######## design 1 ########
### Placement by cell class, design 1

Fill, decap, tap and diode cells in gray.
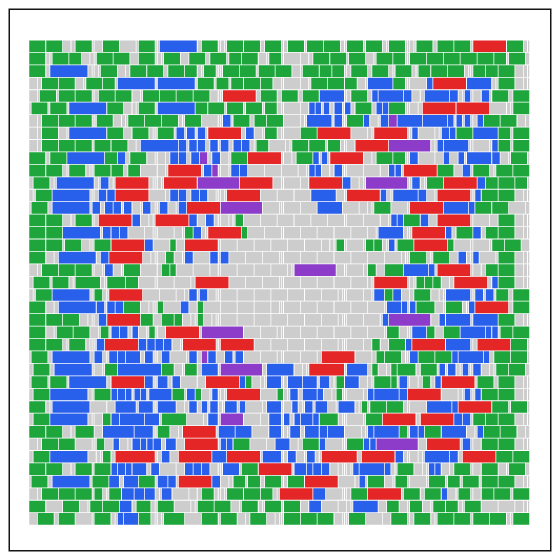

===== src/rtl/cache_pkg.sv =====
// rtl/cache_pkg.sv - shared constants and FSM state type for the cache fill controller
package cache_pkg;

  localparam int ADDR_W_DEF = 24;
  localparam int DATA_W_DEF = 32;

  typedef enum logic [2:0] {
    ST_IDLE,
    ST_LOOKUP,
    ST_CHECK,
    ST_MEM_REQ,
    ST_MEM_WAIT,
    ST_FILL,
    ST_RESP
  } state_e;

endpackage


===== src/rtl/cache_fill_ctrl_if.sv =====
// rtl/cache_fill_ctrl_if.sv - requester, cache and SDRAM port bundle of cache_fill_ctrl
interface cache_fill_ctrl_if
  import cache_pkg::*;
#(
  parameter int NREQ   = 4,
  parameter int ADDR_W = ADDR_W_DEF,
  parameter int DATA_W = DATA_W_DEF
);

  logic [NREQ-1:0]             i_req;
  logic [NREQ-1:0][ADDR_W-1:0] i_addr;
  logic [NREQ-1:0]             o_gnt;
  logic [NREQ-1:0]             o_rdvalid;
  logic [DATA_W-1:0]           o_rddata;

  logic                        o_c_en;
  logic                        o_c_wrt;
  logic [ADDR_W-1:0]           o_c_addr;
  logic [DATA_W-1:0]           o_c_data;
  logic [DATA_W-1:0]           i_c_data;
  logic                        i_c_success;

  logic                        o_mem_read;
  logic [ADDR_W-1:0]           o_mem_addr;
  logic                        i_mem_waitrequest;
  logic                        i_mem_readdatavalid;
  logic [DATA_W-1:0]           i_mem_readdata;

  modport master (
    input  i_req, i_addr, i_c_data, i_c_success,
           i_mem_waitrequest, i_mem_readdatavalid, i_mem_readdata,
    output o_gnt, o_rdvalid, o_rddata, o_c_en, o_c_wrt, o_c_addr, o_c_data,
           o_mem_read, o_mem_addr
  );

  modport slave (
    output i_req, i_addr, i_c_data, i_c_success,
           i_mem_waitrequest, i_mem_readdatavalid, i_mem_readdata,
    input  o_gnt, o_rdvalid, o_rddata, o_c_en, o_c_wrt, o_c_addr, o_c_data,
           o_mem_read, o_mem_addr
  );

endinterface


===== src/rtl/rr_arbiter.sv =====
// rtl/rr_arbiter.sv - round-robin grant search starting after the last accepted index
module rr_arbiter #(
  parameter int NREQ  = 4,
  parameter int IDX_W = (NREQ > 1) ? $clog2(NREQ) : 1
) (
  input  logic             i_clk,
  input  logic             i_rst,
  input  logic [NREQ-1:0]  req_i,
  input  logic             accept_i,
  output logic [NREQ-1:0]  gnt_o,
  output logic [IDX_W-1:0] idx_o
);

  logic [IDX_W-1:0] ptr_q;
  logic [IDX_W-1:0] cand;
  logic             found;

  always_comb begin
    gnt_o = '0;
    idx_o = '0;
    cand  = '0;
    found = 1'b0;
    for (int i = 1; i <= NREQ; i++) begin
      cand = IDX_W'((int'(ptr_q) + i) % NREQ);
      if (!found && req_i[cand]) begin
        found = 1'b1;
        idx_o = cand;
      end
    end
    if (found) gnt_o = NREQ'(1) << idx_o;
  end

  // Pointer resets to the last index so requester 0 has first priority.
  always_ff @(posedge i_clk) begin
    if (i_rst)         ptr_q <= IDX_W'(NREQ - 1);
    else if (accept_i) ptr_q <= idx_o;
  end

endmodule


===== src/rtl/cache_fill_ctrl.sv =====
// rtl/cache_fill_ctrl.sv - arbitrated read path: cache lookup, SDRAM miss fetch, cache fill, response
module cache_fill_ctrl
  import cache_pkg::*;
#(
  parameter int NREQ   = 4,
  parameter int ADDR_W = ADDR_W_DEF,
  parameter int DATA_W = DATA_W_DEF
) (
  input logic               i_clk,
  input logic               i_rst,
  cache_fill_ctrl_if.master bus
);

  localparam int IDX_W = (NREQ > 1) ? $clog2(NREQ) : 1;

  state_e            state_q;
  logic [IDX_W-1:0]  idx_q;
  logic [ADDR_W-1:0] addr_q;
  logic [DATA_W-1:0] data_q;
  logic              c_en_q;
  logic              c_wrt_q;
  logic              mem_read_q;
  logic [NREQ-1:0]   rdvalid_q;

  logic [NREQ-1:0]   arb_gnt;
  logic [IDX_W-1:0]  arb_idx;
  logic              accept;

  assign accept = (state_q == ST_IDLE) && (|bus.i_req);

  rr_arbiter #(.NREQ(NREQ), .IDX_W(IDX_W)) u_arb (
    .i_clk    (i_clk),
    .i_rst    (i_rst),
    .req_i    (bus.i_req),
    .accept_i (accept),
    .gnt_o    (arb_gnt),
    .idx_o    (arb_idx)
  );

  // The grant is the only combinational output: it marks the IDLE cycle that accepts.
  assign bus.o_gnt      = accept ? arb_gnt : '0;
  assign bus.o_rdvalid  = rdvalid_q;
  assign bus.o_rddata   = data_q;
  assign bus.o_c_en     = c_en_q;
  assign bus.o_c_wrt    = c_wrt_q;
  assign bus.o_c_addr   = addr_q;
  assign bus.o_c_data   = data_q;
  assign bus.o_mem_read = mem_read_q;
  assign bus.o_mem_addr = addr_q;

  always_ff @(posedge i_clk) begin
    if (i_rst) begin
      state_q    <= ST_IDLE;
      idx_q      <= '0;
      addr_q     <= '0;
      data_q     <= '0;
      c_en_q     <= 1'b0;
      c_wrt_q    <= 1'b0;
      mem_read_q <= 1'b0;
      rdvalid_q  <= '0;
    end else begin
      case (state_q)
        ST_IDLE: if (accept) begin
          idx_q   <= arb_idx;
          addr_q  <= bus.i_addr[arb_idx];
          c_en_q  <= 1'b1;
          c_wrt_q <= 1'b0;
          state_q <= ST_LOOKUP;
        end
        ST_LOOKUP: begin
          c_en_q  <= 1'b0;
          state_q <= ST_CHECK;
        end
        ST_CHECK: if (bus.i_c_success) begin
          data_q    <= bus.i_c_data;
          rdvalid_q <= NREQ'(1) << idx_q;
          state_q   <= ST_RESP;
        end else begin
          mem_read_q <= 1'b1;
          state_q    <= ST_MEM_REQ;
        end
        ST_MEM_REQ: if (!bus.i_mem_waitrequest) begin
          mem_read_q <= 1'b0;
          state_q    <= ST_MEM_WAIT;
        end
        // Read data arriving in any other state is dropped simply by not looking here.
        ST_MEM_WAIT: if (bus.i_mem_readdatavalid) begin
          data_q  <= bus.i_mem_readdata;
          c_en_q  <= 1'b1;
          c_wrt_q <= 1'b1;
          state_q <= ST_FILL;
        end
        ST_FILL: begin
          c_en_q    <= 1'b0;
          c_wrt_q   <= 1'b0;
          rdvalid_q <= NREQ'(1) << idx_q;
          state_q   <= ST_RESP;
        end
        ST_RESP: begin
          rdvalid_q <= '0;
          state_q   <= ST_IDLE;
        end
        default: state_q <= ST_IDLE;
      endcase
    end
  end

endmodule


===== src/flat_wrapper.sv =====
// flat-port wrapper written by rule: the top's interface ports become plain ports
module cache_fill_ctrl_flat import cache_pkg::*;
#(
  parameter int NREQ   = 4,
  parameter int ADDR_W = ADDR_W_DEF,
  parameter int DATA_W = DATA_W_DEF
)
  (i_clk, i_rst, bus_i_req, bus_i_addr, bus_i_c_data, bus_i_c_success, bus_i_mem_waitrequest, bus_i_mem_readdatavalid, bus_i_mem_readdata, bus_o_gnt, bus_o_rdvalid, bus_o_rddata, bus_o_c_en, bus_o_c_wrt, bus_o_c_addr, bus_o_c_data, bus_o_mem_read, bus_o_mem_addr);
  cache_fill_ctrl_if #(.NREQ(NREQ), .ADDR_W(ADDR_W), .DATA_W(DATA_W)) bus_i ();
  input logic i_clk;
  input logic i_rst;
  input wire logic [$bits(bus_i.i_req)-1:0] bus_i_req;
  input wire logic [$bits(bus_i.i_addr)-1:0] bus_i_addr;
  input wire logic [$bits(bus_i.i_c_data)-1:0] bus_i_c_data;
  input wire logic [$bits(bus_i.i_c_success)-1:0] bus_i_c_success;
  input wire logic [$bits(bus_i.i_mem_waitrequest)-1:0] bus_i_mem_waitrequest;
  input wire logic [$bits(bus_i.i_mem_readdatavalid)-1:0] bus_i_mem_readdatavalid;
  input wire logic [$bits(bus_i.i_mem_readdata)-1:0] bus_i_mem_readdata;
  output wire logic [$bits(bus_i.o_gnt)-1:0] bus_o_gnt;
  output wire logic [$bits(bus_i.o_rdvalid)-1:0] bus_o_rdvalid;
  output wire logic [$bits(bus_i.o_rddata)-1:0] bus_o_rddata;
  output wire logic [$bits(bus_i.o_c_en)-1:0] bus_o_c_en;
  output wire logic [$bits(bus_i.o_c_wrt)-1:0] bus_o_c_wrt;
  output wire logic [$bits(bus_i.o_c_addr)-1:0] bus_o_c_addr;
  output wire logic [$bits(bus_i.o_c_data)-1:0] bus_o_c_data;
  output wire logic [$bits(bus_i.o_mem_read)-1:0] bus_o_mem_read;
  output wire logic [$bits(bus_i.o_mem_addr)-1:0] bus_o_mem_addr;
  assign bus_i.i_req = bus_i_req;
  assign bus_i.i_addr = bus_i_addr;
  assign bus_i.i_c_data = bus_i_c_data;
  assign bus_i.i_c_success = bus_i_c_success;
  assign bus_i.i_mem_waitrequest = bus_i_mem_waitrequest;
  assign bus_i.i_mem_readdatavalid = bus_i_mem_readdatavalid;
  assign bus_i.i_mem_readdata = bus_i_mem_readdata;
  assign bus_o_gnt = bus_i.o_gnt;
  assign bus_o_rdvalid = bus_i.o_rdvalid;
  assign bus_o_rddata = bus_i.o_rddata;
  assign bus_o_c_en = bus_i.o_c_en;
  assign bus_o_c_wrt = bus_i.o_c_wrt;
  assign bus_o_c_addr = bus_i.o_c_addr;
  assign bus_o_c_data = bus_i.o_c_data;
  assign bus_o_mem_read = bus_i.o_mem_read;
  assign bus_o_mem_addr = bus_i.o_mem_addr;
  cache_fill_ctrl #(.NREQ(NREQ), .ADDR_W(ADDR_W), .DATA_W(DATA_W)) u_core (.i_clk(i_clk), .i_rst(i_rst), .bus(bus_i));
endmodule

===== config.mk =====
export PLATFORM = sky130hd
export DESIGN_NAME = cache_fill_ctrl_flat
export DESIGN_NICKNAME = d
export VERILOG_FILES = /design/src/rtl/cache_pkg.sv /design/src/rtl/cache_fill_ctrl_if.sv /design/src/rtl/rr_arbiter.sv /design/src/rtl/cache_fill_ctrl.sv /design/src/flat_wrapper.sv
export SDC_FILE = /design/constraint.sdc
export NUM_CORES = 1
export LEC_CHECK = 0
export CORE_MARGIN = 4
export CORE_UTILIZATION = 37
export CTS_CLUSTER_SIZE = 24
export DETAILED_ROUTE_END_ITERATION = 8
export GPL_TIMING_DRIVEN = 0
export PLACE_DENSITY = 0.8
export SYNTH_ARGS = -nofsm -noshare
export SYNTH_HDL_FRONTEND = slang
export SYNTH_HIERARCHICAL = 1
export SYNTH_SLANG_ARGS = --single-unit

===== constraint.sdc =====
create_clock -name i_clk -period 2.4 [get_ports i_clk]
set_input_delay 0.48 -clock i_clk [delete_from_list [all_inputs] [get_ports i_clk]]
set_output_delay 0.48 -clock i_clk [all_outputs]
set_load 0.005 [all_outputs]

######## design 2 ########
`config.mk`:
```
export PLATFORM = sky130hd
export DESIGN_NAME = pow_scan
export DESIGN_NICKNAME = d
export VERILOG_FILES = /design/src/rtl/pow_scan.sv
export SDC_FILE = /design/constraint.sdc
export NUM_CORES = 1
export LEC_CHECK = 0
export CORE_MARGIN = 5
export CORE_UTILIZATION = 30
export CTS_BUF_LIST = sky130_fd_sc_hd__clkbuf_16
export CTS_CLUSTER_DIAMETER = 80
export CTS_CLUSTER_SIZE = 12
export DETAILED_ROUTE_END_ITERATION = 8
export GPL_TIMING_DRIVEN = 0
export PLACE_DENSITY = 0.54
export SLEW_MARGIN = 20
export SYNTH_ARGS = -nofsm -noshare
export SYNTH_HDL_FRONTEND = slang
export SYNTH_SLANG_ARGS = --single-unit
```
`constraint.sdc`:
```
create_clock -name clk -period 5.9 [get_ports clk]
set_input_delay 0.885 -clock clk [delete_from_list [all_inputs] [get_ports clk]]
set_output_delay 0.885 -clock clk [all_outputs]
set_load 0.03 [all_outputs]
```
`src/rtl/pow_scan.sv`:
```
// Handshaked set-bit scanner: finds the highest (MSB mode) or lowest (LSB mode) set bit
// of a WIDTH-bit operand, SLICE bits per cycle, and flags zero / exact power-of-two operands.
module pow_scan #(
  parameter int unsigned WIDTH = 32,
  parameter int unsigned SLICE = 8,
  localparam int unsigned IDX_W = $clog2(WIDTH)
) (
  input  logic             clk,
  input  logic             rst_n,
  input  logic             in_valid,
  output logic             in_ready,
  input  logic [WIDTH-1:0] in_num,
  input  logic             in_lsb_mode,
  output logic             out_valid,
  input  logic             out_ready,
  output logic [IDX_W-1:0] out_pow,
  output logic             out_zero,
  output logic             out_pow2
);

  localparam int unsigned NSLICE = WIDTH / SLICE;
  localparam int unsigned PTR_W  = (NSLICE > 1) ? $clog2(NSLICE) : 1;
  localparam int unsigned OFF_W  = (SLICE > 1) ? $clog2(SLICE) : 1;

  typedef enum logic [1:0] {StIdle, StScan, StDone} state_t;

  state_t             state_q;
  logic [WIDTH-1:0]   num_q;
  logic               lsb_q;
  logic               pow2_q;
  logic [PTR_W-1:0]   ptr_q;

  logic [SLICE-1:0]   cur_slice;
  logic [IDX_W-1:0]   base;
  logic [OFF_W-1:0]   hi_off;
  logic [OFF_W-1:0]   lo_off;
  logic [IDX_W-1:0]   pow_val;
  logic               in_pow2;

  assign in_ready = (state_q == StIdle);

  // Exactly one bit set: nonzero and clearing the lowest set bit leaves nothing.
  assign in_pow2 = (in_num != '0) && ((in_num & (in_num - WIDTH'(1))) == '0);

  always_comb begin
    cur_slice = '0;
    base      = '0;
    for (int s = 0; s < NSLICE; s++) begin
      if (ptr_q == PTR_W'(s)) begin
        cur_slice = num_q[s*SLICE +: SLICE];
        base      = IDX_W'(s * SLICE);
      end
    end
  end

  always_comb begin
    hi_off = '0;
    lo_off = '0;
    for (int i = 0; i < SLICE; i++) begin
      if (cur_slice[i]) hi_off = OFF_W'(i);
    end
    for (int i = SLICE - 1; i >= 0; i--) begin
      if (cur_slice[i]) lo_off = OFF_W'(i);
    end
  end

  assign pow_val = base + IDX_W'(lsb_q ? lo_off : hi_off);

  always_ff @(posedge clk or negedge rst_n) begin
    if (!rst_n) begin
      state_q   <= StIdle;
      num_q     <= '0;
      lsb_q     <= 1'b0;
      pow2_q    <= 1'b0;
      ptr_q     <= '0;
      out_valid <= 1'b0;
      out_pow   <= '0;
      out_zero  <= 1'b0;
      out_pow2  <= 1'b0;
    end else begin
      case (state_q)
        StIdle: begin
          if (in_valid && in_ready) begin
            num_q   <= in_num;
            lsb_q   <= in_lsb_mode;
            pow2_q  <= in_pow2;
            ptr_q   <= in_lsb_mode ? '0 : PTR_W'(NSLICE - 1);
            state_q <= StScan;
          end
        end
        StScan: begin
          if (num_q == '0) begin
            out_pow   <= '0;
            out_zero  <= 1'b1;
            out_pow2  <= 1'b0;
            out_valid <= 1'b1;
            state_q   <= StDone;
          end else if (cur_slice != '0) begin
            out_pow   <= pow_val;
            out_zero  <= 1'b0;
            out_pow2  <= pow2_q;
            out_valid <= 1'b1;
            state_q   <= StDone;
          end else begin
            // A nonzero operand stops before the pointer can run off either end.
            ptr_q <= lsb_q ? ptr_q + PTR_W'(1) : ptr_q - PTR_W'(1);
          end
        end
        StDone: begin
          if (out_ready) begin
            out_valid <= 1'b0;
            state_q   <= StIdle;
          end
        end
        default: state_q <= StIdle;
      endcase
    end
  end

endmodule

```
######## design 3 ########
===== src/rtl/stopwatch_ctrl.sv =====
// rtl/stopwatch_ctrl.sv - stopwatch front-end: key sync/debounce, run/pause/lap FSM, status outputs (lap mode under STOPWATCH_LAP_EN)
module stopwatch_ctrl #(
  parameter int CLOCK_FREQ  = 50_000_000,
  parameter int DEBOUNCE_MS = 10
) (
  input  logic i_clk,
  input  logic i_rst,
  input  logic i_key_start_n,
  input  logic i_key_zero_n,
  output logic o_start_stop,
  output logic o_zero,
  output logic o_running,
  output logic o_lap_hold,
  output logic o_led_paused
);

  localparam int DB_CYCLES   = CLOCK_FREQ / 1000 * DEBOUNCE_MS;
  localparam int HALF_SECOND = CLOCK_FREQ / 2;
  localparam int DB_W        = (DB_CYCLES > 1) ? $clog2(DB_CYCLES) : 1;
  localparam int BL_W        = (HALF_SECOND > 1) ? $clog2(HALF_SECOND) : 1;
  localparam logic [DB_W-1:0] DB_LAST = DB_W'(DB_CYCLES - 1);
  localparam logic [BL_W-1:0] BL_LAST = BL_W'(HALF_SECOND - 1);

  typedef enum logic [1:0] {
    S_IDLE   = 2'd0,
    S_RUN    = 2'd1,
    S_PAUSED = 2'd2
`ifdef STOPWATCH_LAP_EN
    ,
    S_LAP    = 2'd3
`endif
  } state_t;

  // Index 0 is the start/stop key, index 1 the zero/lap key.
  logic [1:0]      w_raw;
  logic [1:0]      r_sync1;
  logic [1:0]      r_sync2;
  logic [1:0]      r_db;
  logic [1:0]      r_db_d;
  logic [DB_W-1:0] r_db_cnt [2];
  logic [1:0]      w_press;

  state_t          r_state;
  state_t          w_state_next;
  logic            r_start_stop;
  logic            r_zero;
  logic            w_start_stop_next;
  logic            w_zero_next;
  logic [BL_W-1:0] r_blink_cnt;
  logic            r_led;

  assign w_raw   = {i_key_zero_n, i_key_start_n};
  // A press is the debounced level falling; release is deliberately ignored.
  assign w_press = r_db_d & ~r_db;

  // Two-stage synchronizer and per-key debounce; the level must differ for DB_CYCLES edges to be accepted.
  always_ff @(posedge i_clk or posedge i_rst) begin
    if (i_rst) begin
      r_sync1     <= 2'b11;
      r_sync2     <= 2'b11;
      r_db        <= 2'b11;
      r_db_d      <= 2'b11;
      r_db_cnt[0] <= '0;
      r_db_cnt[1] <= '0;
    end else begin
      r_sync1 <= w_raw;
      r_sync2 <= r_sync1;
      r_db_d  <= r_db;
      for (int k = 0; k < 2; k++) begin
        if (r_sync2[k] == r_db[k]) begin
          r_db_cnt[k] <= '0;
        end else if (r_db_cnt[k] == DB_LAST) begin
          r_db[k]     <= r_sync2[k];
          r_db_cnt[k] <= '0;
        end else begin
          r_db_cnt[k] <= r_db_cnt[k] + DB_W'(1);
        end
      end
    end
  end

  // Next-state and pulse decode; start beats zero when both arrive together, and the loser is dropped.
  always_comb begin
    w_state_next      = r_state;
    w_start_stop_next = 1'b0;
    w_zero_next       = 1'b0;
    case (r_state)
      S_IDLE: begin
        if (w_press[0]) begin
          w_start_stop_next = 1'b1;
          w_state_next      = S_RUN;
        end else if (w_press[1]) begin
          w_zero_next = 1'b1;
        end
      end
      S_RUN: begin
        if (w_press[0]) begin
          w_start_stop_next = 1'b1;
          w_state_next      = S_PAUSED;
        end
`ifdef STOPWATCH_LAP_EN
        else if (w_press[1]) begin
          w_state_next = S_LAP;
        end
`endif
      end
      S_PAUSED: begin
        if (w_press[0]) begin
          w_start_stop_next = 1'b1;
          w_state_next      = S_RUN;
        end else if (w_press[1]) begin
          w_zero_next  = 1'b1;
          w_state_next = S_IDLE;
        end
      end
`ifdef STOPWATCH_LAP_EN
      S_LAP: begin
        if (w_press[0]) begin
          w_start_stop_next = 1'b1;
          w_state_next      = S_PAUSED;
        end else if (w_press[1]) begin
          w_state_next = S_RUN;
        end
      end
`endif
      default: w_state_next = S_IDLE;
    endcase
  end

  // State and registered one-cycle datapath pulses.
  always_ff @(posedge i_clk or posedge i_rst) begin
    if (i_rst) begin
      r_state      <= S_IDLE;
      r_start_stop <= 1'b0;
      r_zero       <= 1'b0;
    end else begin
      r_state      <= w_state_next;
      r_start_stop <= w_start_stop_next;
      r_zero       <= w_zero_next;
    end
  end

  // Paused blink: restart on entry, toggle every HALF_SECOND, held clear whenever the next state is not PAUSED.
  always_ff @(posedge i_clk or posedge i_rst) begin
    if (i_rst) begin
      r_blink_cnt <= '0;
      r_led       <= 1'b0;
    end else if (w_state_next != S_PAUSED || r_state != S_PAUSED) begin
      r_blink_cnt <= '0;
      r_led       <= 1'b0;
    end else if (r_blink_cnt == BL_LAST) begin
      r_blink_cnt <= '0;
      r_led       <= ~r_led;
    end else begin
      r_blink_cnt <= r_blink_cnt + BL_W'(1);
    end
  end

  assign o_start_stop = r_start_stop;
  assign o_zero       = r_zero;
  assign o_led_paused = r_led;
`ifdef STOPWATCH_LAP_EN
  assign o_running    = (r_state == S_RUN) || (r_state == S_LAP);
  assign o_lap_hold   = (r_state == S_LAP);
`else
  assign o_running    = (r_state == S_RUN);
  assign o_lap_hold   = 1'b0;
`endif

endmodule


===== config.mk =====
export PLATFORM = sky130hd
export DESIGN_NAME = stopwatch_ctrl
export DESIGN_NICKNAME = d
export VERILOG_FILES = /design/src/rtl/stopwatch_ctrl.sv
export SDC_FILE = /design/constraint.sdc
export NUM_CORES = 1
export LEC_CHECK = 0
export CORE_MARGIN = 2
export CORE_UTILIZATION = 55
export CTS_CLUSTER_DIAMETER = 100
export CTS_CLUSTER_SIZE = 20
export DETAILED_ROUTE_END_ITERATION = 7
export PLACE_DENSITY = 0.73
export SLEW_MARGIN = 5
export SYNTH_ARGS = -nofsm -noshare
export SYNTH_HDL_FRONTEND = slang
export SYNTH_SLANG_ARGS = --single-unit

===== constraint.sdc =====
create_clock -name i_clk -period 2.2 [get_ports i_clk]
set_input_delay 0.33 -clock i_clk [delete_from_list [all_inputs] [get_ports i_clk]]
set_output_delay 0.33 -clock i_clk [all_outputs]
set_load 0.1 [all_outputs]

######## design 4 ########
File: config.mk
export PLATFORM = sky130hd
export DESIGN_NAME = mem_port_arbiter
export DESIGN_NICKNAME = d
export VERILOG_FILES = /design/src/rtl/mem_port_arbiter_pkg.sv /design/src/rtl/arb_pick.sv /design/src/rtl/mem_port_arbiter.sv
export SDC_FILE = /design/constraint.sdc
export NUM_CORES = 1
export LEC_CHECK = 0
export ABC_CLOCK_PERIOD_IN_PS = 9600
export CORE_AREA = 2 2 410 412
export CTS_CLUSTER_DIAMETER = 30
export DETAILED_ROUTE_END_ITERATION = 7
export DIE_AREA = 0 0 412 414
export GPL_ROUTABILITY_DRIVEN = 0
export GPL_TIMING_DRIVEN = 0
export SLEW_MARGIN = 30
export SYNTH_ARGS = -nofsm -noshare
export SYNTH_HDL_FRONTEND = slang
export SYNTH_SLANG_ARGS = --single-unit
File: constraint.sdc
create_clock -name clock -period 9.6 [get_ports clock]
set_input_delay 1.92 -clock clock [delete_from_list [all_inputs] [get_ports clock]]
set_output_delay 1.92 -clock clock [all_outputs]
set_load 0.02 [all_outputs]
File: src/rtl/mem_port_arbiter_pkg.sv
// Shared types and default block-transfer widths for the cache/data_memory path.
// Used by mem_port_arbiter (optional ARB_ROUND_ROBIN_EN), the dcache and data_memory.
package mem_port_arbiter_pkg;

    localparam int unsigned MEM_AW = 28;
    localparam int unsigned MEM_DW = 128;

    typedef enum logic [1:0] {
        ARB_IDLE  = 2'd0,
        ARB_ISSUE = 2'd1,
        ARB_WAIT  = 2'd2,
        ARB_DONE  = 2'd3
    } arb_state_t;

endpackage

File: src/rtl/arb_pick.sv
// Combinational winner select for mem_port_arbiter.
// Fixed priority (index 0 highest) by default; rotating search when ARB_ROUND_ROBIN_EN is defined.
module arb_pick #(
    parameter int unsigned NREQ = 4,
    parameter int unsigned IW   = $clog2(NREQ)
) (
    input  logic [NREQ-1:0] pending,
`ifdef ARB_ROUND_ROBIN_EN
    input  logic [IW-1:0]   rr,
`endif
    output logic [IW-1:0]   winner,
    output logic            valid
);

`ifdef ARB_ROUND_ROBIN_EN
    logic [IW:0] cand;

    // Search starts one past the last grantee and wraps modulo NREQ.
    always_comb begin
        winner = '0;
        valid  = 1'b0;
        cand   = '0;
        for (int unsigned k = 1; k <= NREQ; k++) begin
            cand = {1'b0, rr} + (IW+1)'(k);
            if (cand >= (IW+1)'(NREQ)) begin
                cand = cand - (IW+1)'(NREQ);
            end
            if (!valid && pending[cand[IW-1:0]]) begin
                valid  = 1'b1;
                winner = cand[IW-1:0];
            end
        end
    end
`else
    always_comb begin
        winner = '0;
        valid  = 1'b0;
        for (int unsigned k = 0; k < NREQ; k++) begin
            if (!valid && pending[k]) begin
                valid  = 1'b1;
                winner = IW'(k);
            end
        end
    end
`endif

endmodule

File: src/rtl/mem_port_arbiter.sv
// Shares the single data_memory block port among NREQ cache requesters with grant hold.
// Define ARB_ROUND_ROBIN_EN for round-robin selection; fixed priority otherwise.
module mem_port_arbiter
    import mem_port_arbiter_pkg::*;
#(
    parameter int unsigned NREQ = 4,
    parameter int unsigned AW   = MEM_AW,
    parameter int unsigned DW   = MEM_DW,
    localparam int unsigned IW  = $clog2(NREQ)
) (
    input  logic             clock,
    input  logic             reset,
    input  logic [NREQ-1:0]  req_read,
    input  logic [NREQ-1:0]  req_write,
    input  logic [NREQ*AW-1:0] req_address,
    input  logic [NREQ*DW-1:0] req_writedata,
    output logic [DW-1:0]    req_readdata,
    output logic [NREQ-1:0]  req_busywait,
    output logic             mem_read,
    output logic             mem_write,
    output logic [AW-1:0]    mem_address,
    output logic [DW-1:0]    mem_writedata,
    input  logic [DW-1:0]    mem_readdata,
    input  logic             mem_busywait,
    output logic [IW-1:0]    owner,
    output logic             idle
);

    arb_state_t      state;
    logic [NREQ-1:0] pending;
    logic [NREQ-1:0] release_mask;
    logic [IW-1:0]   pick_winner;
    logic            pick_valid;
    logic [AW-1:0]   sel_address;
    logic [DW-1:0]   sel_writedata;
    logic            sel_write;
`ifdef ARB_ROUND_ROBIN_EN
    logic [IW-1:0]   rr;
`endif

    assign pending      = req_read | req_write;
    assign req_readdata = mem_readdata;
    assign req_busywait = pending & ~release_mask;

    arb_pick #(
        .NREQ (NREQ),
        .IW   (IW)
    ) u_pick (
        .pending (pending),
`ifdef ARB_ROUND_ROBIN_EN
        .rr      (rr),
`endif
        .winner  (pick_winner),
        .valid   (pick_valid)
    );

    // Only the owner is released, and only in the DONE cycle.
    always_comb begin
        release_mask = '0;
        if (state == ARB_DONE) begin
            release_mask[owner] = 1'b1;
        end
    end

    // Winner's payload; write takes precedence when both strobes are set.
    always_comb begin
        sel_address   = '0;
        sel_writedata = '0;
        sel_write     = 1'b0;
        for (int unsigned i = 0; i < NREQ; i++) begin
            if (pick_winner == IW'(i)) begin
                sel_address   = req_address[i*AW +: AW];
                sel_writedata = req_writedata[i*DW +: DW];
                sel_write     = req_write[i];
            end
        end
    end

    always_ff @(posedge clock or posedge reset) begin
        if (reset) begin
            state         <= ARB_IDLE;
            owner         <= '0;
            mem_read      <= 1'b0;
            mem_write     <= 1'b0;
            mem_address   <= '0;
            mem_writedata <= '0;
            idle          <= 1'b1;
`ifdef ARB_ROUND_ROBIN_EN
            rr            <= IW'(NREQ - 1);
`endif
        end else begin
            case (state)
                ARB_IDLE: begin
                    if (pick_valid) begin
                        state         <= ARB_ISSUE;
                        idle          <= 1'b0;
                        owner         <= pick_winner;
                        mem_address   <= sel_address;
                        mem_writedata <= sel_writedata;
                        mem_write     <= sel_write;
                        mem_read      <= ~sel_write;
`ifdef ARB_ROUND_ROBIN_EN
                        rr            <= pick_winner;
`endif
                    end
                end
                ARB_ISSUE: begin
                    state <= ARB_WAIT;
                end
                // Memory cannot abort, so a withdrawn owner still runs to completion.
                ARB_WAIT: begin
                    if (!mem_busywait) begin
                        state     <= ARB_DONE;
                        mem_read  <= 1'b0;
                        mem_write <= 1'b0;
                    end
                end
                ARB_DONE: begin
                    state <= ARB_IDLE;
                    idle  <= 1'b1;
                end
                default: begin
                    state     <= ARB_IDLE;
                    idle      <= 1'b1;
                    mem_read  <= 1'b0;
                    mem_write <= 1'b0;
                end
            endcase
        end
    end

endmodule

### Cell outlines without signal wires, design 3

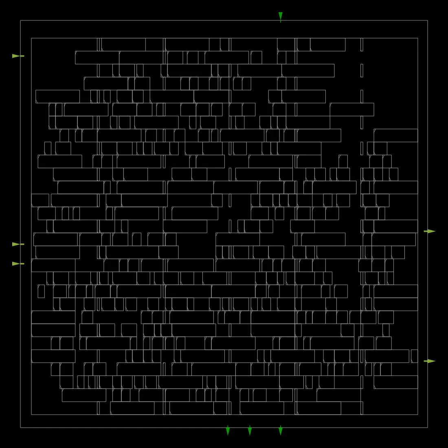
tap cell count: 77
Filler cells: 539
row count: 29
Core Region: 6390 µm²
final cell count without fillers: 458

==> ci_impl_report.md, design 3 <==
## Implementation flow summary

| Metric | Value |
|---|---|
| Syn Inst Count | 359 |
| Outcome | complete, no violations |
| Worst-path clk slew | 70 ps |
| Lkg Pwr | 1.57 nW |
| Placed cells | 443 |
| Area leader, netlist | dfrtp_1 |
| YS warnings | 0 |
| Quantity of I/O buffers inserted on ports | 7 |
| Largest regs | r_db_cnt: 38 flops, r_blink_cnt: 25 flops |
| Top cell excl fill/tap | dfrtp_1 |
| Slowest cell on crit path | or4_4 |
| Clock buf count | 11 |
| WL met2 | 3190 µm |
| Die Span Y | 85.3 µm |
| IO Count | 9 |
| Post-layout util | 63.6% |
| Final WS setup | 165 ps |
[design 3: worst paths after layout]
kind,to,slack [ps],depth (start not counted)
setup / recovery,r_blink_cnt[13],170,5
hold / removal,r_sync2[0],360,0
setup reg to reg,r_blink_cnt[13],170,5
hold reg to reg,r_sync2[0],360,0
max in group asynchronous,r_sync1[0],1430,3
min in group asynchronous,r_db_cnt[32],430,3
[design 3: power breakdown]
| part | internal (mW) | leakage [nW] | switching, mW |
|---|---|---|---|
| registers | 1.41 | 1.03 | 0.0111 |
| logic | 0.0253 | 0.437 | 0.0557 |
| clock network | 0.664 | 0.109 | 0.491 |
### PDN straps and rails, design 2

Bar = 20 µm. Pins as bars on the die edge. Tap cells in gray.
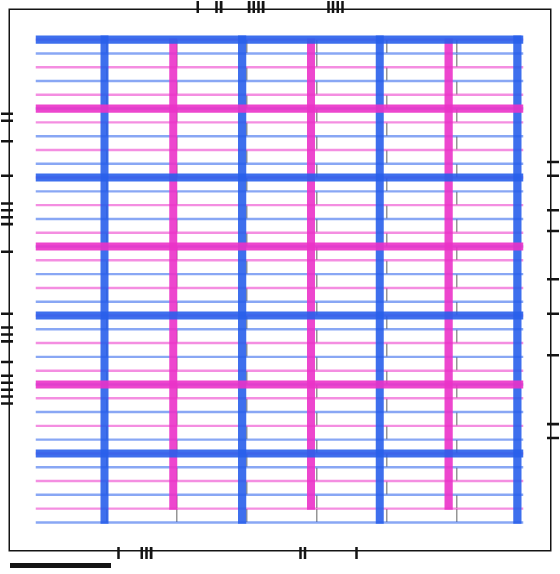
[blue] VSS
[magenta] VDD
met4 straps: 7
rows: 35

### Routed metal per tile, design 2

21 x 21 tiles, from dark blue (low) to red (high), scaled to the fullest tile. Values are wire area over tile area, all layers added.
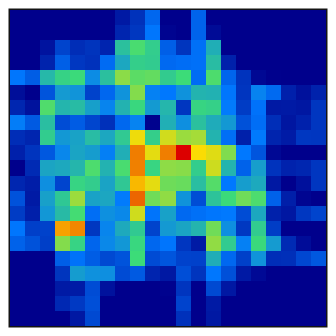
emptiest ninth of the die: upper right
mean over tiles: 0.11
densest ninth of the die: center
fullest tile: 0.52
nearly empty tiles: 29%

==> ci_impl_report.md, design 2 <==
## Implementation flow summary

| Metric | Value |
|---|---|
| Outcome | complete, no violations |
| Lkg Pwr | 1.53 nW |
| Setup TNS | 0 ps |
| Max FFs per register | 32 |
| Quantity of I/O buffers inserted on ports | 45 |
| Hold endpoint | out_zero |
| Layout cells sized above 1 | 6.48% |
| Xor/xnor share | 0.627% |
| R2R Path Start | ptr_q[0] |
| Top cell excl fill/tap | nand2_1 |
| Antenna Cells | 0 |
| Vias per std cell | 5.19 |
| #FFs+latches synth | 46 |
| Clock share of power | 15.8% |
| Unique cell types | 61 |
| First-pass GRT wire length | 12600 µm |
| Cts repair resizes | 0 |
| Fin crit share | 53.7% |
| Largest regs | num_q: 32 flops, out_pow: 5 flops |
| Mux share of post-synthesis cell area | 1.48% |
| Worst Path Buf+Inv | 1 |
| Crit start category | input pin |
| Sequential logic power | 591 µW |
| Metal-1 WL | 3660 µm |
| DR vias | 2577 |
| Crit path DRT | 6090 ps |
| Die Span Y | 106 µm |
| Peak VDD IR | 184 µV |
| IO Count | 46 |
| Combinational Power Share | 50.7% |
| Wirelength per Cell | 15.4 µm |
| Syn Area/Cell | 8.41 µm² |
| Post-CTS Setup Inserts | 0 |
| Final #Nets | 426 |
| Sequential power share | 33.5% |
| Final Max Tran Viols | 0 |
| Most common cell in the netlist | nand2_1 |
| WP data arrival | 3360 ps |
| Beginning of the worst hold path | out_zero |
| GPL Wtd Cong | 0.869 |
| CP cell instances | clkdlybuf4s50_1 > nor4_4 > nand4_2 > or4_1 > maj3_2 > nand4b_4 > o41ai_2 |
[design 2: metrics by stage]
stage	util, %	total power [mW]	cells	instance area (µm²)
floorplan	-	1.20	332	2790
global placement	37.0	1.48	488	3380
detailed placement	37.2	1.49	489	3400
CTS	38.8	1.77	497	3550
global route	38.8	1.92	497	3550
finish	38.8	1.76	497	3550
[design 2: area by class of cell]
type	count	area, µm²
plain buffers	15	70.1
clock buffers	5	125
clock inverters	3	21.3
fillers	956	5600
inverters	10	37.5
multi-input cells	261	1530
flip-flops and latches	46	1150
well taps	111	139
repair buffers	46	473
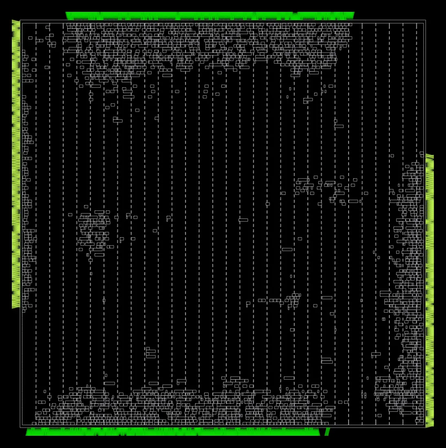
*Cell outlines without signal wires, design 4*
Core Region: 166000 µm²
Seq area share: 16.8%
row count: 150
tap cell count: 2204
Filler cells: 18900

==> ci_impl_report.md, design 4 <==
## Implementation flow summary

| Metric | Value |
|---|---|
| OpenROAD warnings | 29 |
| CTS tree | done |
| Clock skew | 13.0 ps |
| Crit path DRT | 7680 ps |
| Comb area share | 23.1% |
| Number of logic gates | 822 |
| Setup crit end | req_busywait[1] |
| YS warnings | 0 |
| Number of global-route vias before repair | 15400 |
| Lkg Pwr | 8.14 nW |
| Reg with most FFs | mem_writedata |
| Final routed DRC violation total | 0 |
| Ys cells | 1261 |
| Antenna Cells | 23 |
| Drt pass-1 iters | 5 |
| Async set-reset flop share out of synthesis | 100% |
| Max_slew headroom | 34.2% |
| Maxcap violations | 0 |
| Fin crit share | 76.6% |
| Area reported by Yosys stat | 11400 µm² |
| R2R depth | 8 |
| Beginning of the worst hold path | idle |
| Placed inst area | 23600 µm² |
| Post-Syn Nets | 2028 |
| WP data arrival | 5440 ps |
| DR vias | 15800 |
| Area leader, netlist | dfrtp_1 |
| Worst-path clk slew | 80 ps |
| Vias per std cell | 3.54 |
| Initial DRC Count | 1422 |
| Quantity of I/O buffers inserted on ports | 927 |
| #FFs+latches synth | 163 |
| Chip area | 171000 µm² |
| Delay-heaviest family, CP | buffers and inverters |
| Top Metal Used | met5 |
| Post-layout util | 14.6% |
| Outcome | complete, no violations |
==> design 4: where the power goes <==
| group | total, mW | switching, mW | internal [mW] |
|---|---|---|---|
| Clock | 0.840 | 0.389 | 0.451 |
| Sequential | 1.29 | 0.248 | 1.05 |
| Combinational | 3.30 | 1.99 | 1.31 |
| Total | 5.43 | 2.63 | 2.80 |
==> design 4: cells by family after synthesis <==
group	after synthesis	synth area share, %
AND-OR/OR-AND	334	25.2
adder cells (fa/ha/maj)	4	0.440
buffers and inverters	276	14.8
AND/OR/NAND/NOR	483	23.6
multiplexers	1	0.0990
flip-flops	163	35.9
### I/O nets highlighted, design 1

Bar = 20 µm.
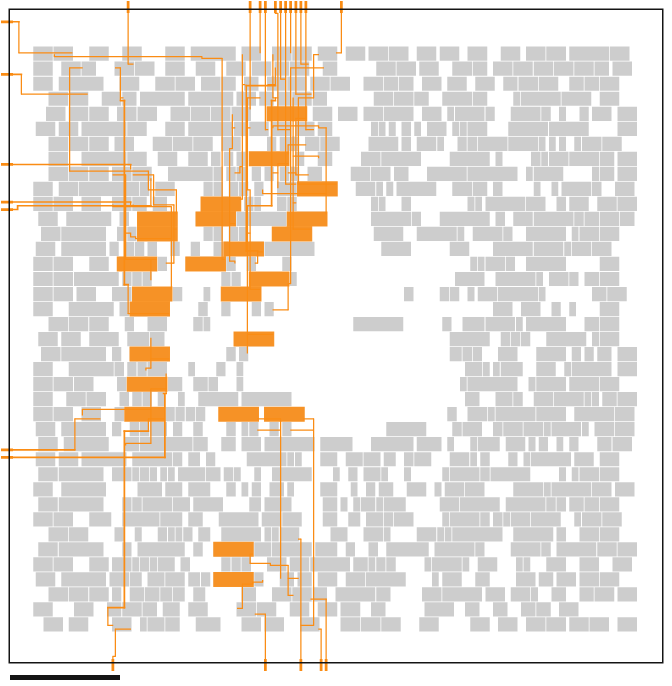
[orange] bus_o_c_addr | bits: 24 | direction: output | end cells: 24 | buffers: 24 | wire: 1280 µm

About 'Placement by cell class' of design 1:
[green] other buffers and delay cells | cells: 400
[purple] clock drivers and dummy loads | cells: 14
[blue] combinational and other logic | cells: 322
[red] flops | cells: 70

==> ci_impl_report.md, design 1 <==
## Implementation flow summary

| Metric | Value |
|---|---|
| Mux share of post-synthesis cell area | 13.3% |
| Worst Path Buf+Inv | 3 |
| FF+latch area | 1410 µm² |
| Setup violators final | 0 |
| Final routed DRC violation total | 0 |
| CP max stage delay | 500 ps |
| Number of logic gates | 313 |
| Slowest cell on crit path | clkdlybuf4s50_1 |
| And+or+nand+nor area frac | 18.0% |
| Metal-1 WL | 6330 µm |
| Top cells by area | dfxtp_1, mux4_2, a311oi_2, buf_4, nand2_1 |
| R2r endpoint | u_core/bus.o_c_addr[12] |
| Top cell excl fill/tap | clkdlybuf4s50_1 |
| Die Span Y | 118 µm |
| Post-Syn Nets | 666 |
| DR vias | 5089 |
| YS warnings | 6 |
| Lkg Pwr | 3.04 nW |
| Cts bufs inserted | 9 |
| Met3 Usage GRT | 6.49% |
| Clk power | 1.17 mW |
| Hold endpoint | u_core/bus.o_rdvalid[1] |
| Design area | 7930 µm² |
| Area leader, netlist | dfxtp_1 |
| R2R Setup Slk | 110 ps |
| Ys cells | 497 |
| Outcome | complete, no violations |
| Delay-heaviest family, CP | buffers and inverters |
| Synth Seq Share | 31.3% |
| Sequential logic power | 1.52 mW |
| Filler cells | 938 |
==> design 1: registers in the layout, summed over array words and instances, names as in the netlist <==
name	count
u_core/bus.o_c_data	32
u_core/bus.o_c_addr	24
u_core/bus.o_rdvalid	4
u_core/state_q	3
u_core/idx_q	2
u_core/u_arb/ptr_q	2
u_core/bus.o_c_en	1
u_core/bus.o_c_wrt	1
u_core/bus.o_mem_read	1
==> design 1: timing repair <==
action	4_1_cts	5_1_grt
setup buffers	5	2
pin swaps	5	2
endpoints found under the setup margin	25	23
gates resized	29	19
endpoints found under the hold margin	0	0

## Gallery

Placement by cell class.
Fill, decap, tap and diode cells in gray.
panel A
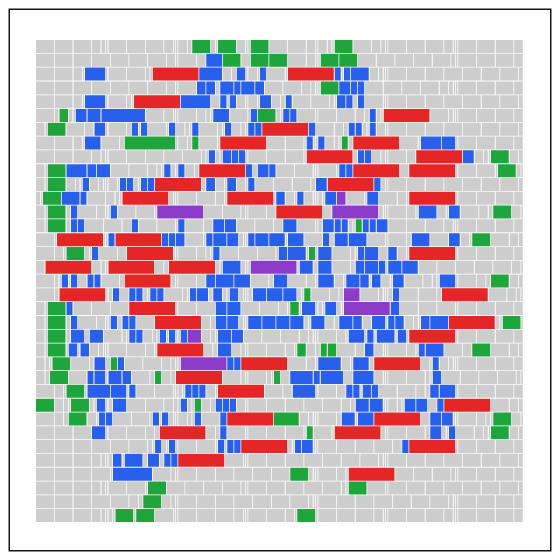
panel B
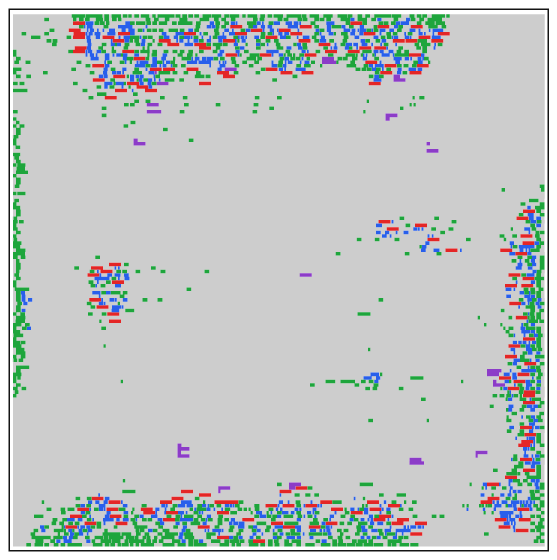
panel C
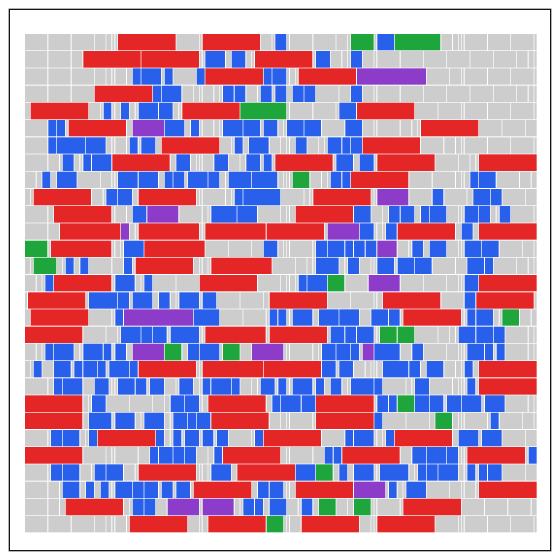
| picture | from |
|---|---|
| panel A | design 2 |
| panel B | design 4 |
| panel C | design 3 |
The one with the most cells is panel B.


######## design 5 ########
**src/rtl/boot_loader_ctrl_if.sv**
```systemverilog
// rtl/boot_loader_ctrl_if.sv - SPI flash pins and boot RAM write port of the boot loader
//   spi_sdi      flash serial data into the controller
//   spi_sdo      flash serial data out of the controller
//   spi_sclk     SPI clock, mode 0
//   spi_cs       flash chip select, active low
//   ram_wr_en    one-cycle boot RAM write strobe
//   ram_wr_addr  boot RAM byte address
//   ram_wr_data  boot RAM write data
interface boot_loader_ctrl_if;
    logic        spi_sdi;
    logic        spi_sdo;
    logic        spi_sclk;
    logic        spi_cs;
    logic        ram_wr_en;
    logic [31:0] ram_wr_addr;
    logic [31:0] ram_wr_data;

    modport master (
        input  spi_sdi,
        output spi_sdo, spi_sclk, spi_cs, ram_wr_en, ram_wr_addr, ram_wr_data
    );

    modport slave (
        output spi_sdi,
        input  spi_sdo, spi_sclk, spi_cs, ram_wr_en, ram_wr_addr, ram_wr_data
    );
endinterface

```
**src/rtl/boot_loader_ctrl.sv**
```systemverilog
// rtl/boot_loader_ctrl.sv - copies BOOT_WORDS words from SPI flash into boot RAM, then releases core reset
//   clk        system clock, rising edge
//   rst        synchronous reset, active high
//   bus        SPI flash pins and boot RAM write port (master side)
//   sys_rst_n  core reset, active low, released once the copy completes
//   boot_busy  high while the copy is in progress
//   boot_done  high after the copy completes, sticky until rst
module boot_loader_ctrl #(
    parameter int unsigned CLK_DIV    = 4,
    parameter int unsigned BOOT_WORDS = 1024,
    parameter logic [23:0] FLASH_BASE = 24'h000000,
    parameter logic [31:0] RAM_BASE   = 32'h0000_0000
) (
    input  logic               clk,
    input  logic               rst,
    boot_loader_ctrl_if.master bus,
    output logic               sys_rst_n,
    output logic               boot_busy,
    output logic               boot_done
);
    typedef enum logic [2:0] {
        IDLE, CS_SETUP, CMD, ADDR, DATA, WRITE, CS_HOLD, DONE
    } state_t;

    localparam logic [7:0]  DIV_LAST  = 8'(CLK_DIV - 1);
    localparam logic [31:0] WORDS     = 32'(BOOT_WORDS);
    localparam logic [7:0]  READ_CMD  = 8'h03;

    state_t      state, state_nx;
    logic [7:0]  div_cnt, div_nx;
    logic [4:0]  bit_cnt, bit_nx;
    logic [31:0] tx_shift, tx_nx;
    logic [31:0] rx_shift, rx_nx;
    logic [22:0] word_index, idx_nx;
    logic        sclk_q, sclk_nx;
    logic        sdo_q, sdo_nx;
    logic        cs_q, cs_nx;
    logic        wr_en_q, wr_en_nx;
    logic [31:0] wr_addr_q, wr_addr_nx;
    logic [31:0] wr_data_q, wr_data_nx;
    logic        srn_q, srn_nx;
    logic        busy_q, busy_nx;
    logic        done_q, done_nx;
    logic        phase_end;

    assign phase_end = (div_cnt == DIV_LAST);

    always_comb begin
        state_nx   = state;
        div_nx     = div_cnt;
        bit_nx     = bit_cnt;
        tx_nx      = tx_shift;
        rx_nx      = rx_shift;
        idx_nx     = word_index;
        sclk_nx    = sclk_q;
        sdo_nx     = sdo_q;
        cs_nx      = cs_q;
        wr_en_nx   = 1'b0;
        wr_addr_nx = wr_addr_q;
        wr_data_nx = wr_data_q;
        srn_nx     = srn_q;
        busy_nx    = busy_q;
        done_nx    = done_q;

        case (state)
            IDLE: begin
                state_nx = CS_SETUP;
                cs_nx    = 1'b0;
                busy_nx  = 1'b1;
                div_nx   = 8'd0;
                bit_nx   = 5'd0;
                idx_nx   = 23'd0;
                // command and address go out as one 32-bit MSB-first stream
                tx_nx    = {READ_CMD, FLASH_BASE};
            end

            CS_SETUP: begin
                if (phase_end) begin
                    state_nx = CMD;
                    div_nx   = 8'd0;
                    sdo_nx   = tx_shift[31];
                    tx_nx    = {tx_shift[30:0], 1'b0};
                end else begin
                    div_nx = div_cnt + 8'd1;
                end
            end

            CMD, ADDR, DATA: begin
                if (!phase_end) begin
                    div_nx = div_cnt + 8'd1;
                end else begin
                    div_nx = 8'd0;
                    if (!sclk_q) begin
                        // end of low phase: raise sclk and sample on the same edge
                        sclk_nx = 1'b1;
                        if (state == DATA) begin
                            rx_nx = {rx_shift[30:0], bus.spi_sdi};
                        end
                    end else begin
                        // end of high phase: bit is complete
                        sclk_nx = 1'b0;
                        bit_nx  = bit_cnt + 5'd1;
                        if (state == DATA) begin
                            if (bit_cnt == 5'd31) begin
                                state_nx   = WRITE;
                                wr_en_nx   = 1'b1;
                                // first byte received lands in the low byte
                                wr_data_nx = {rx_shift[7:0], rx_shift[15:8],
                                              rx_shift[23:16], rx_shift[31:24]};
                                wr_addr_nx = RAM_BASE + {7'd0, word_index, 2'b00};
                            end
                        end else if (bit_cnt == 5'd31) begin
                            state_nx = DATA;
                            sdo_nx   = 1'b0;
                        end else begin
                            if (bit_cnt == 5'd7) begin
                                state_nx = ADDR;
                            end
                            sdo_nx = tx_shift[31];
                            tx_nx  = {tx_shift[30:0], 1'b0};
                        end
                    end
                end
            end

            WRITE: begin
                idx_nx = word_index + 23'd1;
                div_nx = 8'd0;
                if (({9'd0, word_index} + 32'd1) < WORDS) begin
                    state_nx = DATA;
                end else begin
                    state_nx = CS_HOLD;
                end
            end

            CS_HOLD: begin
                if (phase_end) begin
                    state_nx = DONE;
                    cs_nx    = 1'b1;
                    srn_nx   = 1'b1;
                    busy_nx  = 1'b0;
                    done_nx  = 1'b1;
                end else begin
                    div_nx = div_cnt + 8'd1;
                end
            end

            DONE: begin
                state_nx = DONE;
            end

            default: begin
                state_nx = IDLE;
            end
        endcase
    end

    always_ff @(posedge clk) begin
        if (rst) begin
            state      <= IDLE;
            div_cnt    <= 8'd0;
            bit_cnt    <= 5'd0;
            tx_shift   <= 32'd0;
            rx_shift   <= 32'd0;
            word_index <= 23'd0;
            sclk_q     <= 1'b0;
            sdo_q      <= 1'b0;
            cs_q       <= 1'b1;
            wr_en_q    <= 1'b0;
            wr_addr_q  <= 32'd0;
            wr_data_q  <= 32'd0;
            srn_q      <= 1'b0;
            busy_q     <= 1'b0;
            done_q     <= 1'b0;
        end else begin
            state      <= state_nx;
            div_cnt    <= div_nx;
            bit_cnt    <= bit_nx;
            tx_shift   <= tx_nx;
            rx_shift   <= rx_nx;
            word_index <= idx_nx;
            sclk_q     <= sclk_nx;
            sdo_q      <= sdo_nx;
            cs_q       <= cs_nx;
            wr_en_q    <= wr_en_nx;
            wr_addr_q  <= wr_addr_nx;
            wr_data_q  <= wr_data_nx;
            srn_q      <= srn_nx;
            busy_q     <= busy_nx;
            done_q     <= done_nx;
        end
    end

    assign bus.spi_sclk    = sclk_q;
    assign bus.spi_sdo     = sdo_q;
    assign bus.spi_cs      = cs_q;
    assign bus.ram_wr_en   = wr_en_q;
    assign bus.ram_wr_addr = wr_addr_q;
    assign bus.ram_wr_data = wr_data_q;
    assign sys_rst_n       = srn_q;
    assign boot_busy       = busy_q;
    assign boot_done       = done_q;
endmodule
```
**src/flat_wrapper.sv**
```systemverilog
// flat-port wrapper written by rule: the top's interface ports become plain ports
module boot_loader_ctrl_flat 
#(
    parameter int unsigned CLK_DIV    = 4,
    parameter int unsigned BOOT_WORDS = 1024,
    parameter logic [23:0] FLASH_BASE = 24'h000000,
    parameter logic [31:0] RAM_BASE   = 32'h0000_0000
)
  (clk, rst, sys_rst_n, boot_busy, boot_done, bus_spi_sdi, bus_spi_sdo, bus_spi_sclk, bus_spi_cs, bus_ram_wr_en, bus_ram_wr_addr, bus_ram_wr_data);
  boot_loader_ctrl_if bus_i ();
  input  logic clk;
  input  logic rst;
  output logic sys_rst_n;
  output logic boot_busy;
  output logic boot_done;
  input wire logic [$bits(bus_i.spi_sdi)-1:0] bus_spi_sdi;
  output wire logic [$bits(bus_i.spi_sdo)-1:0] bus_spi_sdo;
  output wire logic [$bits(bus_i.spi_sclk)-1:0] bus_spi_sclk;
  output wire logic [$bits(bus_i.spi_cs)-1:0] bus_spi_cs;
  output wire logic [$bits(bus_i.ram_wr_en)-1:0] bus_ram_wr_en;
  output wire logic [$bits(bus_i.ram_wr_addr)-1:0] bus_ram_wr_addr;
  output wire logic [$bits(bus_i.ram_wr_data)-1:0] bus_ram_wr_data;
  assign bus_i.spi_sdi = bus_spi_sdi;
  assign bus_spi_sdo = bus_i.spi_sdo;
  assign bus_spi_sclk = bus_i.spi_sclk;
  assign bus_spi_cs = bus_i.spi_cs;
  assign bus_ram_wr_en = bus_i.ram_wr_en;
  assign bus_ram_wr_addr = bus_i.ram_wr_addr;
  assign bus_ram_wr_data = bus_i.ram_wr_data;
  boot_loader_ctrl #(.CLK_DIV(CLK_DIV), .BOOT_WORDS(BOOT_WORDS), .FLASH_BASE(FLASH_BASE), .RAM_BASE(RAM_BASE)) u_core (.clk(clk), .rst(rst), .bus(bus_i), .sys_rst_n(sys_rst_n), .boot_busy(boot_busy), .boot_done(boot_done));
endmodule
```
**config.mk**
```make
export PLATFORM = sky130hd
export DESIGN_NAME = boot_loader_ctrl_flat
export DESIGN_NICKNAME = d
export VERILOG_FILES = /design/src/rtl/boot_loader_ctrl_if.sv /design/src/rtl/boot_loader_ctrl.sv /design/src/flat_wrapper.sv
export SDC_FILE = /design/constraint.sdc
export NUM_CORES = 1
export LEC_CHECK = 0
export CORE_MARGIN = 10
export CORE_UTILIZATION = 61
export CTS_CLUSTER_DIAMETER = 120
export DETAILED_ROUTE_END_ITERATION = 16
export DONT_BUFFER_PORTS = 1
export PLACE_DENSITY = 0.77
export SYNTH_ARGS = -nofsm -noshare
export SYNTH_HDL_FRONTEND = slang
export SYNTH_SLANG_ARGS = --single-unit
export TNS_END_PERCENT = 50
```
**constraint.sdc**
```tcl
create_clock -name clk -period 4.5 [get_ports clk]
set_input_delay 0.9 -clock clk [delete_from_list [all_inputs] [get_ports clk]]
set_output_delay 0.9 -clock clk [all_outputs]
set_load 0.005 [all_outputs]
```
######## design 6 ########
### config.mk
export PLATFORM = sky130hd
export DESIGN_NAME = secure_load_unit
export DESIGN_NICKNAME = d
export VERILOG_FILES = /design/src/rtl/secure_load_unit.sv
export SDC_FILE = /design/constraint.sdc
export NUM_CORES = 1
export LEC_CHECK = 0
export CAP_MARGIN = 20
export CORE_MARGIN = 2
export CORE_UTILIZATION = 50
export CTS_BUF_LIST = sky130_fd_sc_hd__clkbuf_8
export CTS_CLUSTER_DIAMETER = 60
export DETAILED_ROUTE_END_ITERATION = 10
export GPL_ROUTABILITY_DRIVEN = 0
export PLACE_DENSITY = 0.84
export REMOVE_ABC_BUFFERS = 1
export SLEW_MARGIN = 15
export SYNTH_ARGS = -nofsm -noshare
export SYNTH_HDL_FRONTEND = slang
export SYNTH_SLANG_ARGS = --single-unit
### constraint.sdc
create_clock -name clk -period 4.2 [get_ports clk]
set_input_delay 0.63 -clock clk [delete_from_list [all_inputs] [get_ports clk]]
set_output_delay 0.63 -clock clk [all_outputs]
set_load 0.05 [all_outputs]
### src/rtl/secure_load_unit.sv
`default_nettype none
// ============================================================================
// Module      : secure_load_unit
// Description : Key-checked memory-to-register load engine. Reads one
//               encrypted word, compares the stored key against the key
//               presented with the request and, on a match (or for an
//               unprotected word with stored key 0), writes the word XORed
//               with the duplicated request key to the register file.
//               Optional lockout after three consecutive key faults is
//               compiled in with macro SEC_LOAD_LOCKOUT_EN.
// Revision    : 1.0 - initial release
// ============================================================================
module secure_load_unit #(
    parameter int DATA_W = 32,
    parameter int ADDR_W = 10
) (
    input  logic              clk,
    input  logic              rst_n,
    input  logic              req_valid,
    output logic              req_ready,
    input  logic [ADDR_W-1:0] req_mem_addr,
    input  logic [ADDR_W-1:0] req_reg_addr,
    input  logic [15:0]       req_key,
    output logic              mem_renable,
    output logic [ADDR_W-1:0] mem_raddr,
    input  logic [DATA_W-1:0] mem_rdata,
    input  logic [15:0]       mem_key,
    output logic              reg_wenable,
    output logic [ADDR_W-1:0] reg_waddr,
    output logic [DATA_W-1:0] reg_wdata,
    output logic              done,
    output logic              fault,
    output logic              busy,
    output logic              locked
);

    typedef enum logic [2:0] {
        S_IDLE  = 3'd0,
        S_READ  = 3'd1,
        S_WAIT  = 3'd2,
        S_CHECK = 3'd3,
        S_WRITE = 3'd4,
        S_FAULT = 3'd5
    } state_t;

    // A stored key of zero marks an unprotected word that any key may read.
    localparam logic [15:0] c_OPEN_KEY = 16'h0000;

    state_t              r_state;
    logic [ADDR_W-1:0]   r_reg_addr;
    logic [15:0]         r_key;
    logic [DATA_W-1:0]   r_data;
    logic [15:0]         r_mem_key;

    logic                r_mem_renable;
    logic [ADDR_W-1:0]   r_mem_raddr;
    logic                r_reg_wenable;
    logic [ADDR_W-1:0]   r_reg_waddr;
    logic [DATA_W-1:0]   r_reg_wdata;
    logic                r_done;
    logic                r_fault;

    logic                w_locked;
    logic                w_accept;
    logic                w_key_ok;
    logic [DATA_W-1:0]   w_mask;

    assign w_key_ok = (r_mem_key == r_key) || (r_mem_key == c_OPEN_KEY);
    assign w_mask   = DATA_W'({r_key, r_key});
    assign w_accept = req_valid && req_ready;

    // Main load sequencer; every strobe and its address/data are registered
    // here and default back to zero so they are only non-zero with the strobe.
    always_ff @(posedge clk) begin
        if (!rst_n) begin
            r_state       <= S_IDLE;
            r_reg_addr    <= '0;
            r_key         <= '0;
            r_data        <= '0;
            r_mem_key     <= '0;
            r_mem_renable <= 1'b0;
            r_mem_raddr   <= '0;
            r_reg_wenable <= 1'b0;
            r_reg_waddr   <= '0;
            r_reg_wdata   <= '0;
            r_done        <= 1'b0;
            r_fault       <= 1'b0;
        end else begin
            r_mem_renable <= 1'b0;
            r_mem_raddr   <= '0;
            r_reg_wenable <= 1'b0;
            r_reg_waddr   <= '0;
            r_reg_wdata   <= '0;
            r_done        <= 1'b0;
            r_fault       <= 1'b0;
            case (r_state)
                S_IDLE: begin
                    if (w_accept) begin
                        r_reg_addr    <= req_reg_addr;
                        r_key         <= req_key;
                        r_mem_renable <= 1'b1;
                        r_mem_raddr   <= req_mem_addr;
                        r_state       <= S_READ;
                    end
                end
                S_READ: begin
                    r_state <= S_WAIT;
                end
                S_WAIT: begin
                    // Memory returns data and key one cycle after the strobe.
                    r_data    <= mem_rdata;
                    r_mem_key <= mem_key;
                    r_state   <= S_CHECK;
                end
                S_CHECK: begin
                    if (w_key_ok) begin
                        r_reg_wenable <= 1'b1;
                        r_reg_waddr   <= r_reg_addr;
                        r_reg_wdata   <= r_data ^ w_mask;
                        r_done        <= 1'b1;
                        r_state       <= S_WRITE;
                    end else begin
                        r_fault <= 1'b1;
                        r_state <= S_FAULT;
                    end
                end
                S_WRITE, S_FAULT: begin
                    r_state <= S_IDLE;
                end
                default: begin
                    r_state <= S_IDLE;
                end
            endcase
        end
    end

`ifdef SEC_LOAD_LOCKOUT_EN
    logic [1:0] r_fault_cnt;
    logic       r_locked;

    // Count consecutive key faults; the third one locks the unit until reset.
    always_ff @(posedge clk) begin
        if (!rst_n) begin
            r_fault_cnt <= 2'd0;
            r_locked    <= 1'b0;
        end else begin
            if (r_state == S_CHECK) begin
                if (w_key_ok) begin
                    r_fault_cnt <= 2'd0;
                end else if (r_fault_cnt != 2'd3) begin
                    r_fault_cnt <= r_fault_cnt + 2'd1;
                end
            end
            if ((r_state == S_FAULT) && (r_fault_cnt == 2'd3)) begin
                r_locked <= 1'b1;
            end
        end
    end

    assign w_locked = r_locked;
`else
    assign w_locked = 1'b0;
`endif

    // Ready and busy are gated by rst_n so they read 0 for the whole reset.
    assign req_ready   = rst_n && (r_state == S_IDLE) && !w_locked;
    assign busy        = rst_n && (r_state != S_IDLE);
    assign locked      = w_locked;
    assign mem_renable = r_mem_renable;
    assign mem_raddr   = r_mem_raddr;
    assign reg_wenable = r_reg_wenable;
    assign reg_waddr   = r_reg_waddr;
    assign reg_wdata   = r_reg_wdata;
    assign done        = r_done;
    assign fault       = r_fault;

endmodule
`default_nettype wire

######## design 7 ########
[src/rtl/hazard_if.sv]
// Hazard-controller bundle: pipeline-stage hazard flags in, PC/pipeline-register
// controls and performance counters out.
interface hazard_if #(
  parameter int unsigned CNT_W = 16
) ();
  logic             Branch_in_Mem;
  logic             BranchN_in_Mem;
  logic             zero_in_Mem;
  logic [1:0]       Jump_in_Mem;
  logic             MemRead_in_Ex;
  logic [4:0]       Rd_in_Ex;
  logic [4:0]       Rs1_in_ID;
  logic [4:0]       Rs2_in_ID;
  logic             Rs1_used_ID;
  logic             Rs2_used_ID;
  logic             imem_ready;

  logic             PCSrc;
  logic             PCWrite;
  logic             IF_ID_en;
  logic             IF_ID_flush;
  logic             ID_EX_flush;
  logic             EX_MEM_flush;
  logic [CNT_W-1:0] stall_cnt;
  logic [CNT_W-1:0] flush_cnt;
  logic [CNT_W-1:0] ifbub_cnt;

  // Datapath side: drives stage flags, consumes controls.
  modport master (
    output Branch_in_Mem, BranchN_in_Mem, zero_in_Mem, Jump_in_Mem,
           MemRead_in_Ex, Rd_in_Ex, Rs1_in_ID, Rs2_in_ID,
           Rs1_used_ID, Rs2_used_ID, imem_ready,
    input  PCSrc, PCWrite, IF_ID_en, IF_ID_flush, ID_EX_flush, EX_MEM_flush,
           stall_cnt, flush_cnt, ifbub_cnt
  );

  // Controller side.
  modport slave (
    input  Branch_in_Mem, BranchN_in_Mem, zero_in_Mem, Jump_in_Mem,
           MemRead_in_Ex, Rd_in_Ex, Rs1_in_ID, Rs2_in_ID,
           Rs1_used_ID, Rs2_used_ID, imem_ready,
    output PCSrc, PCWrite, IF_ID_en, IF_ID_flush, ID_EX_flush, EX_MEM_flush,
           stall_cnt, flush_cnt, ifbub_cnt
  );
endinterface

[src/rtl/pipeline_hazard_ctrl.sv]
// Central redirect / load-use / fetch-stall controller for the 5-stage RV32 pipeline.
// Controls are combinational from state and stage flags; state and counters are registered.
module pipeline_hazard_ctrl #(
  parameter int unsigned CNT_W = 16
) (
  input  logic     clk,
  input  logic     rst_n,
  hazard_if.slave  hz
);

  typedef enum logic {
    ST_RUN     = 1'b0,
    ST_DISCARD = 1'b1
  } state_e;

  state_e           state_q, state_d;
  logic [CNT_W-1:0] stall_cnt_q, stall_cnt_d;
  logic [CNT_W-1:0] flush_cnt_q, flush_cnt_d;
  logic [CNT_W-1:0] ifbub_cnt_q, ifbub_cnt_d;

  logic taken_c;
  logic rs1_hit_c;
  logic rs2_hit_c;
  logic load_use_c;

  logic pc_src_c;
  logic pc_write_c;
  logic if_id_en_c;
  logic if_id_flush_c;
  logic id_ex_flush_c;
  logic ex_mem_flush_c;
  logic stall_inc_c;
  logic flush_inc_c;
  logic ifbub_inc_c;

  // Hazard detection from stage flags.
  always_comb begin
    taken_c    = hz.Jump_in_Mem[0] | hz.Jump_in_Mem[1]
               | (hz.Branch_in_Mem  &  hz.zero_in_Mem)
               | (hz.BranchN_in_Mem & ~hz.zero_in_Mem);
    rs1_hit_c  = hz.Rs1_used_ID & (hz.Rs1_in_ID == hz.Rd_in_Ex);
    rs2_hit_c  = hz.Rs2_used_ID & (hz.Rs2_in_ID == hz.Rd_in_Ex);
    load_use_c = hz.MemRead_in_Ex & (hz.Rd_in_Ex != 5'd0) & (rs1_hit_c | rs2_hit_c);
  end

  // Next-state and control outputs.
  always_comb begin
    state_d        = state_q;
    pc_src_c       = 1'b0;
    pc_write_c     = 1'b1;
    if_id_en_c     = 1'b1;
    if_id_flush_c  = 1'b0;
    id_ex_flush_c  = 1'b0;
    ex_mem_flush_c = 1'b0;
    stall_inc_c    = 1'b0;
    flush_inc_c    = 1'b0;
    ifbub_inc_c    = 1'b0;

    unique case (state_q)
      ST_RUN: begin
        if (taken_c) begin
          pc_src_c       = 1'b1;
          if_id_flush_c  = 1'b1;
          id_ex_flush_c  = 1'b1;
          ex_mem_flush_c = 1'b1;
          flush_inc_c    = 1'b1;
          // The fetch in flight for the old PC must be thrown away when it lands.
          if (!hz.imem_ready) state_d = ST_DISCARD;
        end else if (load_use_c) begin
          pc_write_c    = 1'b0;
          if_id_en_c    = 1'b0;
          id_ex_flush_c = 1'b1;
          stall_inc_c   = 1'b1;
        end else if (!hz.imem_ready) begin
          pc_write_c    = 1'b0;
          if_id_flush_c = 1'b1;
          ifbub_inc_c   = 1'b1;
        end
      end
      ST_DISCARD: begin
        pc_write_c    = 1'b0;
        if_id_flush_c = 1'b1;
        ifbub_inc_c   = 1'b1;
        if (hz.imem_ready) state_d = ST_RUN;
      end
      default: state_d = ST_RUN;
    endcase

    // Hold the whole pipeline in bubbles while reset is asserted.
    if (!rst_n) begin
      pc_src_c       = 1'b0;
      pc_write_c     = 1'b0;
      if_id_en_c     = 1'b0;
      if_id_flush_c  = 1'b1;
      id_ex_flush_c  = 1'b1;
      ex_mem_flush_c = 1'b1;
    end
  end

  always_comb begin
    stall_cnt_d = stall_cnt_q + CNT_W'(stall_inc_c);
    flush_cnt_d = flush_cnt_q + CNT_W'(flush_inc_c);
    ifbub_cnt_d = ifbub_cnt_q + CNT_W'(ifbub_inc_c);
  end

  always_ff @(posedge clk or negedge rst_n) begin
    if (!rst_n) begin
      state_q     <= ST_RUN;
      stall_cnt_q <= '0;
      flush_cnt_q <= '0;
      ifbub_cnt_q <= '0;
    end else begin
      state_q     <= state_d;
      stall_cnt_q <= stall_cnt_d;
      flush_cnt_q <= flush_cnt_d;
      ifbub_cnt_q <= ifbub_cnt_d;
    end
  end

  assign hz.PCSrc        = pc_src_c;
  assign hz.PCWrite      = pc_write_c;
  assign hz.IF_ID_en     = if_id_en_c;
  assign hz.IF_ID_flush  = if_id_flush_c;
  assign hz.ID_EX_flush  = id_ex_flush_c;
  assign hz.EX_MEM_flush = ex_mem_flush_c;
  assign hz.stall_cnt    = stall_cnt_q;
  assign hz.flush_cnt    = flush_cnt_q;
  assign hz.ifbub_cnt    = ifbub_cnt_q;

endmodule
[src/flat_wrapper.sv]
// flat-port wrapper written by rule: the top's interface ports become plain ports
module pipeline_hazard_ctrl_flat 
#(
  parameter int unsigned CNT_W = 16
)
  (clk, rst_n, hz_Branch_in_Mem, hz_BranchN_in_Mem, hz_zero_in_Mem, hz_Jump_in_Mem, hz_MemRead_in_Ex, hz_Rd_in_Ex, hz_Rs1_in_ID, hz_Rs2_in_ID, hz_Rs1_used_ID, hz_Rs2_used_ID, hz_imem_ready, hz_PCSrc, hz_PCWrite, hz_IF_ID_en, hz_IF_ID_flush, hz_ID_EX_flush, hz_EX_MEM_flush, hz_stall_cnt, hz_flush_cnt, hz_ifbub_cnt);
  hazard_if #(.CNT_W(CNT_W)) hz_i ();
  input  logic clk;
  input  logic rst_n;
  input wire logic [$bits(hz_i.Branch_in_Mem)-1:0] hz_Branch_in_Mem;
  input wire logic [$bits(hz_i.BranchN_in_Mem)-1:0] hz_BranchN_in_Mem;
  input wire logic [$bits(hz_i.zero_in_Mem)-1:0] hz_zero_in_Mem;
  input wire logic [$bits(hz_i.Jump_in_Mem)-1:0] hz_Jump_in_Mem;
  input wire logic [$bits(hz_i.MemRead_in_Ex)-1:0] hz_MemRead_in_Ex;
  input wire logic [$bits(hz_i.Rd_in_Ex)-1:0] hz_Rd_in_Ex;
  input wire logic [$bits(hz_i.Rs1_in_ID)-1:0] hz_Rs1_in_ID;
  input wire logic [$bits(hz_i.Rs2_in_ID)-1:0] hz_Rs2_in_ID;
  input wire logic [$bits(hz_i.Rs1_used_ID)-1:0] hz_Rs1_used_ID;
  input wire logic [$bits(hz_i.Rs2_used_ID)-1:0] hz_Rs2_used_ID;
  input wire logic [$bits(hz_i.imem_ready)-1:0] hz_imem_ready;
  output wire logic [$bits(hz_i.PCSrc)-1:0] hz_PCSrc;
  output wire logic [$bits(hz_i.PCWrite)-1:0] hz_PCWrite;
  output wire logic [$bits(hz_i.IF_ID_en)-1:0] hz_IF_ID_en;
  output wire logic [$bits(hz_i.IF_ID_flush)-1:0] hz_IF_ID_flush;
  output wire logic [$bits(hz_i.ID_EX_flush)-1:0] hz_ID_EX_flush;
  output wire logic [$bits(hz_i.EX_MEM_flush)-1:0] hz_EX_MEM_flush;
  output wire logic [$bits(hz_i.stall_cnt)-1:0] hz_stall_cnt;
  output wire logic [$bits(hz_i.flush_cnt)-1:0] hz_flush_cnt;
  output wire logic [$bits(hz_i.ifbub_cnt)-1:0] hz_ifbub_cnt;
  assign hz_i.Branch_in_Mem = hz_Branch_in_Mem;
  assign hz_i.BranchN_in_Mem = hz_BranchN_in_Mem;
  assign hz_i.zero_in_Mem = hz_zero_in_Mem;
  assign hz_i.Jump_in_Mem = hz_Jump_in_Mem;
  assign hz_i.MemRead_in_Ex = hz_MemRead_in_Ex;
  assign hz_i.Rd_in_Ex = hz_Rd_in_Ex;
  assign hz_i.Rs1_in_ID = hz_Rs1_in_ID;
  assign hz_i.Rs2_in_ID = hz_Rs2_in_ID;
  assign hz_i.Rs1_used_ID = hz_Rs1_used_ID;
  assign hz_i.Rs2_used_ID = hz_Rs2_used_ID;
  assign hz_i.imem_ready = hz_imem_ready;
  assign hz_PCSrc = hz_i.PCSrc;
  assign hz_PCWrite = hz_i.PCWrite;
  assign hz_IF_ID_en = hz_i.IF_ID_en;
  assign hz_IF_ID_flush = hz_i.IF_ID_flush;
  assign hz_ID_EX_flush = hz_i.ID_EX_flush;
  assign hz_EX_MEM_flush = hz_i.EX_MEM_flush;
  assign hz_stall_cnt = hz_i.stall_cnt;
  assign hz_flush_cnt = hz_i.flush_cnt;
  assign hz_ifbub_cnt = hz_i.ifbub_cnt;
  pipeline_hazard_ctrl #(.CNT_W(CNT_W)) u_core (.clk(clk), .rst_n(rst_n), .hz(hz_i));
endmodule
[config.mk]
export PLATFORM = sky130hd
export DESIGN_NAME = pipeline_hazard_ctrl_flat
export DESIGN_NICKNAME = d
export VERILOG_FILES = /design/src/rtl/hazard_if.sv /design/src/rtl/pipeline_hazard_ctrl.sv /design/src/flat_wrapper.sv
export SDC_FILE = /design/constraint.sdc
export NUM_CORES = 1
export LEC_CHECK = 0
export CAP_MARGIN = 20
export CORE_MARGIN = 2
export CORE_UTILIZATION = 47
export CTS_BUF_LIST = sky130_fd_sc_hd__clkbuf_8
export CTS_CLUSTER_SIZE = 24
export DETAILED_ROUTE_END_ITERATION = 12
export HOLD_SLACK_MARGIN = 0.06
export PLACE_DENSITY = 0.82
export RECOVER_POWER = 25
export SYNTH_ARGS = -nofsm -noshare
export SYNTH_HDL_FRONTEND = slang
export SYNTH_SLANG_ARGS = --single-unit
[constraint.sdc]
create_clock -name clk -period 2.3 [get_ports clk]
set_input_delay 0.345 -clock clk [delete_from_list [all_inputs] [get_ports clk]]
set_output_delay 0.345 -clock clk [all_outputs]
set_load 0.005 [all_outputs]

## Gallery

Cell outlines without signal wires.
shot_01.png
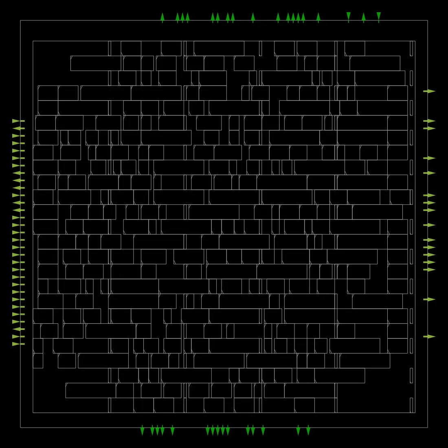
shot_02.png
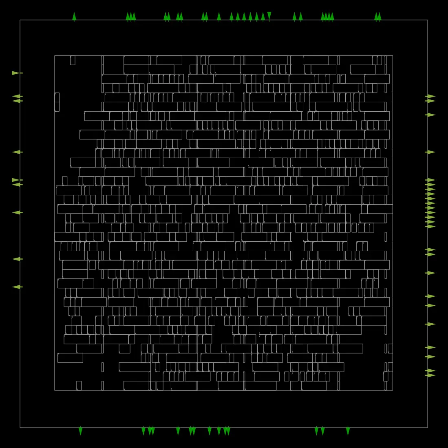
shot_03.png
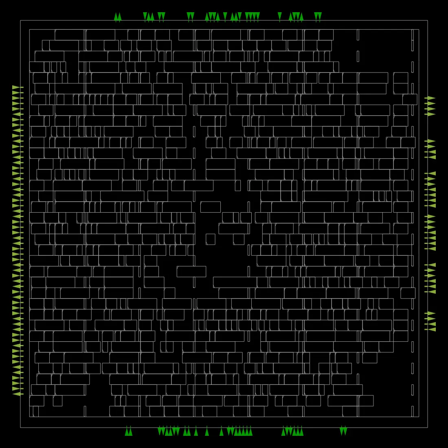
shot_01.png: design 7
shot_03.png: design 6
shot_02.png: design 5
- fewest sequential cells: shot_01.png
- fewest cells: shot_01.png

### Placement by cell class, design 5

Fill, decap, tap and diode cells in gray.
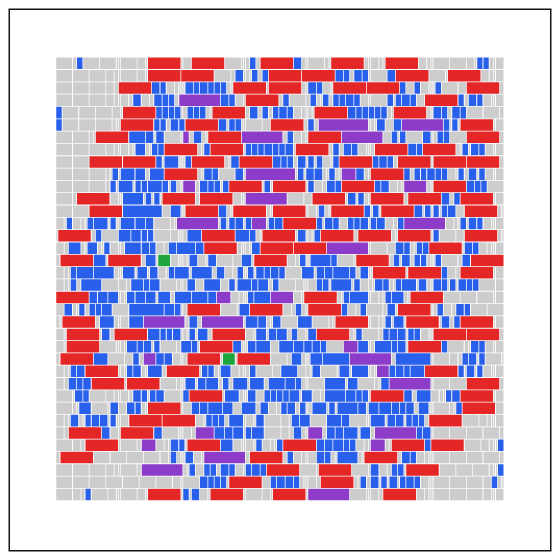
[blue] combinational and other logic | cells: 560
[purple] clock drivers and dummy loads | cells: 32
[green] other buffers and delay cells | cells: 2
[red] flops | cells: 140

==> ci_impl_report.md, design 5 <==
## Implementation flow summary

| Metric | Value |
|---|---|
| Outcome | complete, no violations |
| Final routed DRC violation total | 0 |
| OpenROAD warnings | 28 |
| Peak Freq | 372 MHz |
| Sequential logic power | 1.32 mW |
| Cts repair resizes | 0 |
| Worst Path Buf+Inv | 0 |
| GPL Wtd Cong | 0.891 |
| Hold-fix buffer count after cts | 0 |
| Clock-cell share | 9.10% |
| Lkg Pwr | 2.08 nW |
| Final Max Tran Viols | 0 |
| FF+latch area | 2800 µm² |
| Worst-path clk slew | 60 ps |
| Async set-reset flop share out of synthesis | 0% |
| WL met2 | 6480 µm |
| R2r endpoint | u_core.bus.ram_wr_addr[24] |
| YS warnings | 0 |
| Top class by area | logic gates |
| Area reported by Yosys stat | 6000 µm² |
| Post-layout util | 66.6% |
| Post-Synth AOI/OAI Area | 16.4% |
| Slowest cell on crit path | and4_2 |
| DR vias | 5023 |
| Crit path DRT | 4950 ps |
| Num sequential | 140 |
| Initial DRC Count | 473 |
| Clk buf depth | 2 |
-- design 5: layer usage --
layer / up-vias / track usage [%]
met1: 2349 / 21.9
met2: 161 / 30.6
met3: 19 / 7.27
met5: - / 0
met4: 0 / 6.79
li1: 2494 / -
-- design 5: logic make-up (layout without fill, tap and decap cells) --
| kind of cell | after synthesis | in the layout |
|---|---|---|
| muxes | 6 | 6 |
| buffers and inverters | 70 | 36 |
| adders and majority gates | 4 | 4 |
| and+or+nand+nor | 347 | 347 |
| AOI/OAI and AO/OA | 175 | 175 |
| DFF | 140 | 140 |
| xor gates and xnor gates | 17 | 17 |
| other | 1 | 9 |
### Routed metal per tile, design 7

15 x 15 tiles, from dark blue (low) to red (high), scaled to the fullest tile. Values are wire area over tile area, all layers added.
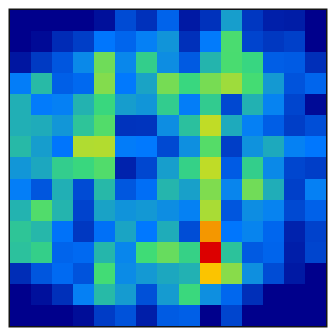
tiles over half the peak: 12%
nearly empty tiles: 8.9%
emptiest ninth of the die: lower right
mean over tiles: 0.14

==> ci_impl_report.md, design 7 <==
## Implementation flow summary

| Metric | Value |
|---|---|
| Pre-CTS setup slack | -588 ps |
| Met3 Usage GRT | 5.56% |
| Post-layout util | 73.8% |
| Syn Area/Cell | 11.2 µm² |
| First-pass GRT wire length | 8060 µm |
| Power density cells | 628 nW/µm² |
| Clk power | 493 µW |
| Number of global-route vias before repair | 1796 |
| Fin crit share | 97.4% |
| Seq area share | 34.9% |
| Outcome | complete, no violations |
| Post-CTS Setup Inserts | 1 |
| Top_reg_cell synth | dfrtp_1 |
| IO Count | 80 |
| Clock buf count | 6 |
| Antenna Cells | 0 |
| WL met2 | 2480 µm |
| Setup violators final | 0 |
| Maxcap violations | 0 |
| Slowest cell on crit path | clkdlybuf4s50_1 |
[design 7: Yosys cell counts, types with 3 or more instances]
library cell,n,area share [%]
ha_1,7,3.7
and2_1,3,0.80
nor2_1,14,2.2
nor3_1,3,0.64
xor2_1,10,3.7
dfrtp_1,49,52
xnor2_1,42,16
and4_1,3,1.1
nand3_1,20,4.3
inv_1,5,0.80
nand4_1,9,2.4
and3_1,9,2.4
nand2_1,15,2.4
[design 7: metrics by stage]
step                      hold slack, ps  instances
after floorplan                     49.4        208
after global placement               455        368
after detailed placement             456        368
after CTS                            212        376
after global routing                 479        378
final                                438        378
### Placement by cell class, design 6

Fill, decap, tap and diode cells in gray.
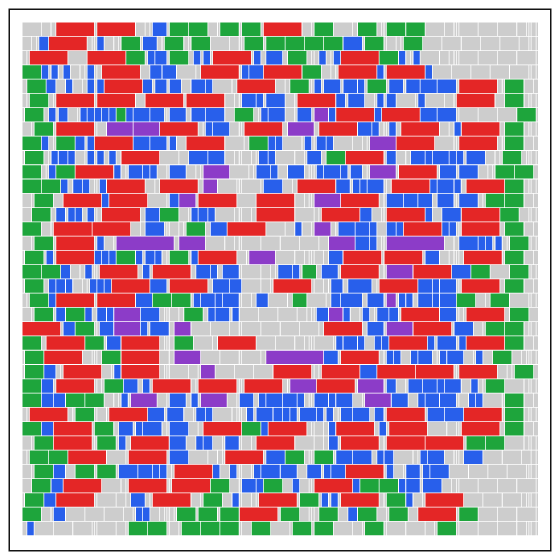
[green] other buffers and delay cells | cells: 146
[purple] clock drivers and dummy loads | cells: 31
[red] flops | cells: 132
[blue] combinational and other logic | cells: 360

==> ci_impl_report.md, design 6 <==
## Implementation flow summary

| Metric | Value |
|---|---|
| Outcome | complete, no violations |
| CP max stage delay | 800 ps |
| Signal buffers | 146 |
| Post-synth top cells | nand2_1, dfxtp_1, xnor2_1 |
| Maxcap violations | 0 |
| EDFF count, synth | 0 |
| Comb area share | 30.9% |
| Slowest cell on crit path | clkdlybuf4s50_1 |
| Async set-reset flop share out of synthesis | 0% |
| Number of logic gates | 359 |
| FF+latch area | 2640 µm² |
| Cts bufs inserted | 17 |
| Clock skew | 11.8 ps |
| Unrepaired setup endpoints after global routing | false |
| Clock tree sinks | 132 |
| Setup CP Type | input pin to output pin |
| Crit end category | output pin |
| Switch Pwr | 1.55 mW |
| Row count | 36 |
-- design 6: power by group through the flow --
stage                     Combinational, mW  Sequential (mW)  Clock, mW
final                                  1.35             1.62       1.11
after global routing                   1.48             1.65       1.19
after CTS                              1.38             1.62       1.13
after detailed placement               1.36             1.65          0
after global placement                 1.31             1.63          0
after floorplan                       0.833             1.69          0
-- design 6: per-layer routing --
layer  vias up  global-route usage (%)  part of all wire (%)
met5         -                       0                     0
met4         0                    5.67                  0.99
met3        10                    10.2                   8.4
met2       126                    37.6                    50
met1      1835                    24.0                    41
li1       1962                       -                     -

######## design 8 ########
### PDN straps and rails, design 8

Bar = 20 µm. Pins as bars on the die edge. Tap cells in gray.
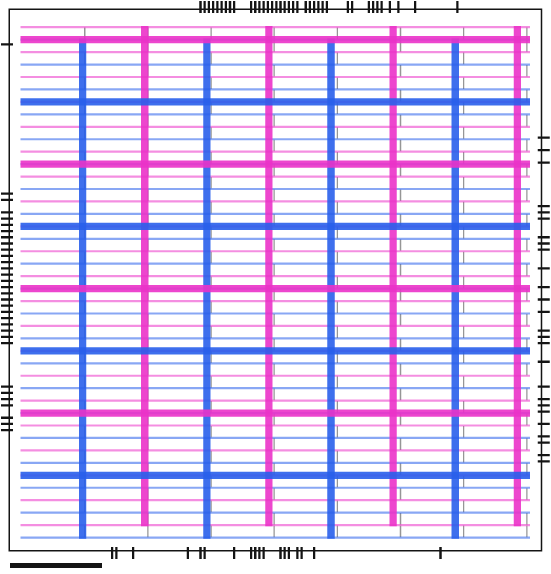

--- config.mk ---
export PLATFORM = sky130hd
export DESIGN_NAME = instruction_loader
export DESIGN_NICKNAME = d
export VERILOG_FILES = /design/src/rtl/instruction_loader.sv
export SDC_FILE = /design/constraint.sdc
export NUM_CORES = 1
export LEC_CHECK = 0
export ABC_AREA = 0
export ABC_CLOCK_PERIOD_IN_PS = 2900
export CORE_AREA = 2 2 114 116
export DETAILED_ROUTE_END_ITERATION = 10
export DIE_AREA = 0 0 116 118
export PLACE_DENSITY = 0.9
export SLEW_MARGIN = 20
export SYNTH_ARGS = -nofsm -noshare
export SYNTH_HDL_FRONTEND = slang
export SYNTH_SLANG_ARGS = --single-unit
--- constraint.sdc ---
create_clock -name i_clk -period 2.9 [get_ports i_clk]
set_clock_uncertainty 0.15 [all_clocks]
set_input_delay 0.435 -clock i_clk [delete_from_list [all_inputs] [get_ports i_clk]]
set_output_delay 0.435 -clock i_clk [all_outputs]
set_load 0.1 [all_outputs]
--- src/rtl/instruction_loader.sv ---
// instruction_loader: packs a UART byte stream (big-endian, 4 bytes per word)
// into 32-bit instructions and writes them to instruction memory at
// consecutive word addresses starting at 0. Loading stops on the HALT word
// or when the last memory word has been written.
// Optional feature: define LOADER_TIMEOUT_EN to discard a partial word after
// TIMEOUT_CYCLES idle cycles between bytes (pulsing o_timeout_err).
module instruction_loader #(
    parameter int NB_PC          = 32,
    parameter int N_WORDS        = 256,
    parameter int TIMEOUT_CYCLES = 100000
) (
    input  logic             i_clk,
    input  logic             i_rst,
    input  logic             i_load_start,
    input  logic [7:0]       i_rx_data,
    input  logic             i_rx_valid,
    output logic             o_rf_instruction_write_enb,
    output logic [NB_PC-1:0] o_rf_instruction_addr,
    output logic [NB_PC-1:0] o_rf_instruction_data,
    output logic             o_busy,
    output logic             o_load_done,
    output logic             o_overflow,
    output logic [NB_PC-1:0] o_word_count,
    output logic             o_timeout_err
);

    localparam logic [NB_PC-1:0] LAST_ADDR = NB_PC'(N_WORDS - 1);
    localparam logic [NB_PC-1:0] HALT_WORD = NB_PC'(32'hFFFFFFFF);

    typedef enum logic [1:0] {
        ST_IDLE,
        ST_RECV,
        ST_WRITE,
        ST_DONE
    } state_t;

    state_t           state_q, state_d;
    logic [NB_PC-1:0] addr_q, addr_d;
    logic [NB_PC-1:0] wr_addr_q, wr_addr_d;
    logic [NB_PC-1:0] wr_data_q, wr_data_d;
    logic [31:0]      word_q, word_d;
    logic [1:0]       byte_cnt_q, byte_cnt_d;
    logic [NB_PC-1:0] count_q, count_d;
    logic             overflow_q, overflow_d;

`ifdef LOADER_TIMEOUT_EN
    localparam int TMO_W = $clog2(TIMEOUT_CYCLES + 1);
    localparam logic [TMO_W-1:0] TMO_LAST = TMO_W'(TIMEOUT_CYCLES - 1);

    logic [TMO_W-1:0] tmo_q, tmo_d;
    logic             tmo_err_q, tmo_err_d;
`endif

    // Next-state logic: restart has priority over byte reception in every state;
    // the write address/data outputs only change when a new word is latched.
    always_comb begin
        state_d    = state_q;
        addr_d     = addr_q;
        wr_addr_d  = wr_addr_q;
        wr_data_d  = wr_data_q;
        word_d     = word_q;
        byte_cnt_d = byte_cnt_q;
        count_d    = count_q;
        overflow_d = overflow_q;
`ifdef LOADER_TIMEOUT_EN
        tmo_d      = '0;
        tmo_err_d  = 1'b0;
`endif

        if (i_load_start) begin
            state_d    = ST_RECV;
            addr_d     = '0;
            word_d     = '0;
            byte_cnt_d = '0;
            count_d    = '0;
            overflow_d = 1'b0;
        end else begin
            case (state_q)
                ST_IDLE: begin
                end
                ST_RECV: begin
                    if (i_rx_valid) begin
                        word_d = {word_q[23:0], i_rx_data};
                        if (byte_cnt_q == 2'd3) begin
                            byte_cnt_d = '0;
                            wr_addr_d  = addr_q;
                            wr_data_d  = NB_PC'({word_q[23:0], i_rx_data});
                            state_d    = ST_WRITE;
                        end else begin
                            byte_cnt_d = byte_cnt_q + 2'd1;
                        end
                    end
`ifdef LOADER_TIMEOUT_EN
                    else if (byte_cnt_q != 2'd0) begin
                        if (tmo_q == TMO_LAST) begin
                            byte_cnt_d = '0;
                            word_d     = '0;
                            tmo_err_d  = 1'b1;
                        end else begin
                            tmo_d = tmo_q + TMO_W'(1);
                        end
                    end
`endif
                end
                ST_WRITE: begin
                    count_d = count_q + NB_PC'(1);
                    if (wr_data_q == HALT_WORD) begin
                        state_d = ST_DONE;
                    end else if (addr_q == LAST_ADDR) begin
                        state_d    = ST_DONE;
                        overflow_d = 1'b1;
                    end else begin
                        addr_d  = addr_q + NB_PC'(1);
                        state_d = ST_RECV;
                        if (i_rx_valid) begin
                            word_d     = {word_q[23:0], i_rx_data};
                            byte_cnt_d = 2'd1;
                        end
                    end
                end
                ST_DONE: begin
                end
                default: state_d = ST_IDLE;
            endcase
        end
    end

    // State register with synchronous reset clearing everything visible.
    always_ff @(posedge i_clk) begin
        if (i_rst) begin
            state_q    <= ST_IDLE;
            addr_q     <= '0;
            wr_addr_q  <= '0;
            wr_data_q  <= '0;
            word_q     <= '0;
            byte_cnt_q <= '0;
            count_q    <= '0;
            overflow_q <= 1'b0;
        end else begin
            state_q    <= state_d;
            addr_q     <= addr_d;
            wr_addr_q  <= wr_addr_d;
            wr_data_q  <= wr_data_d;
            word_q     <= word_d;
            byte_cnt_q <= byte_cnt_d;
            count_q    <= count_d;
            overflow_q <= overflow_d;
        end
    end

`ifdef LOADER_TIMEOUT_EN
    // Inter-byte timeout counter and its one-cycle error pulse.
    always_ff @(posedge i_clk) begin
        if (i_rst) begin
            tmo_q     <= '0;
            tmo_err_q <= 1'b0;
        end else begin
            tmo_q     <= tmo_d;
            tmo_err_q <= tmo_err_d;
        end
    end

    assign o_timeout_err = tmo_err_q;
`else
    assign o_timeout_err = 1'b0;
`endif

    assign o_rf_instruction_write_enb = (state_q == ST_WRITE);
    assign o_rf_instruction_addr      = wr_addr_q;
    assign o_rf_instruction_data      = wr_data_q;
    assign o_busy                     = (state_q == ST_RECV) || (state_q == ST_WRITE);
    assign o_load_done                = (state_q == ST_DONE);
    assign o_overflow                 = overflow_q;
    assign o_word_count               = count_q;

endmodule

######## design 9 ########
## config.mk

```make
export PLATFORM = sky130hd
export DESIGN_NAME = vga_vsync_gen_flat
export DESIGN_NICKNAME = d
export VERILOG_FILES = /design/src/rtl/vga_vsync_gen_if.sv /design/src/rtl/vga_vsync_gen.sv /design/src/flat_wrapper.sv
export SDC_FILE = /design/constraint.sdc
export NUM_CORES = 1
export LEC_CHECK = 0
export ABC_AREA = 0
export CAP_MARGIN = 20
export CORE_UTILIZATION = 45
export DETAILED_ROUTE_END_ITERATION = 7
export GPL_ROUTABILITY_DRIVEN = 0
export PLACE_DENSITY = 0.74
export SYNTH_ARGS = -nofsm -noshare
export SYNTH_HDL_FRONTEND = slang
export SYNTH_SLANG_ARGS = --single-unit
```

## constraint.sdc

```tcl
create_clock -name VGA_CLOCK -period 6.9 [get_ports VGA_CLOCK]
set_clock_uncertainty 0.2 [all_clocks]
set_input_delay 0.69 -clock VGA_CLOCK [delete_from_list [all_inputs] [get_ports VGA_CLOCK]]
set_output_delay 0.69 -clock VGA_CLOCK [all_outputs]
set_load 0.005 [all_outputs]
```

## src/rtl/vga_vsync_gen_if.sv

```systemverilog
// vga_vsync_gen_if: line-pulse input and vertical timing outputs of the vertical sync stage
//   ENABLE      run enable, low holds the stage idle
//   LINE_DONE   one pulse per completed horizontal line
//   VGA_VS      vertical sync, active low
//   V_ACTIVE    high during the active rows
//   LINE_NUM    active row index, 0 outside the active rows
//   FRAME_START one-cycle pulse on the front porch to sync wrap
interface vga_vsync_gen_if #(parameter int LINE_W = 10);
  logic              ENABLE;
  logic              LINE_DONE;
  logic              VGA_VS;
  logic              V_ACTIVE;
  logic [LINE_W-1:0] LINE_NUM;
  logic              FRAME_START;
  modport master (output ENABLE, LINE_DONE, input VGA_VS, V_ACTIVE, LINE_NUM, FRAME_START);
  modport slave  (input ENABLE, LINE_DONE, output VGA_VS, V_ACTIVE, LINE_NUM, FRAME_START);
endinterface

```

## src/rtl/vga_vsync_gen.sv

```systemverilog
// vga_vsync_gen: counts LINE_DONE pulses through sync, back porch, active and front porch
//   VGA_CLOCK  pixel clock, rising edge
//   RESET_N    asynchronous active-low reset
//   vif        slave side of vga_vsync_gen_if (ENABLE/LINE_DONE in, registered timing out)
module vga_vsync_gen #(
  parameter int VS_LINES   = 2,
  parameter int VBP_LINES  = 33,
  parameter int VACT_LINES = 480,
  parameter int VFP_LINES  = 10,
  parameter int LINE_W     = 10
) (
  input  logic             VGA_CLOCK,
  input  logic             RESET_N,
  vga_vsync_gen_if.slave   vif
);
  typedef enum logic [1:0] {SYNC, BACK_PORCH, ACTIVE, FRONT_PORCH} state_t;
  localparam logic [LINE_W-1:0] VS_LAST   = LINE_W'(VS_LINES - 1);
  localparam logic [LINE_W-1:0] VBP_LAST  = LINE_W'(VBP_LINES - 1);
  localparam logic [LINE_W-1:0] VACT_LAST = LINE_W'(VACT_LINES - 1);
  localparam logic [LINE_W-1:0] VFP_LAST  = LINE_W'(VFP_LINES - 1);
  state_t            state_q, state_d, next_state;
  logic [LINE_W-1:0] cnt_q, cnt_d, line_q, line_d, last;
  logic              vs_q, vs_d, act_q, act_d, fs_q, fs_d, wrap;
  always_comb begin
    last       = state_q == SYNC ? VS_LAST : state_q == BACK_PORCH ? VBP_LAST :
                 state_q == ACTIVE ? VACT_LAST : VFP_LAST;
    next_state = state_q == SYNC ? BACK_PORCH : state_q == BACK_PORCH ? ACTIVE :
                 state_q == ACTIVE ? FRONT_PORCH : SYNC;
    wrap       = vif.ENABLE && vif.LINE_DONE && cnt_q == last;
    state_d    = state_q;
    cnt_d      = cnt_q;
    if (!vif.ENABLE) begin
      state_d = SYNC;
      cnt_d   = '0;
    end else if (vif.LINE_DONE) begin
      state_d = wrap ? next_state : state_q;
      cnt_d   = wrap ? '0 : cnt_q + 1'b1;
    end
    // Outputs are decoded from the next state so they register on the same edge as the move.
    vs_d   = state_d != SYNC;
    act_d  = state_d == ACTIVE;
    line_d = act_d ? cnt_d : '0;
    fs_d   = wrap && state_q == FRONT_PORCH;
  end
  always_ff @(posedge VGA_CLOCK or negedge RESET_N) begin
    if (!RESET_N) begin
      state_q <= SYNC;
      cnt_q   <= '0;
      vs_q    <= 1'b0;
      act_q   <= 1'b0;
      line_q  <= '0;
      fs_q    <= 1'b0;
    end else begin
      state_q <= state_d;
      cnt_q   <= cnt_d;
      vs_q    <= vs_d;
      act_q   <= act_d;
      line_q  <= line_d;
      fs_q    <= fs_d;
    end
  end
  assign vif.VGA_VS      = vs_q;
  assign vif.V_ACTIVE    = act_q;
  assign vif.LINE_NUM    = line_q;
  assign vif.FRAME_START = fs_q;
endmodule

```

## src/flat_wrapper.sv

```systemverilog
// flat-port wrapper written by rule: the top's interface ports become plain ports
module vga_vsync_gen_flat 
#(
  parameter int VS_LINES   = 2,
  parameter int VBP_LINES  = 33,
  parameter int VACT_LINES = 480,
  parameter int VFP_LINES  = 10,
  parameter int LINE_W     = 10
)
  (VGA_CLOCK, RESET_N, vif_ENABLE, vif_LINE_DONE, vif_VGA_VS, vif_V_ACTIVE, vif_LINE_NUM, vif_FRAME_START);
  vga_vsync_gen_if #(.LINE_W(LINE_W)) vif_i ();
  input  logic VGA_CLOCK;
  input  logic RESET_N;
  input wire logic [$bits(vif_i.ENABLE)-1:0] vif_ENABLE;
  input wire logic [$bits(vif_i.LINE_DONE)-1:0] vif_LINE_DONE;
  output wire logic [$bits(vif_i.VGA_VS)-1:0] vif_VGA_VS;
  output wire logic [$bits(vif_i.V_ACTIVE)-1:0] vif_V_ACTIVE;
  output wire logic [$bits(vif_i.LINE_NUM)-1:0] vif_LINE_NUM;
  output wire logic [$bits(vif_i.FRAME_START)-1:0] vif_FRAME_START;
  assign vif_i.ENABLE = vif_ENABLE;
  assign vif_i.LINE_DONE = vif_LINE_DONE;
  assign vif_VGA_VS = vif_i.VGA_VS;
  assign vif_V_ACTIVE = vif_i.V_ACTIVE;
  assign vif_LINE_NUM = vif_i.LINE_NUM;
  assign vif_FRAME_START = vif_i.FRAME_START;
  vga_vsync_gen #(.VS_LINES(VS_LINES), .VBP_LINES(VBP_LINES), .VACT_LINES(VACT_LINES), .VFP_LINES(VFP_LINES), .LINE_W(LINE_W)) u_core (.VGA_CLOCK(VGA_CLOCK), .RESET_N(RESET_N), .vif(vif_i));
endmodule
```

######## design 10 ########
$ cat src/rtl/arf_seq_pkg.sv
// Shared encodings for the ARF/memory control sequencer: states, ARF select
// and function codes, stack op codes and the packed control-output bundle.
package arf_seq_pkg;

    typedef enum logic [3:0] {
        S_IDLE,
        S_F_L,
        S_F_H,
        S_PU_H,
        S_PU_L,
        S_PO_I,
        S_PO_L,
        S_PO_H,
        S_CA_H,
        S_CA_L,
        S_CA_J,
        S_RE_I,
        S_RE_L,
        S_RE_S,
        S_RE_H,
        S_ERR
    } state_t;

    localparam logic [2:0] FS_DEC  = 3'b000;
    localparam logic [2:0] FS_INC  = 3'b001;
    localparam logic [2:0] FS_LOAD = 3'b010;
    localparam logic [2:0] FS_WLO  = 3'b101;
    localparam logic [2:0] FS_WHI  = 3'b110;

    // Active-low register enables, bit 2 = PC, bit 1 = AR, bit 0 = SP.
    localparam logic [2:0] SEL_PC   = 3'b011;
    localparam logic [2:0] SEL_AR   = 3'b101;
    localparam logic [2:0] SEL_SP   = 3'b110;
    localparam logic [2:0] SEL_NONE = 3'b111;

    localparam logic [1:0] OSEL_PC = 2'b00;
    localparam logic [1:0] OSEL_AR = 2'b01;
    localparam logic [1:0] OSEL_SP = 2'b11;

    localparam logic [1:0] OP_PUSH = 2'b00;
    localparam logic [1:0] OP_POP  = 2'b01;
    localparam logic [1:0] OP_CALL = 2'b10;
    localparam logic [1:0] OP_RET  = 2'b11;

    localparam logic [1:0] MDS_NONE = 2'b00;
    localparam logic [1:0] MDS_PUSH = 2'b01;
    localparam logic [1:0] MDS_OUTC = 2'b10;

    typedef struct packed {
        logic       fetch_done;
        logic       stack_done;
        logic       stack_err;
        logic [2:0] funsel;
        logic [2:0] regsel;
        logic [1:0] outcsel;
        logic [1:0] outdsel;
        logic       target_oe;
        logic       mem_cs;
        logic       mem_wr;
        logic       byte_sel;
        logic [1:0] mem_data_sel;
        logic       ir_load_l;
        logic       ir_load_h;
        logic       dst_load_l;
        logic       dst_load_h;
    } ctl_t;

    localparam ctl_t CTL_DEFAULT = '{
        fetch_done:   1'b0,
        stack_done:   1'b0,
        stack_err:    1'b0,
        funsel:       FS_DEC,
        regsel:       SEL_NONE,
        outcsel:      OSEL_SP,
        outdsel:      OSEL_SP,
        target_oe:    1'b0,
        mem_cs:       1'b0,
        mem_wr:       1'b0,
        byte_sel:     1'b0,
        mem_data_sel: MDS_NONE,
        ir_load_l:    1'b0,
        ir_load_h:    1'b0,
        dst_load_l:   1'b0,
        dst_load_h:   1'b0
    };

    // PUSH and CALL grow the stack downward; POP and RET shrink it.
    function automatic logic op_grows(input logic [1:0] op);
        return ~op[0];
    endfunction

endpackage

$ cat src/rtl/arf_stack_guard.sv
// Combinational stack bounds check, evaluated against SP while the sequencer
// is idle. Arithmetic is 17 bits wide so neither direction can wrap.
module arf_stack_guard
    import arf_seq_pkg::*;
#(
    parameter logic [15:0] STACK_LIMIT = 16'h0800,
    parameter logic [15:0] STACK_TOP   = 16'h0FFF
) (
    input  logic [15:0] i_sp_value,
    input  logic [1:0]  i_stack_op,
    output logic        o_legal
);

    logic [16:0] w_sp;
    logic [16:0] w_push_min;
    logic [16:0] w_pop_next;
    logic        w_push_ok;
    logic        w_pop_ok;

    assign w_sp = {1'b0, i_sp_value};

    // SP-1 >= LIMIT is evaluated as SP >= LIMIT+1 so SP=0 cannot underflow.
    assign w_push_min = {1'b0, STACK_LIMIT} + 17'd1;
    assign w_pop_next = w_sp + 17'd2;

    assign w_push_ok = (w_sp >= w_push_min);
    assign w_pop_ok  = (w_pop_next <= {1'b0, STACK_TOP});

    assign o_legal = op_grows(i_stack_op) ? w_push_ok : w_pop_ok;

endmodule

$ cat src/rtl/arf_sequencer.sv
// Moore sequencer that turns fetch and stack requests into one-register-per-
// cycle ARF operations plus byte-wide memory accesses.
module arf_sequencer
    import arf_seq_pkg::*;
#(
    parameter logic [15:0] STACK_LIMIT = 16'h0800,
    parameter logic [15:0] STACK_TOP   = 16'h0FFF
) (
    input  logic        i_clk,
    input  logic        i_rst,
    input  logic        i_fetch_req,
    input  logic        i_stack_req,
    input  logic [1:0]  i_stack_op,
    input  logic [15:0] i_sp_value,
    output logic        o_fetch_done,
    output logic        o_stack_done,
    output logic        o_stack_err,
    output logic        o_busy,
    output logic [2:0]  o_arf_funsel,
    output logic [2:0]  o_arf_regsel,
    output logic [1:0]  o_arf_outcsel,
    output logic [1:0]  o_arf_outdsel,
    output logic        o_target_oe,
    output logic        o_mem_cs,
    output logic        o_mem_wr,
    output logic        o_mem_byte_sel,
    output logic [1:0]  o_mem_data_sel,
    output logic        o_ir_load_l,
    output logic        o_ir_load_h,
    output logic        o_dst_load_l,
    output logic        o_dst_load_h,
    output logic [3:0]  o_state
);

    // Handshake: a requester holds its Req high until it samples the matching
    // Done pulse and drops Req on that same edge; every op returns to IDLE,
    // so a Req still high there is taken as a new request.

    state_t r_state;
    state_t w_next_state;
    ctl_t   w_ctl;
    logic   w_legal;

    arf_stack_guard #(
        .STACK_LIMIT (STACK_LIMIT),
        .STACK_TOP   (STACK_TOP)
    ) u_guard (
        .i_sp_value (i_sp_value),
        .i_stack_op (i_stack_op),
        .o_legal    (w_legal)
    );

    always_ff @(posedge i_clk or posedge i_rst) begin
        if (i_rst) begin
            r_state <= S_IDLE;
        end else begin
            r_state <= w_next_state;
        end
    end

    // The op code is consumed only here; the chosen state carries it onward.
    always_comb begin
        w_next_state = r_state;
        case (r_state)
            S_IDLE: begin
                if (i_stack_req) begin
                    if (!w_legal) begin
                        w_next_state = S_ERR;
                    end else begin
                        case (i_stack_op)
                            OP_PUSH: w_next_state = S_PU_H;
                            OP_POP:  w_next_state = S_PO_I;
                            OP_CALL: w_next_state = S_CA_H;
                            default: w_next_state = S_RE_I;
                        endcase
                    end
                end else if (i_fetch_req) begin
                    w_next_state = S_F_L;
                end
            end
            S_F_L:   w_next_state = S_F_H;
            S_F_H:   w_next_state = S_IDLE;
            S_PU_H:  w_next_state = S_PU_L;
            S_PU_L:  w_next_state = S_IDLE;
            S_PO_I:  w_next_state = S_PO_L;
            S_PO_L:  w_next_state = S_PO_H;
            S_PO_H:  w_next_state = S_IDLE;
            S_CA_H:  w_next_state = S_CA_L;
            S_CA_L:  w_next_state = S_CA_J;
            S_CA_J:  w_next_state = S_IDLE;
            S_RE_I:  w_next_state = S_RE_L;
            S_RE_L:  w_next_state = S_RE_S;
            S_RE_S:  w_next_state = S_RE_H;
            S_RE_H:  w_next_state = S_IDLE;
            S_ERR:   w_next_state = S_IDLE;
            default: w_next_state = S_IDLE;
        endcase
    end

    always_comb begin
        w_ctl = CTL_DEFAULT;
        case (r_state)
            S_F_L: begin
                w_ctl.outdsel   = OSEL_PC;
                w_ctl.mem_cs    = 1'b1;
                w_ctl.ir_load_l = 1'b1;
                w_ctl.regsel    = SEL_PC;
                w_ctl.funsel    = FS_INC;
            end
            S_F_H: begin
                w_ctl.outdsel    = OSEL_PC;
                w_ctl.mem_cs     = 1'b1;
                w_ctl.ir_load_h  = 1'b1;
                w_ctl.regsel     = SEL_PC;
                w_ctl.funsel     = FS_INC;
                w_ctl.fetch_done = 1'b1;
            end
            S_PU_H: begin
                w_ctl.outdsel      = OSEL_SP;
                w_ctl.mem_cs       = 1'b1;
                w_ctl.mem_wr       = 1'b1;
                w_ctl.mem_data_sel = MDS_PUSH;
                w_ctl.byte_sel     = 1'b1;
                w_ctl.regsel       = SEL_SP;
                w_ctl.funsel       = FS_DEC;
            end
            S_PU_L: begin
                w_ctl.outdsel      = OSEL_SP;
                w_ctl.mem_cs       = 1'b1;
                w_ctl.mem_wr       = 1'b1;
                w_ctl.mem_data_sel = MDS_PUSH;
                w_ctl.byte_sel     = 1'b0;
                w_ctl.regsel       = SEL_SP;
                w_ctl.funsel       = FS_DEC;
                w_ctl.stack_done   = 1'b1;
            end
            S_PO_I, S_RE_I, S_RE_S: begin
                w_ctl.regsel = SEL_SP;
                w_ctl.funsel = FS_INC;
            end
            S_PO_L: begin
                w_ctl.outdsel    = OSEL_SP;
                w_ctl.mem_cs     = 1'b1;
                w_ctl.dst_load_l = 1'b1;
                w_ctl.regsel     = SEL_SP;
                w_ctl.funsel     = FS_INC;
            end
            S_PO_H: begin
                w_ctl.outdsel    = OSEL_SP;
                w_ctl.mem_cs     = 1'b1;
                w_ctl.dst_load_h = 1'b1;
                w_ctl.stack_done = 1'b1;
            end
            S_CA_H: begin
                w_ctl.outcsel      = OSEL_PC;
                w_ctl.outdsel      = OSEL_SP;
                w_ctl.mem_cs       = 1'b1;
                w_ctl.mem_wr       = 1'b1;
                w_ctl.mem_data_sel = MDS_OUTC;
                w_ctl.byte_sel     = 1'b1;
                w_ctl.regsel       = SEL_SP;
                w_ctl.funsel       = FS_DEC;
            end
            S_CA_L: begin
                w_ctl.outcsel      = OSEL_PC;
                w_ctl.outdsel      = OSEL_SP;
                w_ctl.mem_cs       = 1'b1;
                w_ctl.mem_wr       = 1'b1;
                w_ctl.mem_data_sel = MDS_OUTC;
                w_ctl.byte_sel     = 1'b0;
                w_ctl.regsel       = SEL_SP;
                w_ctl.funsel       = FS_DEC;
            end
            S_CA_J: begin
                w_ctl.target_oe  = 1'b1;
                w_ctl.regsel     = SEL_PC;
                w_ctl.funsel     = FS_LOAD;
                w_ctl.stack_done = 1'b1;
            end
            S_RE_L: begin
                w_ctl.outdsel = OSEL_SP;
                w_ctl.mem_cs  = 1'b1;
                w_ctl.regsel  = SEL_PC;
                w_ctl.funsel  = FS_WLO;
            end
            S_RE_H: begin
                w_ctl.outdsel    = OSEL_SP;
                w_ctl.mem_cs     = 1'b1;
                w_ctl.regsel     = SEL_PC;
                w_ctl.funsel     = FS_WHI;
                w_ctl.stack_done = 1'b1;
            end
            S_ERR: begin
                w_ctl.stack_done = 1'b1;
                w_ctl.stack_err  = 1'b1;
            end
            default: w_ctl = CTL_DEFAULT;
        endcase
    end

    assign o_busy         = (r_state != S_IDLE);
    assign o_state        = r_state;
    assign o_fetch_done   = w_ctl.fetch_done;
    assign o_stack_done   = w_ctl.stack_done;
    assign o_stack_err    = w_ctl.stack_err;
    assign o_arf_funsel   = w_ctl.funsel;
    assign o_arf_regsel   = w_ctl.regsel;
    assign o_arf_outcsel  = w_ctl.outcsel;
    assign o_arf_outdsel  = w_ctl.outdsel;
    assign o_target_oe    = w_ctl.target_oe;
    assign o_mem_cs       = w_ctl.mem_cs;
    assign o_mem_wr       = w_ctl.mem_wr;
    assign o_mem_byte_sel = w_ctl.byte_sel;
    assign o_mem_data_sel = w_ctl.mem_data_sel;
    assign o_ir_load_l    = w_ctl.ir_load_l;
    assign o_ir_load_h    = w_ctl.ir_load_h;
    assign o_dst_load_l   = w_ctl.dst_load_l;
    assign o_dst_load_h   = w_ctl.dst_load_h;

endmodule
$ cat config.mk
export PLATFORM = sky130hd
export DESIGN_NAME = arf_sequencer
export DESIGN_NICKNAME = d
export VERILOG_FILES = /design/src/rtl/arf_seq_pkg.sv /design/src/rtl/arf_stack_guard.sv /design/src/rtl/arf_sequencer.sv
export SDC_FILE = /design/constraint.sdc
export NUM_CORES = 1
export LEC_CHECK = 0
export CELL_PAD_IN_SITES_DETAIL_PLACEMENT = 1
export CELL_PAD_IN_SITES_GLOBAL_PLACEMENT = 2
export CORE_MARGIN = 8
export CORE_UTILIZATION = 20
export DETAILED_ROUTE_END_ITERATION = 7
export PLACE_DENSITY_LB_ADDON = 0.1
export SLEW_MARGIN = 20
export SYNTH_ARGS = -nofsm -noshare
export SYNTH_HDL_FRONTEND = slang
export SYNTH_SLANG_ARGS = --single-unit
$ cat constraint.sdc
create_clock -name i_clk -period 4.7 [get_ports i_clk]
set_clock_uncertainty 0.2 [all_clocks]
set_input_delay 0.705 -clock i_clk [delete_from_list [all_inputs] [get_ports i_clk]]
set_output_delay 0.705 -clock i_clk [all_outputs]
set_load 0.01 [all_outputs]
### Routed metal per tile, design 10

17 x 17 tiles, from dark blue (low) to red (high), scaled to the fullest tile. Values are wire area over tile area, all layers added.
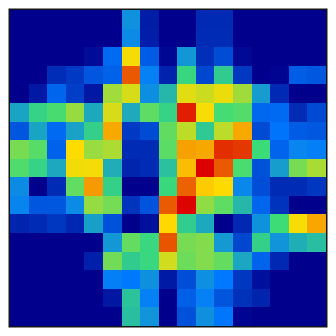
nearly empty tiles: 31%
mean over tiles: 0.084
tiles over half the peak: 22%
emptiest ninth of the die: lower left

==> ci_impl_report.md, design 10 <==
## Implementation flow summary

| Metric | Value |
|---|---|
| Outcome | complete, no violations |
| CTS Root Cell | clkbuf_8 |
| Synth Seq Share | 11.1% |
| #FFs+latches synth | 4 |
| GRT busiest layer | met2 |
| R2r endpoint | o_state[2] |
| Worst Path Buf+Inv | 1 |
| Pre-CTS setup slack | 1600 ps |
| Syn Area/Cell | 6.78 µm² |
| Met3 Usage GRT | 3.22% |
| Peak Freq | 319 MHz |
| Met1 Use GR | 11.5% |
| Placed inst area | 1390 µm² |
| Post-Syn Nets | 161 |
| Pin slew with the least headroom to its limit | 699 ps |
| Synth logic family | simple AND/OR/NAND/NOR gates |
| Cts bufs inserted | 3 |
| H-tree lvl count | 1 |
| GPL Wtd Cong | 0.763 |
| GR Overflow Total | 0 |
| Setup violators final | 0 |
| R2R depth | 5 |
| Unique cell types | 41 |
| Final cell count without fillers | 225 |
| Fin crit share | 66.6% |
| Lkg Pwr | 0.545 nW |
| IO Count | 50 |
| Met2 usage | 18.0% |
| FF+latch area | 100 µm² |
| First-pass GRT wire length | 6090 µm |
| Cts repair resizes | 0 |
| Antenna Cells | 0 |
| R2R Path Start | o_state[3] |
| Area reported by Yosys stat | 902 µm² |
| Post-synth top cells | nor2_1, inv_1, o21ai_0 |
| WL met2 | 1810 µm |
| Number of global-route vias before repair | 1241 |
## design 10: area by class of cell
type | instances | area share [%]
sequential | 4 | 6.99
clock buffer | 3 | 2.88
timing repair buffer | 48 | 33.5
tap | 52 | 4.54
multi-input combinational | 107 | 49.2
inverter | 11 | 2.88
## design 10: worst register-to-register path: stages (launching register included)
cell and delay [ps]:
dfrtp_1 780, nor2_1 160, a21boi_0 170, a221oi_1 340
a21boi_0 240, a31oi_1 60
## design 10: power breakdown
group	total [mW]	internal (mW)	switching [mW]
registers	0.131	0.0496	0.0817
logic	0.546	0.296	0.250
clock network	0.0720	0.0545	0.0174
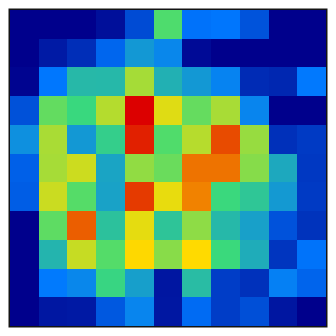
*Routed metal per tile, design 9*
11 x 11 tiles, from dark blue (low) to red (high), scaled to the fullest tile. Values are wire area over tile area, all layers added.
tiles over half the peak: 29%
emptiest ninth of the die: upper right
nearly empty tiles: 15%
densest ninth of the die: center

==> ci_impl_report.md, design 9 <==
## Implementation flow summary

| Metric | Value |
|---|---|
| Wire length on met3 | 48 µm |
| Sequential logic power | 151 µW |
| Crit path DRT | 6950 ps |
| Clock tree sinks | 25 |
| Drt pass-1 iters | 4 |
| Peak VDD IR | 120 µV |
| Die width | 53.9 µm |
| First-pass GRT wire length | 3820 µm |
| Outcome | complete, no violations |
| Hold-fix buffer count after cts | 0 |
| Hold endpoint | u_core.state_q[0] |
| Number of global-route vias before repair | 850 |
| Worst Path Buf+Inv | 2 |
| Post-layout util | 56.6% |
| CP max stage delay | 790 ps |
| Hold Vio Cnt, Final | 0 |
| Comb area share | 38.0% |
| Top cell excl fill/tap | dfrtp_1 |
| Syn Area/Cell | 11.2 µm² |
| Pwr top | registers |
| Tap cell count | 30 |
| WP data arrival | 2590 ps |
| Peak Freq | 394 MHz |
| Die Span Y | 53.9 µm |
| Top_reg_cell synth | dfrtp_1 |
| Post-CTS Setup Inserts | 0 |
| Design area | 1430 µm² |
| Lkg Pwr | 0.593 nW |
| Final cell count without fillers | 155 |
| Met2 usage | 30.5% |
| Clock latency (worst-skew pair) | 320 ps |
| R2R depth | 7 |
| Signal buffers | 18 |
| Quantity of I/O buffers inserted on ports | 16 |
| Met1 Use GR | 23.8% |
| Setup crit end | u_core.state_q[0] |
| EDFF count, synth | 0 |
| R2R Path Start | u_core.state_q[0] |
| Top cell type's share of synthesized area | 51.5% |
| WL met2 | 1040 µm |
| Top class by area | sequential cells |
| Syn Inst Count | 108 |
| Final routed DRC violation total | 0 |
| Worst setup path start | vif_ENABLE |
| Post-Syn Nets | 117 |
-- design 9: cells by family after synthesis --
group                      Yosys count  share of synthesized area, %
AOI/OAI and AO/OA                    6                          4.85
DFF                                 25                          51.5
buffers and inverters                8                          3.71
xor gates and xnor gates            11                          7.94
muxes                                5                          4.12
adders and majority gates            5                          5.15
and+or+nand+nor                     48                          22.7
-- design 9: worst register-to-register path: stages, from the launching register on --
cell and delay, ps:
dfrtp_1 450, inv_1 100, ha_1 300, nor4_1 280, nand2_1 140, a2111oi_4 360, buf_4 330, mux2i_1 240
### Placement by cell class, design 8

Fill, decap, tap and diode cells in gray.
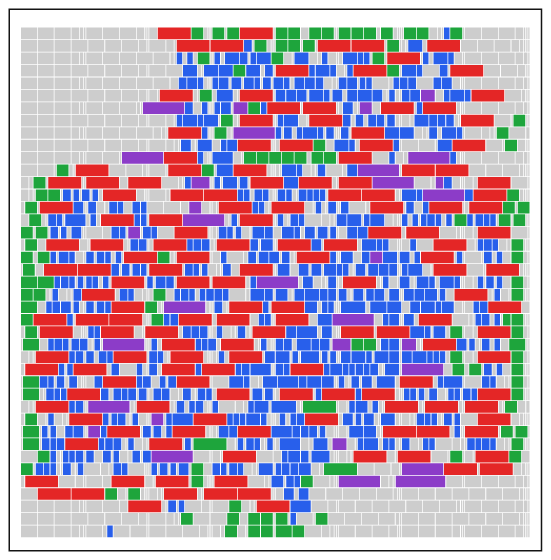
[blue] combinational and other logic | cells: 590
[red] flops | cells: 157
[green] other buffers and delay cells | cells: 121
[purple] clock drivers and dummy loads | cells: 31

Notes on 'PDN straps and rails' of design 8 above:
[magenta] VDD
[blue] VSS
met5 straps: 8
met4 straps: 8
rows: 41

==> ci_impl_report.md, design 8 <==
## Implementation flow summary

| Metric | Value |
|---|---|
| Outcome | complete, no violations |
| Maxcap violations | 0 |
| Lkg Pwr | 2.88 nW |
| YS warnings | 0 |
| Met2 usage | 36.4% |
| Hold Vio Cnt, Final | 0 |
| Placed cells | 1040 |
| Pre-CTS setup slack | 495 ps |
| DR vias | 5763 |
| Routed Wire Length | 15300 µm |
| Synth Seq Share | 48.8% |
| Antenna Cells | 0 |
| Worst Path Buf+Inv | 0 |
| Delay-heaviest family, CP | simple AND/OR/NAND/NOR gates |
| R2r endpoint | addr_q[4] |
| Clock buf count | 17 |
| Crit end category | register |
| Crit start category | register |
==> design 8: worst reg2reg max path: stages, from the launching register on <==
cell and delay (ps):
dfxtp_1 350, ha_1 240, and4_1 240, nand2_1 160, or3_1 390, nand2_1 250
or4_1 520, nand2_1 80
==> design 8: logic make-up (layout without fill, tap and decap cells) <==
family          count (synthesis)  count (layout)  share of synthesized area [%]
simple gates                  395             395                           28.7
flops                         157             157                           48.8
compound gates                131             131                           11.1
buf+inv                        55             162                           3.79
xor+xnor                       46              46                           6.25
fa+ha+maj                       6               6                           1.17
other cells                     1               1                         0.0582
mux                             1               1                          0.155

==> layout pictures side by side <==
Cell outlines without signal wires.
(a)
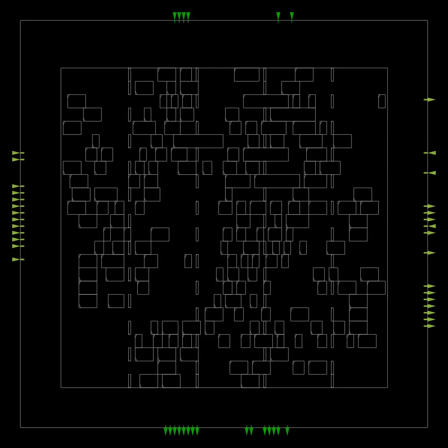
(b)
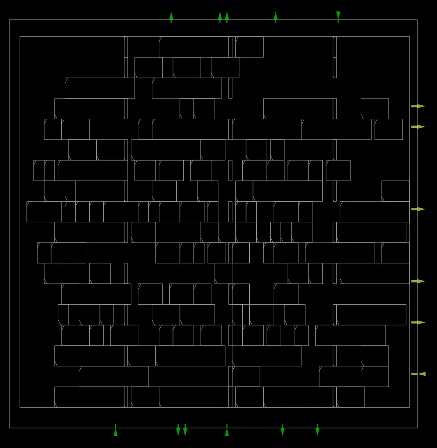
(c)
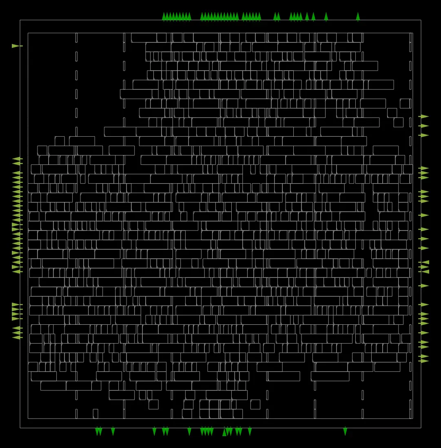
Of these, most sequential cells: (c)
Of these, fewest sequential cells: (a)
- design 10 = (a)
- design 8 = (c)
- design 9 = (b)



==> notes/layouts.md <==
Pictures saved along the way, in no particular order.

Placement by cell class.
Fill, decap, tap and diode cells in gray.
image #1
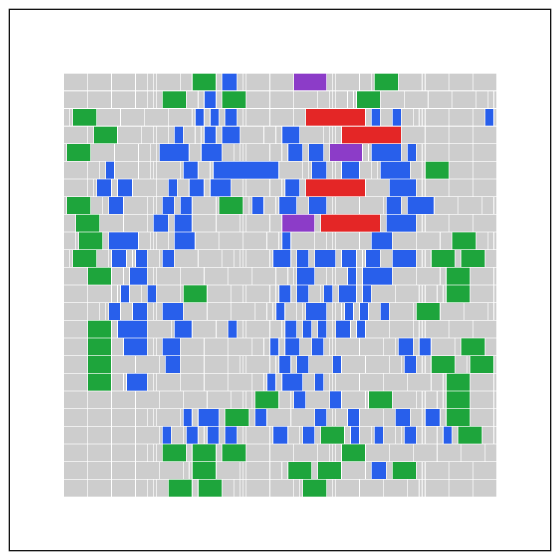
image #2
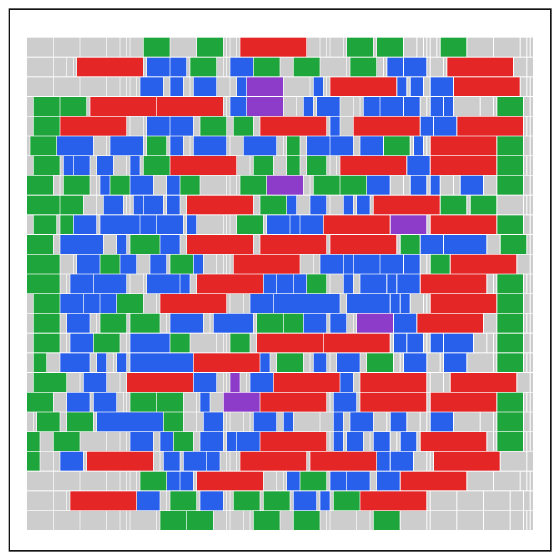
image #3
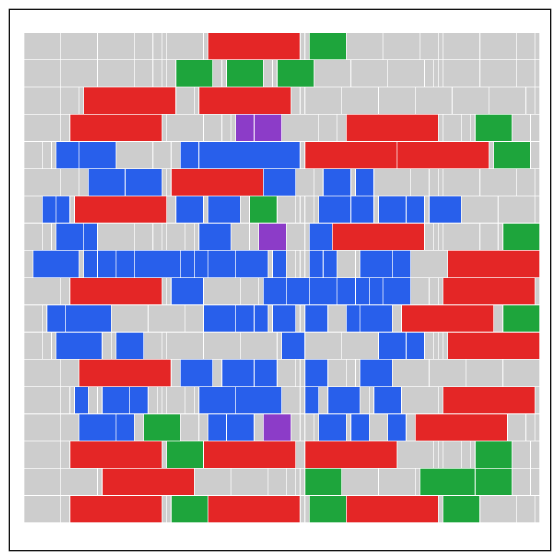
Of these, fewest cells: image #3
Of these, most sequential cells: image #2
design 9 -> image #3
design 7 -> image #2
design 10 -> image #1

Key to image #3:
[red] flops | cells: 25
[green] other buffers and delay cells | cells: 18
[blue] combinational and other logic | cells: 78
[purple] clock drivers and dummy loads | cells: 4


==> gallery <==
Routed metal per tile.
picture 1
24 x 24 tiles, from dark blue (low) to red (high), scaled to the fullest tile. Values are wire area over tile area, all layers added.
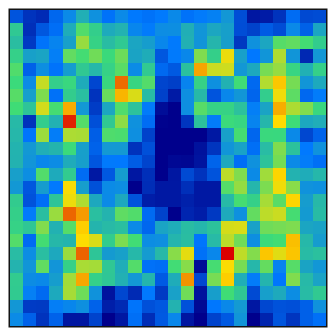
picture 2
17 x 17 tiles, from dark blue (low) to red (high), scaled to the fullest tile. Values are wire area over tile area, all layers added.
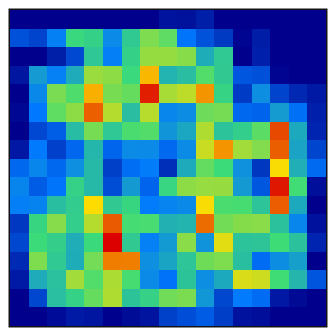
picture 3
23 x 24 tiles, from dark blue (low) to red (high), scaled to the fullest tile. Values are wire area over tile area, all layers added.
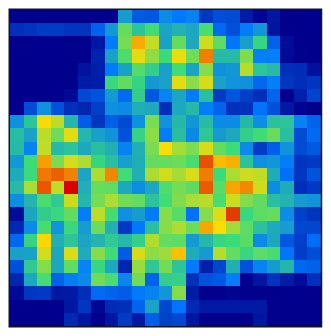
picture 4
21 x 21 tiles, from dark blue (low) to red (high), scaled to the fullest tile. Values are wire area over tile area, all layers added.
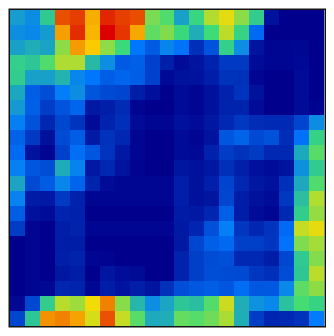
picture 5
24 x 24 tiles, from dark blue (low) to red (high), scaled to the fullest tile. Values are wire area over tile area, all layers added.
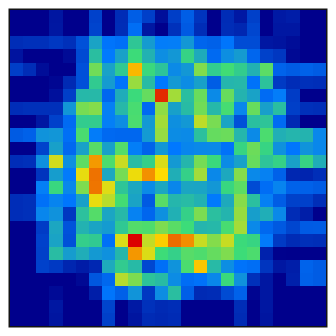
picture 6
21 x 21 tiles, from dark blue (low) to red (high), scaled to the fullest tile. Values are wire area over tile area, all layers added.
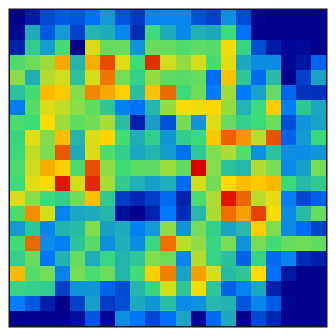
Picture 1 is design 1.
Picture 2 is design 3.
Picture 6 is design 6.
Picture 3 is design 8.
Picture 5 is design 5.
Picture 4 is design 4.

Key to picture 5:
densest ninth of the die: center
mean over tiles: 0.15
nearly empty tiles: 19%
tiles over half the peak: 15%
fullest tile: 0.60

No activity file was given, so power comes from the tool's default toggle rates.
